# csr_exec

csr_exec/clk_routes.png
Drawn at 4 px/µm.
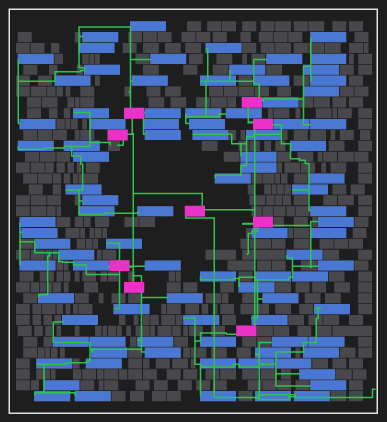
csr_exec/metal_density.png
Drawn at 4 px/µm. The die is cut into 18 by 20 equal tiles; white is low, dark blue is high, scaled to the fullest tile. Values are wire area over tile area, all layers added.
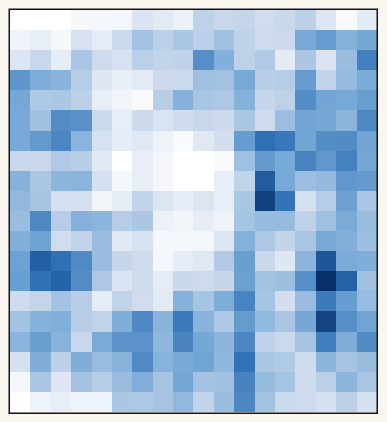
csr_exec/io_fan.png
Drawn at 4 px/µm.
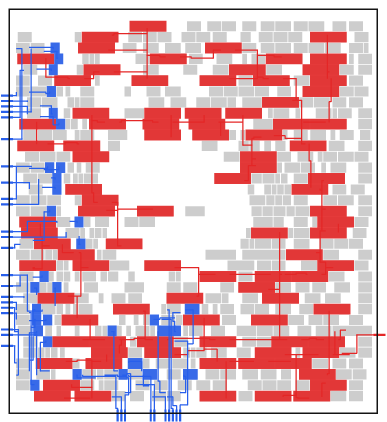
--- config.mk ---
export PLATFORM = sky130hd
export DESIGN_NAME = csr_exec
export DESIGN_NICKNAME = d
export VERILOG_FILES = /design/src/rtl/csr_exec.sv
export SDC_FILE = /design/constraint.sdc
export NUM_CORES = 1
export LEC_CHECK = 0
export ABC_CLOCK_PERIOD_IN_PS = 4790
export CAP_MARGIN = 20
export CORE_ASPECT_RATIO = 1.1
export CORE_UTILIZATION = 44
export DETAILED_ROUTE_END_ITERATION = 6
export GPL_TIMING_DRIVEN = 0
export PLACE_DENSITY = 0.95
export SLEW_MARGIN = 20
export SYNTH_ARGS = -nofsm -noshare
export SYNTH_HDL_FRONTEND = slang
export SYNTH_SLANG_ARGS = --single-unit
--- constraint.sdc ---
create_clock -name clk -period 4.79 [get_ports clk]
set_clock_uncertainty 0.05 [all_clocks]
set_input_delay 0.958 -clock clk [delete_from_list [all_inputs] [get_ports clk]]
set_output_delay 0.958 -clock clk [all_outputs]
set_load 0.02 [all_outputs]
--- src/rtl/csr_exec.sv ---
// csr_exec: executes one Zicsr instruction at a time against an external CSR file.
// Ports: clk, rst (async, active-low); in_* decoded instruction (valid/ready);
//   kill aborts the in-flight instruction; req_* request to the CSR file
//   (valid/ready); resp_* CSR-file response; out_* result (valid/ready).
module csr_exec #(
  parameter int XLEN           = 32,
  parameter int FLUSH_ON_WRITE = 1,
  parameter int RO_CHECK       = 1
) (
  input  logic            clk,
  input  logic            rst,
  input  logic            in_valid,
  output logic            in_ready,
  input  logic [2:0]      in_funct3,
  input  logic [4:0]      in_rs1,
  input  logic [XLEN-1:0] in_rs1_val,
  input  logic [11:0]     in_csr,
  input  logic [4:0]      in_rd,
  input  logic            kill,
  output logic            req_valid,
  input  logic            req_ready,
  output logic [11:0]     req_addr,
  output logic [XLEN-1:0] req_data,
  output logic [1:0]      req_op,
  output logic            req_wen,
  input  logic            resp_valid,
  input  logic            resp_exists,
  input  logic [XLEN-1:0] resp_data,
  output logic            out_valid,
  input  logic            out_ready,
  output logic [4:0]      out_rd,
  output logic [XLEN-1:0] out_rd_val,
  output logic            out_ex,
  output logic [3:0]      out_ex_cause,
  output logic            out_flush
);

  localparam logic       FLUSH_EN  = (FLUSH_ON_WRITE != 0);
  localparam logic       RO_EN     = (RO_CHECK != 0);
  localparam logic [3:0] CAUSE_ILL = 4'd2;

  typedef enum logic [2:0] {
    S_IDLE,
    S_REQ,
    S_RESP,
    S_DRAIN,
    S_DONE
  } state_t;

  state_t state, state_nx;

  logic [1:0]      op_in;
  logic            wen_in;
  logic            ro_hit;
  logic            pre_ex;
  logic            accept;
  logic            take;
  logic            pre_load;
  logic            resp_load;
  logic [XLEN-1:0] operand;
  logic [4:0]      rd_q;

  assign op_in  = in_funct3[1:0];
  // RS/RC with x0 or zimm 0 are pure reads; the index decides for both forms.
  assign wen_in = (op_in == 2'b01) || (in_rs1 != 5'd0);
  assign ro_hit = RO_EN && wen_in && (in_csr[11:10] == 2'b11);
  assign pre_ex = (op_in == 2'b00) || ro_hit;

  assign operand = in_funct3[2] ? {{(XLEN-5){1'b0}}, in_rs1}
                                : in_rs1_val;

  assign in_ready  = (state == S_IDLE);
  assign req_valid = (state == S_REQ);
  assign out_valid = (state == S_DONE);

  assign accept    = in_valid && in_ready;
  // An instruction killed in the cycle it is offered is simply dropped.
  assign take      = accept && !kill;
  assign pre_load  = take && pre_ex;
  assign resp_load = (state == S_RESP) && resp_valid && !kill;

  always_ff @(posedge clk or negedge rst) begin
    if (!rst) begin
      state <= S_IDLE;
    end else begin
      state <= state_nx;
    end
  end

  always_comb begin
    state_nx = state;
    unique case (state)
      S_IDLE: begin
        if (take) begin
          state_nx = pre_ex ? S_DONE : S_REQ;
        end
      end
      S_REQ: begin
        // A kill racing the handshake still owes the CSR file a response slot.
        if (kill) begin
          state_nx = req_ready ? S_DRAIN : S_IDLE;
        end else if (req_ready) begin
          state_nx = S_RESP;
        end
      end
      S_RESP: begin
        if (kill) begin
          state_nx = resp_valid ? S_IDLE : S_DRAIN;
        end else if (resp_valid) begin
          state_nx = S_DONE;
        end
      end
      S_DRAIN: begin
        if (resp_valid) begin
          state_nx = S_IDLE;
        end
      end
      S_DONE: begin
        if (kill || out_ready) begin
          state_nx = S_IDLE;
        end
      end
      default: state_nx = S_IDLE;
    endcase
  end

  always_ff @(posedge clk or negedge rst) begin
    if (!rst) begin
      req_addr <= '0;
      req_data <= '0;
      req_op   <= '0;
      req_wen  <= 1'b0;
      rd_q     <= '0;
    end else if (take) begin
      req_addr <= in_csr;
      req_data <= operand;
      req_op   <= op_in;
      req_wen  <= wen_in;
      rd_q     <= in_rd;
    end
  end

  always_ff @(posedge clk or negedge rst) begin
    if (!rst) begin
      out_rd       <= '0;
      out_rd_val   <= '0;
      out_ex       <= 1'b0;
      out_ex_cause <= '0;
      out_flush    <= 1'b0;
    end else if (pre_load) begin
      out_rd       <= '0;
      out_rd_val   <= '0;
      out_ex       <= 1'b1;
      out_ex_cause <= CAUSE_ILL;
      out_flush    <= 1'b0;
    end else if (resp_load) begin
      if (resp_exists) begin
        out_rd       <= rd_q;
        out_rd_val   <= resp_data;
        out_ex       <= 1'b0;
        out_ex_cause <= '0;
        out_flush    <= FLUSH_EN && req_wen;
      end else begin
        out_rd       <= '0;
        out_rd_val   <= '0;
        out_ex       <= 1'b1;
        out_ex_cause <= CAUSE_ILL;
        out_flush    <= 1'b0;
      end
    end
  end

endmodule

==> results.sh <==
# source this file to load flow results
export IMPL_comb_area_mm2=0.00138
export IMPL_p_comb_share_pct=48.0
export IMPL_drv_cap=0
export IMPL_status="complete, no violations"
export IMPL_synthTopCellsByArea="dfrtp_1, a32o_2, mux2_2"
export IMPL_ff_type="dfrtp_1"
export IMPL_switching_share_pct=36.4
export IMPL_grt_pass1_wl_mm=17.1
export IMPL_worst_pin_slew_ns=0.583
export IMPL_cellPowerDensity_mw_per_mm2=574
export IMPL_rsz0062_at_grt="no"
export IMPL_bufAreaShareNonClock_pct=33.5
export IMPL_p_int_uw=2230
export IMPL_clkLatencyLatePin_ns=0.35
export IMPL_clock_area_share_pct=3.07
export IMPL_cts_tree="done"
export IMPL_yosys_cells=312
export IMPL_post_cts_resized=0
export IMPL_total_power_uw=3510
export IMPL_crit_slowest_cell="clkdlybuf4s50_1"
export IMPL_worstPathRequired_ns=5.03
export IMPL_common_cells="dfrtp_1, a32o_2, o21ai_0"
export IMPL_sh_comb_area_pct=22.6
export IMPL_worst_path_max_fanout=10
export IMPL_top_logic_kind="AND-OR/OR-AND gates"
export IMPL_viasPerCell=5.21
export IMPL_area_growth_syn_to_layout_pct=57.2
export IMPL_hp_class="in2async"
export IMPL_root_buffer="clkbuf_8"
export IMPL_place_ws_ns=1.58
export IMPL_largestClassByArea="flip-flops and latches"
export IMPL_antenna_cells=0
export IMPL_path_clk_slew_ns=0.10
export IMPL_die_y_um=101
export IMPL_antenna_found_initial=0
export IMPL_crit_type="in2reg"
export IMPL_fin_hold_ws_ns=0.343
export IMPL_grt_pass1_vias=3480
export IMPL_placed_area_mm2=0.00593
export IMPL_comb_power_uw=1690
## Picture notes: csr_exec/clk_routes.png
[clock wires] green | length: 1,040 µm
[clock drivers] magenta | count: 9
[flip-flops] blue | count: 94
flops lie	spread over the die

## Picture notes: csr_exec/metal_density.png
mean over tiles	0.19
tiles over half the peak	23%
emptiest ninth of the die	middle

## Picture notes: csr_exec/io_fan.png
port	colour	bits	direction	edge	end cells	buffers	wire
`rst`	red	1	input	right	94	2	655 µm
`in_rs1_val`	blue	32	input	22 left, 10 bottom	32	32	582 µm

metal layers:
layer	vias up	routed length, µm	global-route usage [%]	share of wire, %
li1	1517	-	-	-
met1	1557	4160	26.9	38
met2	167	5480	43.2	51
met3	26	845	6.49	7.8
met4	0	330	12.2	3.1
met5	-	0	0	0
state kept, by name, indices dropped and copies added (netlist names):
name,flops
out_ex_cause,1
out_flush,1
out_rd,5
out_rd_val,32
rd_q,5
req_addr,12
req_data,32
req_op,2
req_wen,1
state,3
path summary, 6_finish.rpt:
| kind | endpoint | slack, ns | depth (start not counted) |
|---|---|---|---|
| worst max-delay path | out_rd[2]$_DFFE_PN0P_ | 1.90 | 6 |
| worst min-delay path | out_rd_val[13]$_DFFE_PN0P_ | 0.34 | 1 |
| worst max register to register | out_rd[2]$_DFFE_PN0P_ | 2.52 | 6 |
| worst min register to register | req_data[9]$_DFFE_PN0P_ | 0.44 | 2 |
| max in group asynchronous | req_data[5]$_DFFE_PN0P_ | 3.72 | 2 |
| min in group clk | req_data[9]$_DFFE_PN0P_ | 0.44 | 2 |
critical path: cells and delay by family:
family	cells	cell delay, ns
AND-OR/OR-AND	1	0.20
AND/OR/NAND/NOR	2	0.62
buffers and inverters	3	1.35

# pipelined_compressor_tree

[src/rtl/mult_pkg.sv]
// Shared definitions for the multiplier datapath: legal row counts, the
// stage valid vector type and the width/offset helpers used to size the
// pipelined compressor tree.
package mult_pkg;

    localparam int ROWS_4  = 4;
    localparam int ROWS_8  = 8;
    localparam int ROWS_16 = 16;

    // Deepest tree (16 rows) has 3 reduction stages plus the optional adder.
    localparam int MAX_STAGES = 4;

    typedef logic [MAX_STAGES-1:0] stage_vec_t;

    function automatic int clog2(input int n);
        int r;
        r = 0;
        for (int unsigned i = 0; i < 32; i++) begin
            if ((64'd1 << i) < 64'(n)) r = int'(i) + 1;
        end
        return r;
    endfunction

    function automatic bit rows_legal(input int n);
        return (n == ROWS_4) || (n == ROWS_8) || (n == ROWS_16);
    endfunction

    // Every 4:2 level widens its rows by 2 bits.
    function automatic int out_w(input int width, input int rows);
        return width + 2 * (clog2(rows) - 1);
    endfunction

    // Bit offset of the register stage behind level lvl inside the packed
    // pipeline vector (stage l holds rows>>(l+1) rows of width+2*l+2 bits).
    function automatic int stage_off(input int width, input int rows, input int lvl);
        int off;
        off = 0;
        for (int unsigned l = 0; l < 32; l++) begin
            if (int'(l) < lvl) off += (rows >> (l + 1)) * (width + 2 * int'(l) + 2);
        end
        return off;
    endfunction

endpackage

[src/rtl/compressor_4to2_cell.sv]
// One-bit 4:2 compressor built from two full adders.
// x1+x2+x3+x4+cin = s + 2*(c+cout); cout depends only on x1..x3, so the
// column-to-column cin/cout chain never ripples.
module compressor_4to2_cell (
    input  logic x1,
    input  logic x2,
    input  logic x3,
    input  logic x4,
    input  logic cin,
    output logic s,
    output logic c,
    output logic cout
);

    logic s1;

    assign s1   = x1 ^ x2 ^ x3;
    assign cout = (x1 & x2) | (x1 & x3) | (x2 & x3);
    assign s    = s1 ^ x4 ^ cin;
    assign c    = (s1 & x4) | (s1 & cin) | (x4 & cin);

endmodule

[src/rtl/pipelined_compressor_tree.sv]
// Pipelined 4:2 compressor tree: NUM_ROWS rows of WIDTH bits reduced to a
// redundant sum/carry pair, one register stage per level, valid/ready
// handshake with back-pressure and bubble collapse.
// Optional macro COMP_TREE_FINAL_ADD_EN adds a registered carry-propagate
// stage driving result_o (sum_o = result_o, carry_o = 0).
module pipelined_compressor_tree
    import mult_pkg::*;
#(
    parameter  int WIDTH    = 16,
    parameter  int NUM_ROWS = 8,
    localparam int LEVELS   = clog2(NUM_ROWS) - 1,
    localparam int OUT_W    = out_w(WIDTH, NUM_ROWS)
) (
    input  logic                      clk,
    input  logic                      rst,
    input  logic                      in_valid,
    output logic                      in_ready,
    input  logic [NUM_ROWS*WIDTH-1:0] rows_i,
    output logic                      out_valid,
    input  logic                      out_ready,
    output logic [OUT_W-1:0]          sum_o,
    output logic [OUT_W-1:0]          carry_o
`ifdef COMP_TREE_FINAL_ADD_EN
    ,
    output logic [OUT_W-1:0]          result_o
`endif
);

`ifdef COMP_TREE_FINAL_ADD_EN
    localparam int unsigned NSTG = LEVELS + 1;
`else
    localparam int unsigned NSTG = LEVELS;
`endif
    localparam int TOTAL    = stage_off(WIDTH, NUM_ROWS, LEVELS);
    localparam int LAST_OFF = stage_off(WIDTH, NUM_ROWS, LEVELS - 1);

    // All compressor stage registers packed into one vector, level 0 first.
    logic [TOTAL-1:0] stage_q;
    logic [TOTAL-1:0] lvl_d;
    logic [TOTAL-1:0] load_mask;

    stage_vec_t v_q;
    stage_vec_t vin;
    stage_vec_t adv;
    stage_vec_t ld;

    logic [OUT_W-1:0] sum_w;
    logic [OUT_W-1:0] carry_w;
    logic             unused_stage;

    // Stage k may advance if out_ready or any stage from k to the output is
    // empty; computed per stage directly so no bit of adv feeds another.
    always_comb begin
        logic acc;
        acc = 1'b0;
        vin = stage_vec_t'({v_q[MAX_STAGES-2:0], in_valid});
        adv = '0;
        ld  = '0;
        for (int unsigned k = 0; k < NSTG; k++) begin
            acc = out_ready;
            for (int unsigned j = k; j < NSTG; j++) begin
                acc = acc | ~v_q[j];
            end
            adv[k] = acc;
            ld[k]  = acc & vin[k];
        end
    end

    assign in_ready  = adv[0];
    assign out_valid = v_q[NSTG-1];

    for (genvar lv = 0; lv < LEVELS; lv++) begin : g_lvl
        localparam int RIN  = NUM_ROWS >> lv;
        localparam int WIN  = WIDTH + 2 * lv;
        localparam int WOUT = WIN + 2;
        localparam int ROUT = RIN / 2;
        localparam int OFF  = stage_off(WIDTH, NUM_ROWS, lv);

        logic [RIN*WIN-1:0] lin;

        if (lv == 0) begin : g_src_in
            assign lin = rows_i;
        end else begin : g_src_reg
            assign lin = stage_q[stage_off(WIDTH, NUM_ROWS, lv - 1) +: RIN*WIN];
        end

        assign load_mask[OFF +: ROUT*WOUT] = {(ROUT*WOUT){ld[lv]}};

        for (genvar g = 0; g < RIN / 4; g++) begin : g_grp
            logic [WOUT:0]   chain;
            logic [WOUT-1:0] s_bits;
            logic [WOUT-1:0] c_bits;
            logic            unused_top;

            assign chain[0] = 1'b0;

            for (genvar i = 0; i < WOUT; i++) begin : g_col
                logic [3:0] x;
                if (i < WIN) begin : g_data
                    assign x = {lin[(4*g+3)*WIN+i], lin[(4*g+2)*WIN+i],
                                lin[(4*g+1)*WIN+i], lin[(4*g)*WIN+i]};
                end else begin : g_ext
                    assign x = '0;
                end

                compressor_4to2_cell u_cell (
                    .x1  (x[0]),
                    .x2  (x[1]),
                    .x3  (x[2]),
                    .x4  (x[3]),
                    .cin (chain[i]),
                    .s   (s_bits[i]),
                    .c   (c_bits[i]),
                    .cout(chain[i+1])
                );
            end

            // The two extension columns see only zero inputs, so the top c and
            // the final cout are provably zero and can be dropped.
            assign lvl_d[OFF + (2*g)*WOUT +: WOUT]   = s_bits;
            assign lvl_d[OFF + (2*g+1)*WOUT +: WOUT] = {c_bits[WOUT-2:0], 1'b0};
            assign unused_top = chain[WOUT] ^ c_bits[WOUT-1];
        end
    end

    // Stage valids and data registers: load where the stage advances with
    // valid data, hold otherwise (frozen stages keep their contents).
    always_ff @(posedge clk or posedge rst) begin
        if (rst) begin
            v_q     <= '0;
            stage_q <= '0;
        end else begin
            v_q     <= (v_q & ~adv) | (vin & adv);
            stage_q <= (stage_q & ~load_mask) | (lvl_d & load_mask);
        end
    end

    assign sum_w   = stage_q[LAST_OFF +: OUT_W];
    assign carry_w = stage_q[LAST_OFF + OUT_W +: OUT_W];

`ifdef COMP_TREE_FINAL_ADD_EN
    logic [OUT_W-1:0] result_q;

    // Carry-propagate stage resolving the redundant pair into one word.
    always_ff @(posedge clk or posedge rst) begin
        if (rst) begin
            result_q <= '0;
        end else if (ld[LEVELS]) begin
            result_q <= sum_w + carry_w;
        end
    end

    assign sum_o    = result_q;
    assign carry_o  = '0;
    assign result_o = result_q;
`else
    assign sum_o   = sum_w;
    assign carry_o = carry_w;
`endif

    assign unused_stage = ^{v_q, vin, adv, ld};

endmodule
[config.mk]
export PLATFORM = sky130hd
export DESIGN_NAME = pipelined_compressor_tree
export DESIGN_NICKNAME = d
export VERILOG_FILES = /design/src/rtl/mult_pkg.sv /design/src/rtl/compressor_4to2_cell.sv /design/src/rtl/pipelined_compressor_tree.sv
export SDC_FILE = /design/constraint.sdc
export NUM_CORES = 1
export LEC_CHECK = 0
export CAP_MARGIN = 10
export CORE_AREA = 2 2 149 151
export CTS_CLUSTER_SIZE = 16
export DETAILED_ROUTE_END_ITERATION = 12
export DIE_AREA = 0 0 151 153
export GPL_TIMING_DRIVEN = 1
export SLEW_MARGIN = 10
export SYNTH_ARGS = -nofsm -noshare
export SYNTH_HDL_FRONTEND = slang
export SYNTH_SLANG_ARGS = --single-unit
export TNS_END_PERCENT = 1
[constraint.sdc]
create_clock -name clk -period 6.43 [get_ports clk]
set_input_delay 1.286 -clock clk [delete_from_list [all_inputs] [get_ports clk]]
set_output_delay 1.286 -clock clk [all_outputs]
set_load 0.05 [all_outputs]
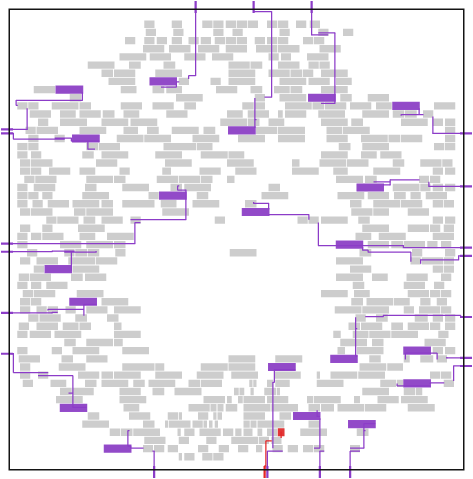
pipelined_compressor_tree/io_fan.png
Drawn at 3 px/µm.
port	colour	bits	direction	edge	end cells	buffers	wire
`carry_o`	purple	20	output	7 right, 6 left, 4 bottom, 3 top	20	20	781 µm
`rst`	red	1	input	bottom	1	1	13.4 µm

==> results.sh <==
# source this file to load flow results
export IMPL_status="complete, no violations"
export IMPL_fp_dieW_um=151
export IMPL_drv_cap=0
export IMPL_overflow=0
export IMPL_io_pins=174
export IMPL_htree_levels=4
export IMPL_cts_sinks=114
export IMPL_cts_setup_buffers=0
export IMPL_fin_cells=834
export IMPL_rsz0062_at_grt="no"
export IMPL_worst_setup_path_end_kind="primary output"
export IMPL_netlist_instances=360
export IMPL_viasPerCell=4.24
export IMPL_grt_pass1_wl_mm=21.0
export IMPL_synth_flop_count=114
export IMPL_p_int_uw=2320
export IMPL_crit_type="in2out"
export IMPL_comb_power_uw=1510
export IMPL_antenna_cells=0
export IMPL_setup_tns_ns=0
export IMPL_met3WireLength_mm=1.03
export IMPL_fin_crit_sh_pct=63.3
export IMPL_met2_usage_pct=19.0
export IMPL_fp_coreArea_mm2=0.0215
export IMPL_path_clk_slew_ns=0.05
export IMPL_final_antenna_net_count=0
export IMPL_vdd_drop_max_uv=167
export IMPL_crit_path_start_kind="input port"
export IMPL_ys_area_mm2=0.00638
export IMPL_cellPowerDensity_mw_per_mm2=402
export IMPL_pwr_share_seq_pct=31.0
export IMPL_dieArea_mm2=0.0231
export IMPL_top_layer="met4"
export IMPL_report_final_slew_viol_count=0
export IMPL_place_ws_ns=2.36
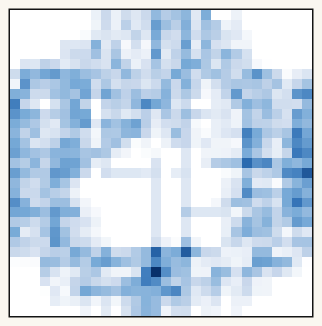
pipelined_compressor_tree/metal_density.png
Drawn at 2 px/µm. The die is cut into 30 by 31 equal tiles; white is low, dark blue is high, scaled to the fullest tile. Values are wire area over tile area, all layers added.
nearly empty tiles	23%
fullest tile	0.40
emptiest ninth of the die	middle
tiles over half the peak	8.6%

==> worst max-delay path: stages <==
cell and delay (ns):
clkdlybuf4s50_1 0.47, nand3b_4 0.20, clkdlybuf4s50_1 0.83
==> path summary, 6_finish.rpt <==
check	startpoint	to	slack [ns]	depth (start not counted)
max in group asynchronous	rst	async pin	3.83	3
setup reg to reg	flip-flop	flip-flop	4.41	3
hold reg to reg	stage_q[92]$_DFF_PP0_	stage_q[92]$_DFF_PP0_	0.49	1
min in group asynchronous	rst	async pin	1.33	2
setup / recovery	out_ready	in_ready	2.36	3
hold / removal	stage_q[92]$_DFF_PP0_	stage_q[92]$_DFF_PP0_	0.49	1
==> cell usage in the layout, fill, tap and decap left out, drive strengths merged, types with 4 or more instances in the layout <==
master	instances
and2	6
clkinvlp	4
mux2	100
inv	14
clkdlybuf4s50	173
fa	97
clkbuf	21
a21oi	6
dfrtp	114
==> area by class of cell <==
type	count	area, µm²
fillers	1978	12500
multi-input cells	221	3350
flip-flops and latches	114	2850
repair buffers	174	1740
clock buffers	21	470
well taps	280	350
clock inverters	11	151
inverters	13	51.3

# uart_rx

uart_rx/congestion.png
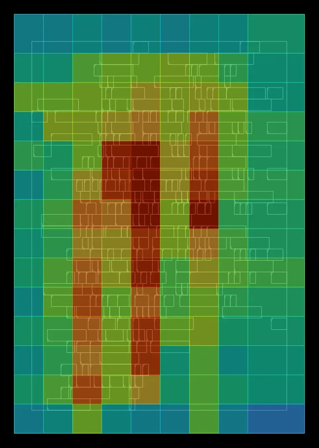
uart_rx/clk_routes.png
Drawn at 4 px/µm.
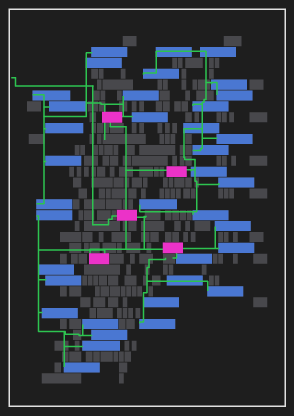
File: config.mk
export PLATFORM = sky130hd
export DESIGN_NAME = uart_rx
export DESIGN_NICKNAME = d
export VERILOG_FILES = /design/src/rtl/uart_rx.sv
export SDC_FILE = /design/constraint.sdc
export NUM_CORES = 1
export LEC_CHECK = 0
export ABC_AREA = 1
export CAP_MARGIN = 20
export CORE_ASPECT_RATIO = 1.5
export CORE_MARGIN = 4
export CORE_UTILIZATION = 35
export DETAILED_ROUTE_END_ITERATION = 8
export GPL_TIMING_DRIVEN = 0
export MAX_ROUTING_LAYER = met4
export SETUP_SLACK_MARGIN = 0.02
export SLEW_MARGIN = 10
export SYNTH_ARGS = -nofsm -noshare
export SYNTH_HDL_FRONTEND = slang
export SYNTH_SLANG_ARGS = --single-unit
File: constraint.sdc
create_clock -name clk -period 1.45 [get_ports clk]
set_input_delay 0.145 -clock clk [delete_from_list [all_inputs] [get_ports clk]]
set_output_delay 0.145 -clock clk [all_outputs]
set_load 0.02 [all_outputs]
File: src/rtl/uart_rx.sv
// ============================================================================
// Module   : uart_rx
// Brief    : 8N1 UART receiver, LSB first, single mid-bit sample per bit,
//            one-cycle valid/error strobes.
// Revision : 1.0 - initial release
// ============================================================================
`default_nettype none

module uart_rx #(
  parameter int CLK_SPEED = 12000000,
  parameter int BAUD_RATE = 19200
) (
  input  logic       clk,
  input  logic       rst,
  input  logic       rx,
  output logic [7:0] rx_byte,
  output logic       rx_valid,
  output logic       rx_error,
  output logic       rx_busy
);

  localparam int BAUD_COUNT = CLK_SPEED / BAUD_RATE;
  localparam int HALF_COUNT = BAUD_COUNT / 2;
  localparam int CNT_W      = $clog2(BAUD_COUNT) + 1;

  localparam logic [CNT_W-1:0] c_baud_last = CNT_W'(BAUD_COUNT - 1);
  localparam logic [CNT_W-1:0] c_half_last = CNT_W'(HALF_COUNT - 1);

  typedef enum logic [2:0] {
    S_IDLE  = 3'd0,
    S_START = 3'd1,
    S_DATA  = 3'd2,
    S_STOP  = 3'd3,
    S_BREAK = 3'd4
  } state_t;

  state_t             r_state, w_state_next;
  logic               r_sync1, r_sync2;
  logic [CNT_W-1:0]   r_cnt, w_cnt_next;
  logic [2:0]         r_bit_idx, w_bit_idx_next;
  logic [7:0]         r_shift, w_shift_next;
  logic [7:0]         r_byte, w_byte_next;
  logic               r_valid, w_valid_next;
  logic               r_error, w_error_next;
  logic               w_rx_s;
  logic               w_baud_done;
  logic               w_half_done;

  assign w_rx_s      = r_sync2;
  assign w_baud_done = (r_cnt == c_baud_last);
  assign w_half_done = (r_cnt == c_half_last);

  // Synchronizer resets to the idle line level so release never fakes an edge
  always_ff @(posedge clk or negedge rst) begin
    if (!rst) begin
      r_sync1 <= 1'b1;
      r_sync2 <= 1'b1;
    end else begin
      r_sync1 <= rx;
      r_sync2 <= r_sync1;
    end
  end

  always_ff @(posedge clk or negedge rst) begin
    if (!rst) begin
      r_state   <= S_IDLE;
      r_cnt     <= '0;
      r_bit_idx <= '0;
      r_shift   <= '0;
      r_byte    <= '0;
      r_valid   <= 1'b0;
      r_error   <= 1'b0;
    end else begin
      r_state   <= w_state_next;
      r_cnt     <= w_cnt_next;
      r_bit_idx <= w_bit_idx_next;
      r_shift   <= w_shift_next;
      r_byte    <= w_byte_next;
      r_valid   <= w_valid_next;
      r_error   <= w_error_next;
    end
  end

  always_comb begin
    w_state_next   = r_state;
    w_cnt_next     = r_cnt + CNT_W'(1);
    w_bit_idx_next = r_bit_idx;
    w_shift_next   = r_shift;
    w_byte_next    = r_byte;
    w_valid_next   = 1'b0;
    w_error_next   = 1'b0;

    case (r_state)
      S_IDLE: begin
        // Counter parked at zero so it is already cleared on entry to START
        w_cnt_next = '0;
        if (!w_rx_s) begin
          w_state_next = S_START;
        end
      end
      S_START: begin
        if (w_half_done) begin
          w_cnt_next     = '0;
          w_bit_idx_next = '0;
          w_state_next   = w_rx_s ? S_IDLE : S_DATA;
        end
      end
      S_DATA: begin
        if (w_baud_done) begin
          w_cnt_next              = '0;
          w_shift_next[r_bit_idx] = w_rx_s;
          if (r_bit_idx == 3'd7) begin
            w_state_next = S_STOP;
          end else begin
            w_bit_idx_next = r_bit_idx + 3'd1;
          end
        end
      end
      S_STOP: begin
        // Leaving mid stop bit leaves half a bit to catch a back-to-back start
        if (w_baud_done) begin
          w_cnt_next = '0;
          if (w_rx_s) begin
            w_byte_next  = r_shift;
            w_valid_next = 1'b1;
            w_state_next = S_IDLE;
          end else begin
            w_error_next = 1'b1;
            w_state_next = S_BREAK;
          end
        end
      end
      S_BREAK: begin
        w_cnt_next = '0;
        if (w_rx_s) begin
          w_state_next = S_IDLE;
        end
      end
      default: begin
        w_cnt_next   = '0;
        w_state_next = S_IDLE;
      end
    endcase
  end

  assign rx_byte  = r_byte;
  assign rx_valid = r_valid;
  assign rx_error = r_error;
  assign rx_busy  = (r_state != S_IDLE);

endmodule

`default_nettype wire

==> results.sh <==
# source this file to load flow results
export IMPL_holdPathEnd="r_sync1$_DFF_PN1_"
export IMPL_final_layout_top_logic_cells="nand2_1, dfrtp_1, nand3_1, inv_1, nor2_1"
export IMPL_edf_count=0
export IMPL_signal_buffers=29
export IMPL_vias=1655
export IMPL_grt_max_degree=22
export IMPL_logic_gates=172
export IMPL_n_fill_cell=512
export IMPL_synth_flop_count=37
export IMPL_die_y_um=98.9
export IMPL_grt_use_met3_pct=2.85
export IMPL_cts_hold_buf=1
export IMPL_top_logic_kind="simple AND/OR/NAND/NOR gates"
export IMPL_nNonClkInverters=29
export IMPL_fin_crit_sh_pct=99.9
export IMPL_crit_start="r_cnt[1]$_DFF_PN0_"
export IMPL_ys_sh_xor_pct=3.18
export IMPL_hold_depth=1
export IMPL_ys_warn_count=0
export IMPL_crit_type="reg2reg"
export IMPL_seq_area_share_pct=36.7
export IMPL_dp_hpwl_mm=2.85
export IMPL_fin_hold_ws_ns=0.252
export IMPL_rsz0062_at_grt="yes"
export IMPL_comb_area_um2=977
export IMPL_status="complete, no violations"
export IMPL_openroad_warnings=28
export IMPL_bufAreaShareNonClock_pct=12.4
export IMPL_tapCellCount=68
export IMPL_largestClassByArea="combinational gates"
export IMPL_fp_coreArea_mm2=0.00525
export IMPL_final_common_cell="nand2_1"
## Picture notes: uart_rx/congestion.png
Routed wire per std cell: 12.2 µm
met1 GRT Util: 14.5%
GR Util All Layers: 13.8%
final core occ: 48.4%
GRT busiest layer: met2

## Picture notes: uart_rx/clk_routes.png
[clock wires] green | length: 493 µm
[clock drivers] magenta | count: 5
[flip-flops] blue | count: 37
flops lie	spread over the die

[critical path, stage by stage (launching register included)]
cell	delay (ns)
dfrtp_1	0.41
inv_2	0.08
ha_4	0.15
nand3_2	0.11
nor3_4	0.26
buf_6	0.15
nand3_1	0.07
nand2_1	0.07
nand2_1	0.05
[cell usage after synthesis, types with 2 or more instances]
cell type | n | area share, %
a21oi_1 | 8 | 2.1
clkinv_1 | 2 | 0.39
dfrtp_1 | 35 | 45
dfstp_2 | 2 | 2.7
ha_1 | 4 | 2.6
inv_1 | 21 | 4.1
inv_2 | 5 | 0.97
nand2_1 | 77 | 15
nand2_2 | 2 | 0.65
nand3_1 | 28 | 7.3
nand3_2 | 3 | 1.6
nand4_1 | 8 | 2.6
nor2_1 | 22 | 4.3
nor2_2 | 2 | 0.65
o21ai_0 | 2 | 0.52
xnor2_1 | 2 | 0.91
xor2_1 | 5 | 2.3
[kinds of logic after synthesis]
family,Yosys count
buffers and inverters,32
AND/OR/NAND/NOR,147
XOR/XNOR,7
flip-flops,37
AND-OR/OR-AND,13
adder cells (fa/ha/maj),4
[where the power goes]
part	total (µW)	switching [µW]	internal, µW
Clock	902	387	515
Combinational	43.5	28.9	14.5
Sequential	1040	1.18	1040

# job_sequencer

==> src/rtl/job_sequencer.sv <==
// job_sequencer: runs one hashing job on a pool of hashing units.
// Holds the pool in reset for RESET_HOLD cycles, releases it, then waits for a
// qualifying hash (captured nonce and per-unit match flags) or for an abort.
// Optional feature: define JOB_SEQUENCER_EXHAUST_EN to compile in the round
// counter and the DONE_EMPTY exit taken when the nonce range is exhausted.
// All outputs come straight from flops.
module job_sequencer #(
    parameter int unsigned POOL_SIZE    = 2,
    parameter int unsigned RESET_HOLD   = 4,
    parameter int unsigned EXHAUST_LOG2 = 23
) (
    input  logic                 clk,
    input  logic                 reset,
    input  logic                 job_start,
    input  logic                 job_abort,
    input  logic                 round_done_in,
    input  logic                 success_in,
    input  logic [31:0]          nonce_in,
    input  logic [POOL_SIZE-1:0] match_flags_in,
    input  logic                 result_ack,
    output logic                 core_reset_n,
    output logic                 ready,
    output logic                 busy,
    output logic                 exhausted,
    output logic [31:0]          result_nonce,
    output logic [POOL_SIZE-1:0] result_flags
);

    typedef enum logic [2:0] {
        StIdle,
        StLoad,
        StRun,
        StFound,
        StDoneEmpty
    } state_e;

    state_e state_q, state_d;

    logic [3:0]           hold_cnt_q, hold_cnt_d;
    logic                 hold_done;
    logic                 round_limit;
    logic                 capture;

    logic [31:0]          result_nonce_q, result_nonce_d;
    logic [POOL_SIZE-1:0] result_flags_q, result_flags_d;

    logic core_reset_n_q, core_reset_n_d;
    logic ready_q, ready_d;
    logic busy_q, busy_d;
    logic exhausted_q, exhausted_d;

    // LOAD lasts exactly RESET_HOLD cycles: counter walks 0 .. RESET_HOLD-1.
    assign hold_done = (hold_cnt_q == 4'(RESET_HOLD - 1));

    // A success is taken only in RUN and only when no restart/abort overrides it.
    assign capture = (state_q == StRun) && success_in && !job_start && !job_abort;

`ifdef JOB_SEQUENCER_EXHAUST_EN
    localparam logic [EXHAUST_LOG2:0] RoundLimit = {1'b1, {EXHAUST_LOG2{1'b0}}};

    logic [EXHAUST_LOG2:0] round_cnt_q, round_cnt_d;
    logic [EXHAUST_LOG2:0] round_inc;

    assign round_inc = round_cnt_q + {{EXHAUST_LOG2{1'b0}}, 1'b1};

    // The round that brings the count to 2^EXHAUST_LOG2 is the exhausting one.
    assign round_limit = (state_q == StRun) && round_done_in && (round_inc == RoundLimit);

    // Round counter: cleared on every job (re)start, counts pool rounds in RUN.
    always_comb begin
        round_cnt_d = round_cnt_q;
        if (job_start) begin
            round_cnt_d = '0;
        end else if ((state_q == StRun) && round_done_in) begin
            round_cnt_d = round_inc;
        end
    end

    // Round counter register.
    always_ff @(posedge clk) begin
        if (reset) begin
            round_cnt_q <= '0;
        end else begin
            round_cnt_q <= round_cnt_d;
        end
    end
`else
    logic [EXHAUST_LOG2:0] unused_round;

    assign unused_round = {(EXHAUST_LOG2 + 1){round_done_in}};
    assign round_limit  = 1'b0;
`endif

    // State register.
    always_ff @(posedge clk) begin
        if (reset) begin
            state_q <= StIdle;
        end else begin
            state_q <= state_d;
        end
    end

    // Next-state logic: restart beats abort, abort beats success, success beats exhaustion.
    always_comb begin
        state_d = state_q;
        if (job_start) begin
            state_d = StLoad;
        end else begin
            case (state_q)
                StIdle: begin
                    state_d = StIdle;
                end
                StLoad: begin
                    if (job_abort) begin
                        state_d = StIdle;
                    end else if (hold_done) begin
                        state_d = StRun;
                    end
                end
                StRun: begin
                    if (job_abort) begin
                        state_d = StIdle;
                    end else if (success_in) begin
                        state_d = StFound;
                    end else if (round_limit) begin
                        state_d = StDoneEmpty;
                    end
                end
                StFound, StDoneEmpty: begin
                    if (result_ack) begin
                        state_d = StIdle;
                    end
                end
                default: begin
                    state_d = StIdle;
                end
            endcase
        end
    end

    // Output decode from the next state so the registered outputs track state_q.
    always_comb begin
        core_reset_n_d = (state_d == StRun);
        busy_d         = (state_d == StLoad) || (state_d == StRun);
        ready_d        = (state_d == StFound) || (state_d == StDoneEmpty);
`ifdef JOB_SEQUENCER_EXHAUST_EN
        exhausted_d    = (state_d == StDoneEmpty);
`else
        exhausted_d    = 1'b0;
`endif
    end

    // Output registers.
    always_ff @(posedge clk) begin
        if (reset) begin
            core_reset_n_q <= 1'b0;
            ready_q        <= 1'b0;
            busy_q         <= 1'b0;
            exhausted_q    <= 1'b0;
        end else begin
            core_reset_n_q <= core_reset_n_d;
            ready_q        <= ready_d;
            busy_q         <= busy_d;
            exhausted_q    <= exhausted_d;
        end
    end

    // Hold counter: restarts on every job start, advances while in LOAD.
    always_comb begin
        hold_cnt_d = hold_cnt_q;
        if (job_start) begin
            hold_cnt_d = '0;
        end else if ((state_q == StLoad) && !hold_done) begin
            hold_cnt_d = hold_cnt_q + 4'd1;
        end
    end

    // Hold counter register.
    always_ff @(posedge clk) begin
        if (reset) begin
            hold_cnt_q <= '0;
        end else begin
            hold_cnt_q <= hold_cnt_d;
        end
    end

    // Result capture: cleared when a job is (re)started, loaded on success in RUN.
    always_comb begin
        result_nonce_d = result_nonce_q;
        result_flags_d = result_flags_q;
        if (job_start) begin
            result_nonce_d = '0;
            result_flags_d = '0;
        end else if (capture) begin
            result_nonce_d = nonce_in;
            result_flags_d = match_flags_in;
        end
    end

    // Result registers.
    always_ff @(posedge clk) begin
        if (reset) begin
            result_nonce_q <= '0;
            result_flags_q <= '0;
        end else begin
            result_nonce_q <= result_nonce_d;
            result_flags_q <= result_flags_d;
        end
    end

    assign core_reset_n = core_reset_n_q;
    assign ready        = ready_q;
    assign busy         = busy_q;
    assign exhausted    = exhausted_q;
    assign result_nonce = result_nonce_q;
    assign result_flags = result_flags_q;

endmodule

==> config.mk <==
export PLATFORM = sky130hd
export DESIGN_NAME = job_sequencer
export DESIGN_NICKNAME = d
export VERILOG_FILES = /design/src/rtl/job_sequencer.sv
export SDC_FILE = /design/constraint.sdc
export NUM_CORES = 1
export LEC_CHECK = 0
export CAP_MARGIN = 20
export CORE_MARGIN = 2
export CORE_UTILIZATION = 40
export CTS_CLUSTER_SIZE = 28
export DETAILED_ROUTE_END_ITERATION = 10
export GPL_TIMING_DRIVEN = 1
export PLACE_DENSITY = 0.8
export SETUP_SLACK_MARGIN = 0.15
export SLEW_MARGIN = 20
export SYNTH_ARGS = -nofsm -noshare
export SYNTH_HDL_FRONTEND = slang
export SYNTH_SLANG_ARGS = --single-unit
==> constraint.sdc <==
create_clock -name clk -period 2 [get_ports clk]
set_input_delay 0.5 -clock clk [delete_from_list [all_inputs] [get_ports clk]]
set_output_delay 0.5 -clock clk [all_outputs]
set_load 0.02 [all_outputs]
==> results.sh <==
# source this file to load flow results
export IMPL_worstRegToRegCells=5
export IMPL_holdPathEnd="result_nonce[19]$_SDFFE_PP0P_"
export IMPL_synthDistinctLibCells=31
export IMPL_status="complete, no violations"
export IMPL_p_int_uw=1240
export IMPL_vdd_drop_max_uv=757
export IMPL_switching_share_pct=20.9
export IMPL_cts_tree="done"
export IMPL_viasPerCell=4.74
export IMPL_fmax_ghz=0.570
export IMPL_grt_pass1_wl_mm=5.90
export IMPL_fa_ha_area_share_pct=0.744
export IMPL_ys_sh_xor_pct=1.56
export IMPL_clock_buffers=7
export IMPL_signal_buffers=85
export IMPL_simple_gate_share_pct=25.4
export IMPL_clock_area_share_pct=3.59
export IMPL_antenna_found_initial=0
## cell usage after synthesis, types with 2 or more instances
cell type   n  area share (%)
nor2_1      7             1.6
nand3_1     2            0.60
buf_2       5             1.5
inv_1       4            0.89
nand2_1    71              16
buf_6       3             2.0
a21oi_1    39              12
dfxtp_1    44              52
buf_4       2            0.89
clkbuf_1    4            0.89
xor2_1      3             1.6
## how the worst max path moves through the flow
stage	from	endpoint	slack [ns]	cells past startpoint
final	result_nonce[23]$_SDFFE_PP0P_	result_nonce[23]	0.25	1
after CTS	result_nonce[23]$_SDFFE_PP0P_	result_nonce[23]	0.23	1
after global routing	job_abort	result_nonce[21]$_SDFFE_PP0P_	0.17	7
after detailed placement	job_abort	result_nonce[7]$_SDFFE_PP0P_	-0.05	7
after global placement	job_abort	result_nonce[8]$_SDFFE_PP0P_	-0.02	6
after floorplan	job_abort	result_flags[1]$_SDFFE_PP0P_	0.44	6
## registers in the layout, summed over array words and instances, names as in the netlist
signal,count
ready,1
state_q,3
busy,1
result_flags,2
hold_cnt_q,4
result_nonce,32
core_reset_n,1
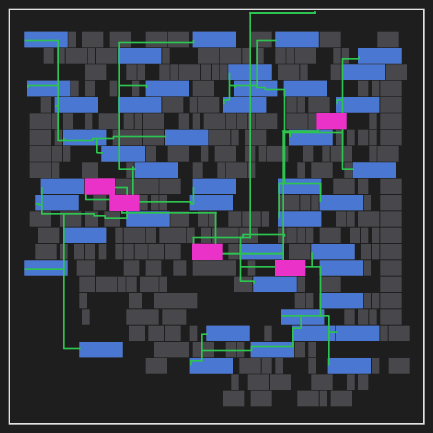
job_sequencer/clk_routes.png
Drawn at 6 px/µm.
[clock drivers] magenta | count: 5
[clock wires] green | length: 492 µm
[flip-flops] blue | count: 44
flops lie	spread over the die

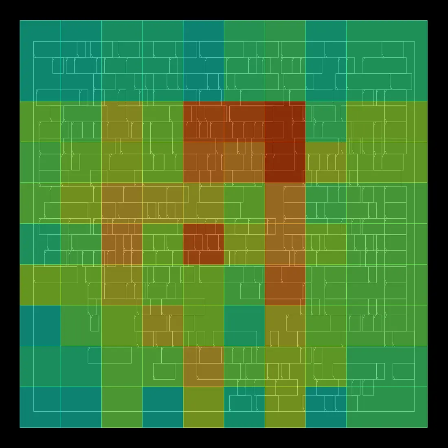
job_sequencer/congestion.png
GRT busiest layer: met2
Routed wire per std cell: 11.9 µm


# key_step_conditioner

key_step_conditioner/io_fan.png
Drawn at 6 px/µm.
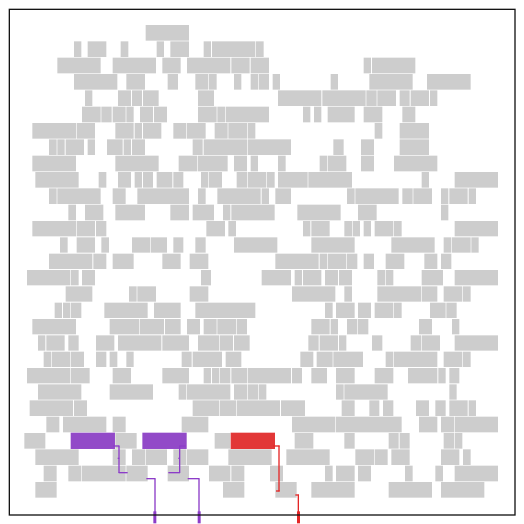
key_step_conditioner/congestion.png
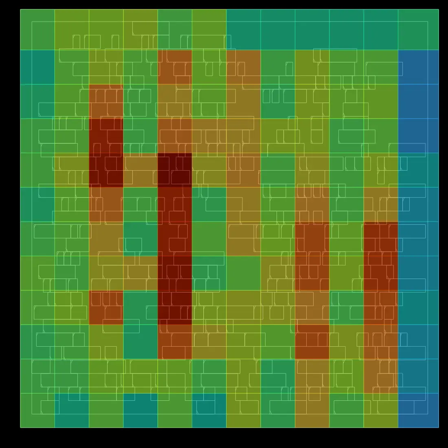
File: config.mk
export PLATFORM = sky130hd
export DESIGN_NAME = key_step_conditioner
export DESIGN_NICKNAME = d
export VERILOG_FILES = /design/src/rtl/key_step_conditioner.sv
export SDC_FILE = /design/constraint.sdc
export NUM_CORES = 1
export LEC_CHECK = 0
export CELL_PAD_IN_SITES_DETAIL_PLACEMENT = 0
export CELL_PAD_IN_SITES_GLOBAL_PLACEMENT = 1
export CORE_MARGIN = 2
export CORE_UTILIZATION = 45
export CTS_CLUSTER_SIZE = 16
export DETAILED_ROUTE_END_ITERATION = 6
export GPL_TIMING_DRIVEN = 1
export PLACE_DENSITY_LB_ADDON = 0.1
export SYNTH_ARGS = -nofsm -noshare
export SYNTH_HDL_FRONTEND = slang
export SYNTH_SLANG_ARGS = --single-unit
File: constraint.sdc
create_clock -name Clock -period 2.4 [get_ports Clock]
set_clock_uncertainty 0.05 [all_clocks]
set_input_delay 0.36 -clock Clock [delete_from_list [all_inputs] [get_ports Clock]]
set_output_delay 0.36 -clock Clock [all_outputs]
set_load 0.02 [all_outputs]
File: src/rtl/key_step_conditioner.sv
// Pushbutton front end: synchronises and debounces key_n/mode_in, then emits a
// one-cycle step (with auto-repeat while held) and the mode captured with it.
module key_step_conditioner #(
    parameter int DEBOUNCE_CYCLES = 1_000_000,
    parameter bit REPEAT_EN       = 1'b1,
    parameter int REPEAT_DELAY    = 25_000_000,
    parameter int REPEAT_PERIOD   = 10_000_000,
    parameter int CNT_W           = 25
) (
    input  logic       Clock,
    input  logic       resetn,
    input  logic       key_n,
    input  logic [1:0] mode_in,
    output logic       step,
    output logic [1:0] mode,
    output logic       pressed
);

    typedef enum logic [1:0] {
        IDLE   = 2'd0,
        HELD   = 2'd1,
        REPEAT = 2'd2
    } state_t;

    localparam logic [CNT_W-1:0] DB_LAST  = CNT_W'(DEBOUNCE_CYCLES - 1);
    localparam logic [CNT_W-1:0] DLY_LAST = CNT_W'(REPEAT_DELAY - 1);
    localparam logic [CNT_W-1:0] PER_LAST = CNT_W'(REPEAT_PERIOD - 1);
    localparam logic [CNT_W-1:0] CNT_ONE  = CNT_W'(1);
    localparam logic [CNT_W-1:0] CNT_ZERO = CNT_W'(0);

    logic             key_meta_r;
    logic             key_sync_r;
    logic [1:0]       mode_meta_r;
    logic [1:0]       mode_sync_r;
    logic             key_s;
    logic [1:0]       mode_s;

    logic [CNT_W-1:0] dcnt_r;
    logic             pressed_r;
    logic             differ_s;
    logic             dbnc_done_s;
    logic             rise_s;
    logic             fall_s;

    state_t           state_r;
    state_t           state_nxt_s;
    logic [CNT_W-1:0] hcnt_r;
    logic [CNT_W-1:0] hcnt_nxt_s;
    logic             step_r;
    logic             step_nxt_s;
    logic [1:0]       mode_r;
    logic [1:0]       mode_nxt_s;

    // Two-flop synchronisers; key resets to released so a held key re-presses.
    always_ff @(posedge Clock) begin
        if (resetn) begin
            key_meta_r  <= 1'b1;
            key_sync_r  <= 1'b1;
            mode_meta_r <= 2'b00;
            mode_sync_r <= 2'b00;
        end else begin
            key_meta_r  <= key_n;
            key_sync_r  <= key_meta_r;
            mode_meta_r <= mode_in;
            mode_sync_r <= mode_meta_r;
        end
    end

    assign key_s       = key_sync_r;
    assign mode_s      = mode_sync_r;
    assign differ_s    = (~key_s) != pressed_r;
    assign dbnc_done_s = differ_s && (dcnt_r == DB_LAST);
    assign rise_s      = dbnc_done_s && !pressed_r;
    assign fall_s      = dbnc_done_s && pressed_r;

    // Debounce counter: any agreement between key and accepted level restarts it.
    always_ff @(posedge Clock) begin
        if (resetn) begin
            dcnt_r    <= CNT_ZERO;
            pressed_r <= 1'b0;
        end else if (!differ_s) begin
            dcnt_r    <= CNT_ZERO;
        end else if (dbnc_done_s) begin
            dcnt_r    <= CNT_ZERO;
            pressed_r <= ~pressed_r;
        end else begin
            dcnt_r    <= dcnt_r + CNT_ONE;
        end
    end

    // Step FSM next-state: release wins over a repeat falling due on the same edge.
    always_comb begin
        state_nxt_s = state_r;
        hcnt_nxt_s  = hcnt_r;
        step_nxt_s  = 1'b0;
        mode_nxt_s  = mode_r;
        case (state_r)
            IDLE: begin
                hcnt_nxt_s = CNT_ZERO;
                if (rise_s) begin
                    state_nxt_s = HELD;
                    step_nxt_s  = 1'b1;
                    mode_nxt_s  = mode_s;
                end else begin
                    state_nxt_s = IDLE;
                end
            end
            HELD: begin
                if (fall_s) begin
                    state_nxt_s = IDLE;
                    hcnt_nxt_s  = CNT_ZERO;
                end else if (hcnt_r == DLY_LAST) begin
                    if (REPEAT_EN) begin
                        state_nxt_s = REPEAT;
                        step_nxt_s  = 1'b1;
                        mode_nxt_s  = mode_s;
                        hcnt_nxt_s  = CNT_ZERO;
                    end else begin
                        hcnt_nxt_s  = hcnt_r;
                    end
                end else begin
                    hcnt_nxt_s = hcnt_r + CNT_ONE;
                end
            end
            REPEAT: begin
                if (fall_s) begin
                    state_nxt_s = IDLE;
                    hcnt_nxt_s  = CNT_ZERO;
                end else if (hcnt_r == PER_LAST) begin
                    step_nxt_s  = 1'b1;
                    mode_nxt_s  = mode_s;
                    hcnt_nxt_s  = CNT_ZERO;
                end else begin
                    hcnt_nxt_s = hcnt_r + CNT_ONE;
                end
            end
            default: begin
                state_nxt_s = IDLE;
                hcnt_nxt_s  = CNT_ZERO;
            end
        endcase
    end

    // FSM state, hold counter and registered outputs.
    always_ff @(posedge Clock) begin
        if (resetn) begin
            state_r <= IDLE;
            hcnt_r  <= CNT_ZERO;
            step_r  <= 1'b0;
            mode_r  <= 2'b00;
        end else begin
            state_r <= state_nxt_s;
            hcnt_r  <= hcnt_nxt_s;
            step_r  <= step_nxt_s;
            mode_r  <= mode_nxt_s;
        end
    end

    assign step    = step_r;
    assign mode    = mode_r;
    assign pressed = pressed_r;

endmodule

==> results.sh <==
# source this file to load flow results
export IMPL_yosys_cells=324
export IMPL_fa_ha_area_share_pct=2.60
export IMPL_antenna_cells=0
export IMPL_cts_hold_buf=0
export IMPL_status="complete, no violations"
export IMPL_clock_area_share_pct=5.73
export IMPL_worst_path_max_fanout=8
export IMPL_signal_buffers=18
export IMPL_postSynthSeqShare_pct=43.0
export IMPL_pwr_share_clk_pct=45.4
export IMPL_grt_max_degree=26
export IMPL_wl_met2_mm=2.53
export IMPL_path_depth=6
export IMPL_fp_dieW_um=84.1
export IMPL_logic_gates=239
export IMPL_dp_cells=408
export IMPL_netlist_instances=324
export IMPL_io_pins=9
export IMPL_path_buffers=1
export IMPL_final_antenna_net_count=0
export IMPL_setup_ws_ns=0.225
export IMPL_fin_area_mm2=0.00329
export IMPL_clk_path_buf_depth=2
export IMPL_r2r_end="mode[0]$_SDFFE_PP0P_"
export IMPL_dp_hpwl_mm=3.78
export IMPL_common_cells="dfxtp_1, nor2_1, xnor2_1"
export IMPL_synthAoiAreaFrac_pct=4.38
export IMPL_fmax_ghz=0.460
export IMPL_final_core_utilization_pct=52.5
export IMPL_antenna_found_initial=0
export IMPL_syn_num_nets=335
export IMPL_report_final_slew_viol_count=0
export IMPL_grt_pass1_vias=2183
## Picture notes: key_step_conditioner/io_fan.png
port	colour	bits	direction	edge	end cells	buffers	wire
`mode`	purple	2	output	bottom	2	2	28.6 µm
`step`	red	1	output	bottom	1	1	12.2 µm

## Picture notes: key_step_conditioner/congestion.png
Routed wire per std cell: 13.0 µm
GR Util All Layers: 17.6%
GRT met3 Usage: 6.82%
met2 Track Usage GR: 27.8%

placed cells by master (no fill, tap or decap), types with 2 or more instances in the layout:
cell             netlist  layout
xor2_1                 9       9
nor2_1                60      60
nor2b_1                4       4
a31oi_1                2       2
buf_12                 0       2
nand3_2                2       2
ha_1                   6       6
nor3b_1                2       2
or4_1                  3       3
nand3_1               20      20
nand2b_1               4       4
nand4_1               11      11
and3_1                 5       5
mux2i_1                2       2
or2_2                  3       3
o31a_1                 2       2
and4_1                 8       8
inv_1                 12      12
nor4b_1                2       2
buf_4                  0       8
nand2_1               12      12
clkbuf_8               0      10
nor3_1                17      17
xnor2_1               38      38
dfxtp_1               62      62
nor4_1                13      13
clkdlybuf4s50_1        0       8
clkinv_2               0       2
kinds of logic (layout without fill, tap and decap cells):
logic type,after synthesis,in the layout
AOI/OAI and AO/OA,13,13
and+or+nand+nor,171,171
buffers and inverters,23,45
xor gates and xnor gates,47,47
DFF,62,62
adders and majority gates,6,6
muxes,2,2
state kept, by name, indices dropped and copies added (netlist names):
signal	count
mode	2
state_r	2
step	1
hcnt_r	25
mode_s	2
key_s	1
pressed	1
mode_meta_r	2
dcnt_r	25
key_meta_r	1

# mac_mgnt_slave

mac_mgnt_slave/metal_density.png
Drawn at 1.5 px/µm. The die is cut into 32 by 19 equal tiles; white is low, dark blue is high, scaled to the fullest tile. Values are wire area over tile area, all layers added.
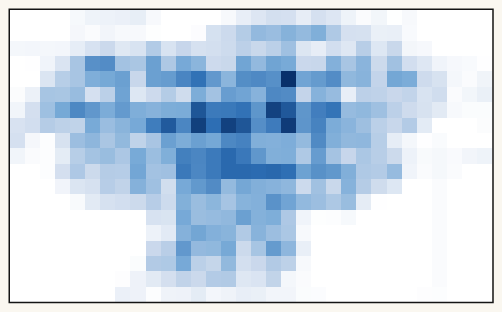
mac_mgnt_slave/clk_routes.png
Drawn at 2 px/µm.
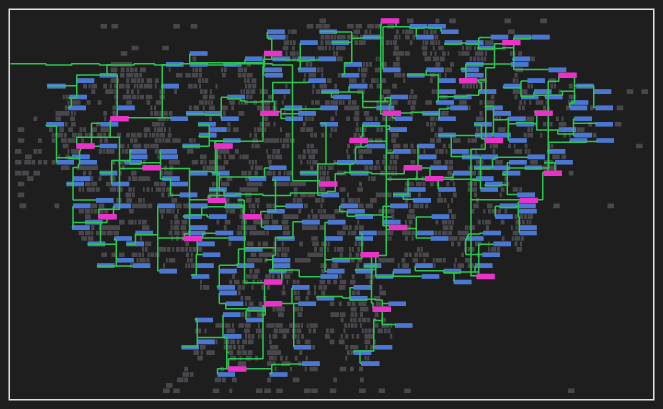
===== src/rtl/mac_mgnt_slave.sv =====
// mac_mgnt_slave: per-port management register endpoint with config and saturating statistics counters
module mac_mgnt_slave #(
  parameter int         MGNT_REG_WIDTH = 32,
  parameter logic [7:0] PORT_ID        = 8'h00,
  parameter int         RESP_DELAY     = 2
) (
  input  logic        clk,
  input  logic        rst,
  input  logic        mgnt_req_valid,
  input  logic        mgnt_req_wr,
  input  logic [7:0]  mgnt_req_addr,
  input  logic [7:0]  mgnt_req_data,
  input  logic        mgnt_req_data_valid,
  output logic        mgnt_req_ack,
  output logic [7:0]  mgnt_resp_data,
  output logic        mgnt_resp_data_valid,
  input  logic        rx_frame_done,
  input  logic [15:0] rx_frame_len,
  input  logic        rx_crc_err,
  input  logic        tx_frame_done,
  input  logic [15:0] tx_frame_len,
  input  logic        link_up,
  input  logic [1:0]  link_speed,
  output logic        cfg_rx_en,
  output logic        cfg_tx_en
);
  localparam int NBYTES = MGNT_REG_WIDTH / 8;
  typedef enum logic [2:0] {IDLE, WR_DATA, RD_WAIT, RD_DATA, ACK, HOLD} state_t;
  state_t            state_q, state_d;
  logic [31:0]       shift_q, shift_d;
  logic [2:0]        bcnt_q, bcnt_d;
  logic [7:0]        dly_q, dly_d;
  logic [2:0]        ctrl_q;
  logic [31:0]       scratch_q;
  logic [1:0]        cfg_q;
  logic              ack_q, ack_d;
  logic              resp_valid_q, resp_valid_d;
  logic [7:0]        resp_data_q, resp_data_d;
  logic [31:0]       rdata;
  logic [4:0]        ev;
  logic [4:0][31:0]  cnt;
  logic              rd_start, wr_commit;
  assign rd_start  = state_q == IDLE && mgnt_req_valid && !mgnt_req_wr;
  assign wr_commit = state_q == WR_DATA && mgnt_req_valid && bcnt_q == 3'(NBYTES);
  // counter order: rx frames, rx bytes, rx crc errors, tx frames, tx bytes
  assign ev = {tx_frame_done & cfg_q[1], tx_frame_done & cfg_q[1], rx_crc_err,
               rx_frame_done & cfg_q[0], rx_frame_done & cfg_q[0]};
  assign mgnt_req_ack         = ack_q;
  assign mgnt_resp_data       = resp_data_q;
  assign mgnt_resp_data_valid = resp_valid_q;
  assign cfg_rx_en            = cfg_q[0];
  assign cfg_tx_en            = cfg_q[1];
  // register map read mux, sampled into the shift register when a read is accepted
  always_comb begin
    case (mgnt_req_addr)
      8'h00:   rdata = {29'b0, ctrl_q};
      8'h01:   rdata = {16'b0, PORT_ID, 5'b0, link_speed, link_up};
      8'h10:   rdata = cnt[0];
      8'h11:   rdata = cnt[1];
      8'h12:   rdata = cnt[2];
      8'h13:   rdata = cnt[3];
      8'h14:   rdata = cnt[4];
      8'h20:   rdata = scratch_q;
      default: rdata = '0;
    endcase
  end
  for (genvar i = 0; i < 5; i++) begin : g_cnt
    logic [31:0] add, cnt_q;
    logic [32:0] sum;
    logic        clr;
    assign add = !ev[i] ? 32'd0 : i == 1 ? {16'b0, rx_frame_len} : i == 4 ? {16'b0, tx_frame_len} : 32'd1;
    assign sum = {1'b0, cnt_q} + {1'b0, add};
    assign clr = rd_start && ctrl_q[2] && mgnt_req_addr == 8'h10 + 8'(i);
    assign cnt[i] = cnt_q;
    // saturating counter; a clear-on-read keeps any same-cycle increment
    always_ff @(posedge clk or posedge rst) begin
      if (rst) cnt_q <= '0;
      else     cnt_q <= clr ? add : sum[32] ? '1 : sum[31:0];
    end
  end
  // transaction sequencing: byte collection, read delay, byte streaming, ack and release
  always_comb begin
    state_d = state_q;
    shift_d = shift_q;
    bcnt_d  = bcnt_q;
    dly_d   = dly_q;
    case (state_q)
      IDLE: if (mgnt_req_valid) begin
        state_d = mgnt_req_wr ? WR_DATA : RD_WAIT;
        shift_d = rdata;
        bcnt_d  = '0;
        dly_d   = 8'(RESP_DELAY - 1);
      end
      WR_DATA: if (!mgnt_req_valid) state_d = IDLE;
        else if (bcnt_q == 3'(NBYTES)) state_d = ACK;
        else if (mgnt_req_data_valid) begin
          shift_d = {shift_q[23:0], mgnt_req_data};
          bcnt_d  = bcnt_q + 3'd1;
        end
      RD_WAIT: if (!mgnt_req_valid) state_d = IDLE;
        else if (dly_q == 8'd0) begin
          state_d = RD_DATA;
          bcnt_d  = '0;
        end else dly_d = dly_q - 8'd1;
      RD_DATA: if (!mgnt_req_valid) state_d = IDLE;
        else begin
          shift_d = {shift_q[23:0], 8'h00};
          bcnt_d  = bcnt_q + 3'd1;
          state_d = bcnt_q == 3'(NBYTES - 1) ? ACK : RD_DATA;
        end
      ACK:     state_d = HOLD;
      HOLD:    state_d = mgnt_req_valid ? HOLD : IDLE;
      default: state_d = IDLE;
    endcase
    ack_d        = state_q == ACK;
    resp_valid_d = state_q == RD_DATA && mgnt_req_valid;
    resp_data_d  = resp_valid_d ? shift_q[31:24] : 8'h00;
  end
  // state, registered bus outputs, and the writable registers
  always_ff @(posedge clk or posedge rst) begin
    if (rst) begin
      state_q      <= IDLE;
      shift_q      <= '0;
      bcnt_q       <= '0;
      dly_q        <= '0;
      ctrl_q       <= 3'b011;
      scratch_q    <= '0;
      cfg_q        <= 2'b11;
      ack_q        <= 1'b0;
      resp_valid_q <= 1'b0;
      resp_data_q  <= '0;
    end else begin
      state_q      <= state_d;
      shift_q      <= shift_d;
      bcnt_q       <= bcnt_d;
      dly_q        <= dly_d;
      ctrl_q       <= wr_commit && mgnt_req_addr == 8'h00 ? shift_q[2:0] : ctrl_q;
      scratch_q    <= wr_commit && mgnt_req_addr == 8'h20 ? shift_q : scratch_q;
      cfg_q        <= ctrl_q[1:0];
      ack_q        <= ack_d;
      resp_valid_q <= resp_valid_d;
      resp_data_q  <= resp_data_d;
    end
  end
endmodule


===== config.mk =====
export PLATFORM = sky130hd
export DESIGN_NAME = mac_mgnt_slave
export DESIGN_NICKNAME = d
export VERILOG_FILES = /design/src/rtl/mac_mgnt_slave.sv
export SDC_FILE = /design/constraint.sdc
export NUM_CORES = 1
export LEC_CHECK = 0
export CAP_MARGIN = 10
export CORE_ASPECT_RATIO = 0.6
export CORE_MARGIN = 2
export CORE_UTILIZATION = 25
export DETAILED_ROUTE_END_ITERATION = 7
export PLACE_DENSITY_LB_ADDON = 0.25
export SETUP_SLACK_MARGIN = 0.5
export SYNTH_ARGS = -nofsm -noshare
export SYNTH_HDL_FRONTEND = slang
export SYNTH_SLANG_ARGS = --single-unit

===== constraint.sdc =====
create_clock -name clk -period 7.1 [get_ports clk]
set_clock_uncertainty 0.15 [all_clocks]
set_input_delay 0.71 -clock clk [delete_from_list [all_inputs] [get_ports clk]]
set_output_delay 0.71 -clock clk [all_outputs]
set_load 0.05 [all_outputs]

==> results.sh <==
# source this file to load flow results
export IMPL_fin_area_mm2=0.0175
export IMPL_worst_path_max_fanout=13
export IMPL_holdPathEnd="cfg_q[0]$_DFF_PP1_"
export IMPL_max_stage_delay_ns=0.66
export IMPL_rr_startpoint="cfg_q[0]$_DFF_PP1_"
export IMPL_drtIter0Drc=1308
export IMPL_met3WireLength_mm=4.76
export IMPL_r2r_end="g_cnt[1].cnt_q[23]$_DFF_PP0_"
export IMPL_antenna_found_initial=0
export IMPL_ff_type="dfrtp_1"
export IMPL_common_cells="dfrtp_1, a21oi_1, nand2_1"
export IMPL_wl_per_cell_um=21.4
export IMPL_dr_pass1_iters=6
export IMPL_yosys_cells=1579
export IMPL_top_area_share_pct=41.2
export IMPL_synthDistinctLibCells=91
export IMPL_path_buffers=2
export IMPL_status="complete, no violations"
export IMPL_dp_hpwl_mm=38.8
export IMPL_r2r_setup_slack_ns=2.93
export IMPL_htree_levels=1
export IMPL_crit_path_end="g_cnt[1].cnt_q[23]$_DFF_PP0_"
export IMPL_synthTopCellsByArea="dfrtp_1, a21oi_1, nand2_1"
export IMPL_io_pins=71
export IMPL_numCtsBuffers=30
export IMPL_fmax_ghz=0.229
export IMPL_root_buffer="clkbuf_16"
export IMPL_cts_setup_buffers=0
export IMPL_worst_hold_startpoint="ctrl_q[0]$_DFFE_PP1P_"
export IMPL_synthArstFlopShare_pct=100
export IMPL_worst_setup_path_end_kind="flip-flop"
export IMPL_rsz0062_at_grt="no"
export IMPL_postSynthSeqShare_pct=41.9
export IMPL_largest_register="g_cnt.cnt_q"
export IMPL_worstPathCellList="clkdlybuf4s50_1 > and2_1 > nand2_1 > inv_1 > ha_1 > fa_1 > a211oi_1 > o21ai_2 > o221ai_2 > a211oi_2 > nand3_1 > and4_1 > nor3_1"
Notes on mac_mgnt_slave/metal_density.png above:
mean over tiles	0.14
densest ninth of the die	middle
fullest tile	0.59
tiles over half the peak	15%

Notes on mac_mgnt_slave/clk_routes.png above:
[clock drivers] magenta | count: 30
[flip-flops] blue | count: 253
[clock wires] green | length: 4,120 µm
routed clock nets	31

-- metrics by stage --
step | setup slack [ns] | std cells
final | 2.74 | 2419
after global routing | 2.42 | 2419
after CTS | 2.76 | 2419
after detailed placement | 2.13 | 2365
after global placement | 2.29 | 2365
after floorplan | 2.91 | 1579
-- final cells by class --
type                    count  area (µm²)
clock buffers              38         811
clock inverters            16         178
fillers                  6174       42000
inverters                  36         139
multi-input cells        1209        8220
flip-flops and latches    253        6340
well taps                 781         977
repair buffers             86         828
-- cell families (layout without fill, tap and decap cells) --
group | count (synthesis) | count (layout) | share of synthesized area (%)
adder cells (fa/ha/maj) | 45 | 45 | 3.82
AND/OR/NAND/NOR | 534 | 534 | 18.5
flip-flops | 253 | 253 | 41.9
AND-OR/OR-AND | 435 | 435 | 18.1
multiplexers | 80 | 80 | 7.14
XOR/XNOR | 115 | 115 | 6.66
buffers and inverters | 117 | 176 | 3.82
-- routing by layer --
layer,GRT usage (%),vias up
li1,-,5855
met1,27.2,6135
met2,20.1,437
met3,4.57,58
met4,3.18,0
met5,0,-
-- power breakdown --
group	switching, µW	internal, µW	total (µW)
Combinational	309	182	490
Clock	664	916	1580
Sequential	118	1530	1650

# instruction_fetch_unit

instruction_fetch_unit/io_fan.png
Drawn at 3 px/µm.
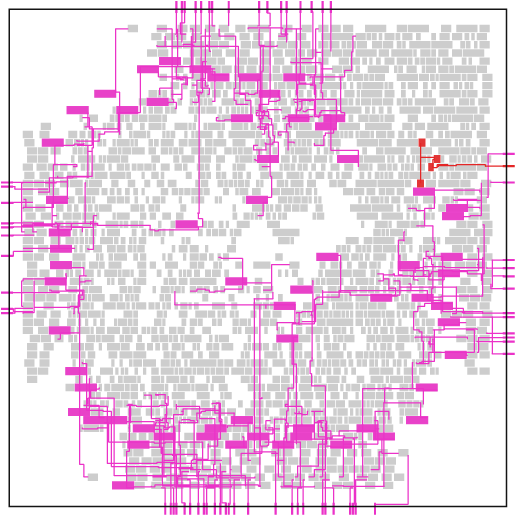
instruction_fetch_unit/logic_types.png
Drawn at 2 px/µm.
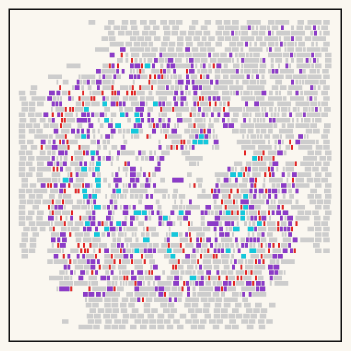
instruction_fetch_unit/clk_routes.png
Drawn at 3 px/µm.
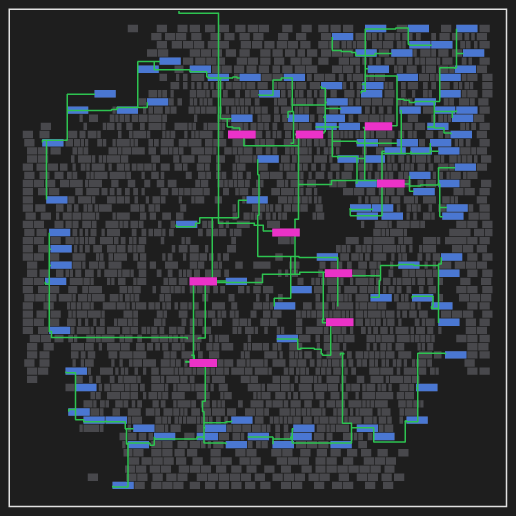
$ cat config.mk
export PLATFORM = sky130hd
export DESIGN_NAME = instruction_fetch_unit
export DESIGN_NICKNAME = d
export VERILOG_FILES = /design/src/rtl/instruction_fetch_unit.sv
export SDC_FILE = /design/constraint.sdc
export NUM_CORES = 1
export LEC_CHECK = 0
export ABC_CLOCK_PERIOD_IN_PS = 6000
export CORE_MARGIN = 4
export CORE_UTILIZATION = 49
export DETAILED_ROUTE_END_ITERATION = 16
export PLACE_DENSITY = 0.86
export SETUP_SLACK_MARGIN = 0.1
export SLEW_MARGIN = 20
export SYNTH_ARGS = -nofsm -noshare
export SYNTH_HDL_FRONTEND = slang
export SYNTH_SLANG_ARGS = --single-unit
export TNS_END_PERCENT = 50
$ cat constraint.sdc
create_clock -name clock -period 6 [get_ports clock]
set_clock_uncertainty 0.1 [all_clocks]
set_input_delay 1.2 -clock clock [delete_from_list [all_inputs] [get_ports clock]]
set_output_delay 1.2 -clock clock [all_outputs]
set_load 0.03 [all_outputs]
$ cat src/rtl/instruction_fetch_unit.sv
// Instruction fetch unit: owns PC and IR, fetches over a req/ready handshake,
// and stalls the control unit while a fetch is outstanding.
module instruction_fetch_unit #(
    parameter logic [63:0] RESET_PC = 64'h0,
    parameter int unsigned MAX_WAIT = 15
) (
    input  logic        clock,
    input  logic        reset,
    input  logic [33:0] control_word,
    input  logic [63:0] constant,
    input  logic [63:0] a_bus,
    output logic [63:0] imem_addr,
    output logic        imem_req,
    input  logic [31:0] imem_rdata,
    input  logic        imem_ready,
    output logic [31:0] I,
    output logic [63:0] pc,
    output logic        stall,
    output logic        fault
);

    typedef enum logic { S_IDLE, S_WAIT } state_e;

    state_e      state_q, state_d;
    logic [63:0] pc_q, pc_d;
    logic [31:0] ir_q, ir_d;
    logic        fault_q, fault_d;
    logic [7:0]  wait_cnt_q, wait_cnt_d;

    logic [1:0]  ps;
    logic        pcsel, il;
    logic [63:0] sel, next_pc;
    logic        cw_unused;

    assign ps        = control_word[30:29];
    assign pcsel     = control_word[28];
    assign il        = control_word[26];
    assign cw_unused = ^{control_word[33:31], control_word[27], control_word[25:0]};

    assign sel = pcsel ? constant : a_bus;

    // PS=11: PC already advanced past the branch, so back up one word first.
    always_comb begin
        next_pc = pc_q;
        case (ps)
            2'b00: next_pc = pc_q;
            2'b01: next_pc = pc_q + 64'd4;
            2'b10: next_pc = sel;
            2'b11: next_pc = pc_q - 64'd4 + (sel << 2);
            default: next_pc = pc_q;
        endcase
    end

    always_comb begin
        state_d    = state_q;
        pc_d       = pc_q;
        ir_d       = ir_q;
        fault_d    = fault_q;
        wait_cnt_d = wait_cnt_q;
        imem_req   = 1'b0;
        stall      = 1'b0;
        case (state_q)
            S_IDLE: begin
                if (!il) begin
                    pc_d = next_pc;
                end else begin
                    imem_req = 1'b1;
                    if (imem_ready) begin
                        ir_d = imem_rdata;
                        pc_d = next_pc;
                    end else begin
                        stall      = 1'b1;
                        wait_cnt_d = 8'd1;
                        state_d    = S_WAIT;
                    end
                end
            end
            S_WAIT: begin
                imem_req = 1'b1;
                if (imem_ready) begin
                    ir_d    = imem_rdata;
                    pc_d    = next_pc;
                    state_d = S_IDLE;
                end else if (wait_cnt_q == 8'(MAX_WAIT)) begin
                    // Timeout: abandon the fetch and let the control unit run on a zero IR.
                    fault_d = 1'b1;
                    ir_d    = 32'h0;
                    state_d = S_IDLE;
                end else begin
                    stall      = 1'b1;
                    wait_cnt_d = wait_cnt_q + 8'd1;
                end
            end
            default: state_d = S_IDLE;
        endcase
        if (reset) begin
            imem_req = 1'b0;
            stall    = 1'b0;
        end
    end

    always_ff @(posedge clock) begin
        if (reset) begin
            state_q    <= S_IDLE;
            pc_q       <= RESET_PC;
            ir_q       <= 32'h0;
            fault_q    <= 1'b0;
            wait_cnt_q <= 8'd0;
        end else begin
            state_q    <= state_d;
            pc_q       <= pc_d;
            ir_q       <= ir_d;
            fault_q    <= fault_d;
            wait_cnt_q <= wait_cnt_d;
        end
    end

    assign imem_addr = pc_q;
    assign pc        = pc_q;
    assign I         = ir_q;
    assign fault     = fault_q;

endmodule

==> results.sh <==
# source this file to load flow results
export IMPL_worstPathRequired_ns=6.17
export IMPL_routabilityCongestion=1.03
export IMPL_status="complete, no violations"
export IMPL_p_leak_uw=0.00634
export IMPL_cts_setup_buffers=0
export IMPL_hold_viol=0
export IMPL_path_buffers=3
export IMPL_r2r_end="imem_addr[53]$_SDFF_PP0_"
export IMPL_yosys_cells=1698
export IMPL_total_power_uw=4060
export IMPL_ff_type="dfxtp_1"
export IMPL_fin_area_mm2=0.0154
export IMPL_ys_warn_count=0
export IMPL_fin_crit_sh_pct=86.9
export IMPL_hold_depth=2
export IMPL_period_minus_slack_ns=5.21
export IMPL_finalNetCount=2215
export IMPL_io_pins=360
export IMPL_setup_ws_ns=0.786
export IMPL_fmax_ghz=0.192
## Picture notes: instruction_fetch_unit/io_fan.png
port	colour	bits	direction	edge	end cells	buffers	wire
`imem_ready`	red	1	input	right	4	1	51.0 µm
`imem_addr`	magenta	64	output	26 bottom, 16 top, 12 right, 10 left	64	64	4,830 µm

## Picture notes: instruction_fetch_unit/logic_types.png
family	colour	cells
inverting AOI/OAI gates	purple	424
AND-OR and OR-AND gates	cyan	55
inverters	red	196

## Picture notes: instruction_fetch_unit/clk_routes.png
[clock wires] green | length: 1,640 µm
[clock drivers] magenta | count: 9
[flip-flops] blue | count: 106
routed clock nets	10
flops lie	spread over the die

## final cells by class
type,count,area (µm²)
Clock buffer,9,225
Clock inverter,7,88.8
Timing Repair Buffer,345,3420
Fill cell,2164,8890
Inverter,196,736
Sequential cell,106,2120
Multi-Input combinational cell,1236,8430
Tap cell,324,405
## synth_stat cells, drive strengths merged, types with 28 or more instances
cell    number  area, µm²
a211oi      46        350
a21o        30        225
a21oi      161        817
buf         80        561
clkbuf      80        300
dfxtp      106       2120
ha         123       1540
inv        196        736
mux2i       68        681
nand2      135        507
nand3       90        460
nand4       30        188
nor2       104        390
nor3        28        151
o21ai       99        495
xnor2       65        569
## cells by family (layout without fill, tap and decap cells)
logic type | count (synthesis) | count (layout) | share of synthesized area, %
adders and majority gates | 124 | 124 | 12.9
xor gates and xnor gates | 89 | 89 | 6.43
DFF | 106 | 106 | 17.5
buffers and inverters | 356 | 557 | 13.2
muxes | 70 | 70 | 5.80
and+or+nand+nor | 474 | 474 | 19.0
AOI/OAI and AO/OA | 479 | 479 | 25.2
## flip-flops by register name, indices dropped and copies added, names as in the netlist
signal and cells:
wait_cnt_q 8, imem_addr 64, I 32, state_q 1
fault 1


==> notes/layouts.md <==
Pictures saved along the way, in no particular order.

Routed metal per tile.
picture 1
Drawn at 6 px/µm. The die is cut into 14 by 14 equal tiles; white is low, dark blue is high, scaled to the fullest tile. Values are wire area over tile area, all layers added.
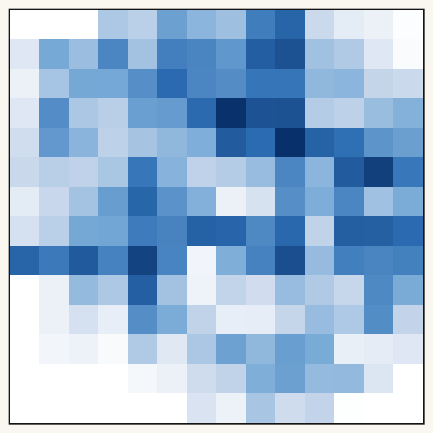
picture 2
Drawn at 4 px/µm. The die is cut into 17 by 17 equal tiles; white is low, dark blue is high, scaled to the fullest tile. Values are wire area over tile area, all layers added.
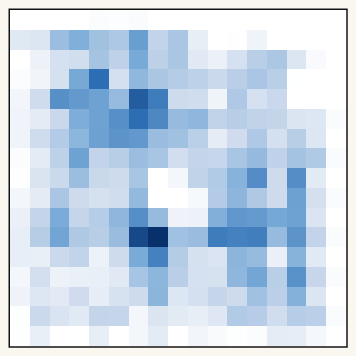
picture 3
Drawn at 2 px/µm. The die is cut into 33 by 33 equal tiles; white is low, dark blue is high, scaled to the fullest tile. Values are wire area over tile area, all layers added.
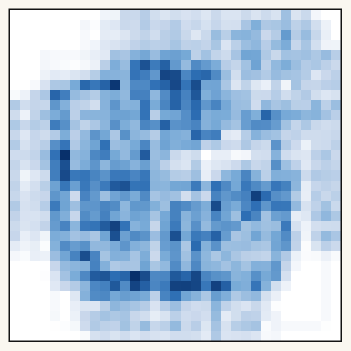
picture 4
Drawn at 4 px/µm. The die is cut into 14 by 20 equal tiles; white is low, dark blue is high, scaled to the fullest tile. Values are wire area over tile area, all layers added.
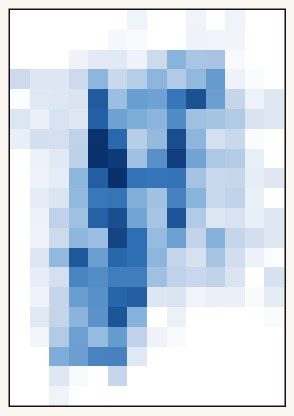
picture 4: uart_rx
picture 2: key_step_conditioner
picture 1: job_sequencer
picture 3: instruction_fetch_unit
- smallest die: picture 1


==> screenshots <==
Wires at chosen ports, followed through buffers.
(a)
Drawn at 6 px/µm.
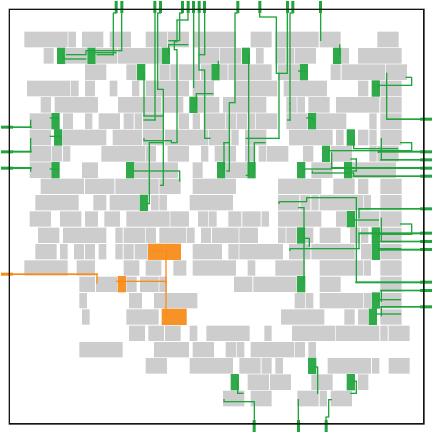
(b)
Drawn at 4 px/µm.
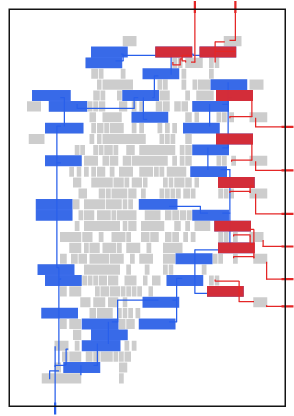
(c)
Drawn at 2 px/µm.
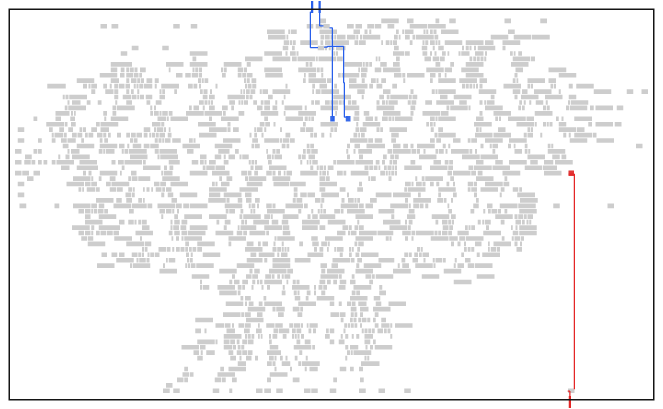
| from | picture |
|---|---|
| job_sequencer | (a) |
| uart_rx | (b) |
| mac_mgnt_slave | (c) |
Of these, smallest die: (a)

Power figures rest on the tool's default switching activity, not on a simulated workload.
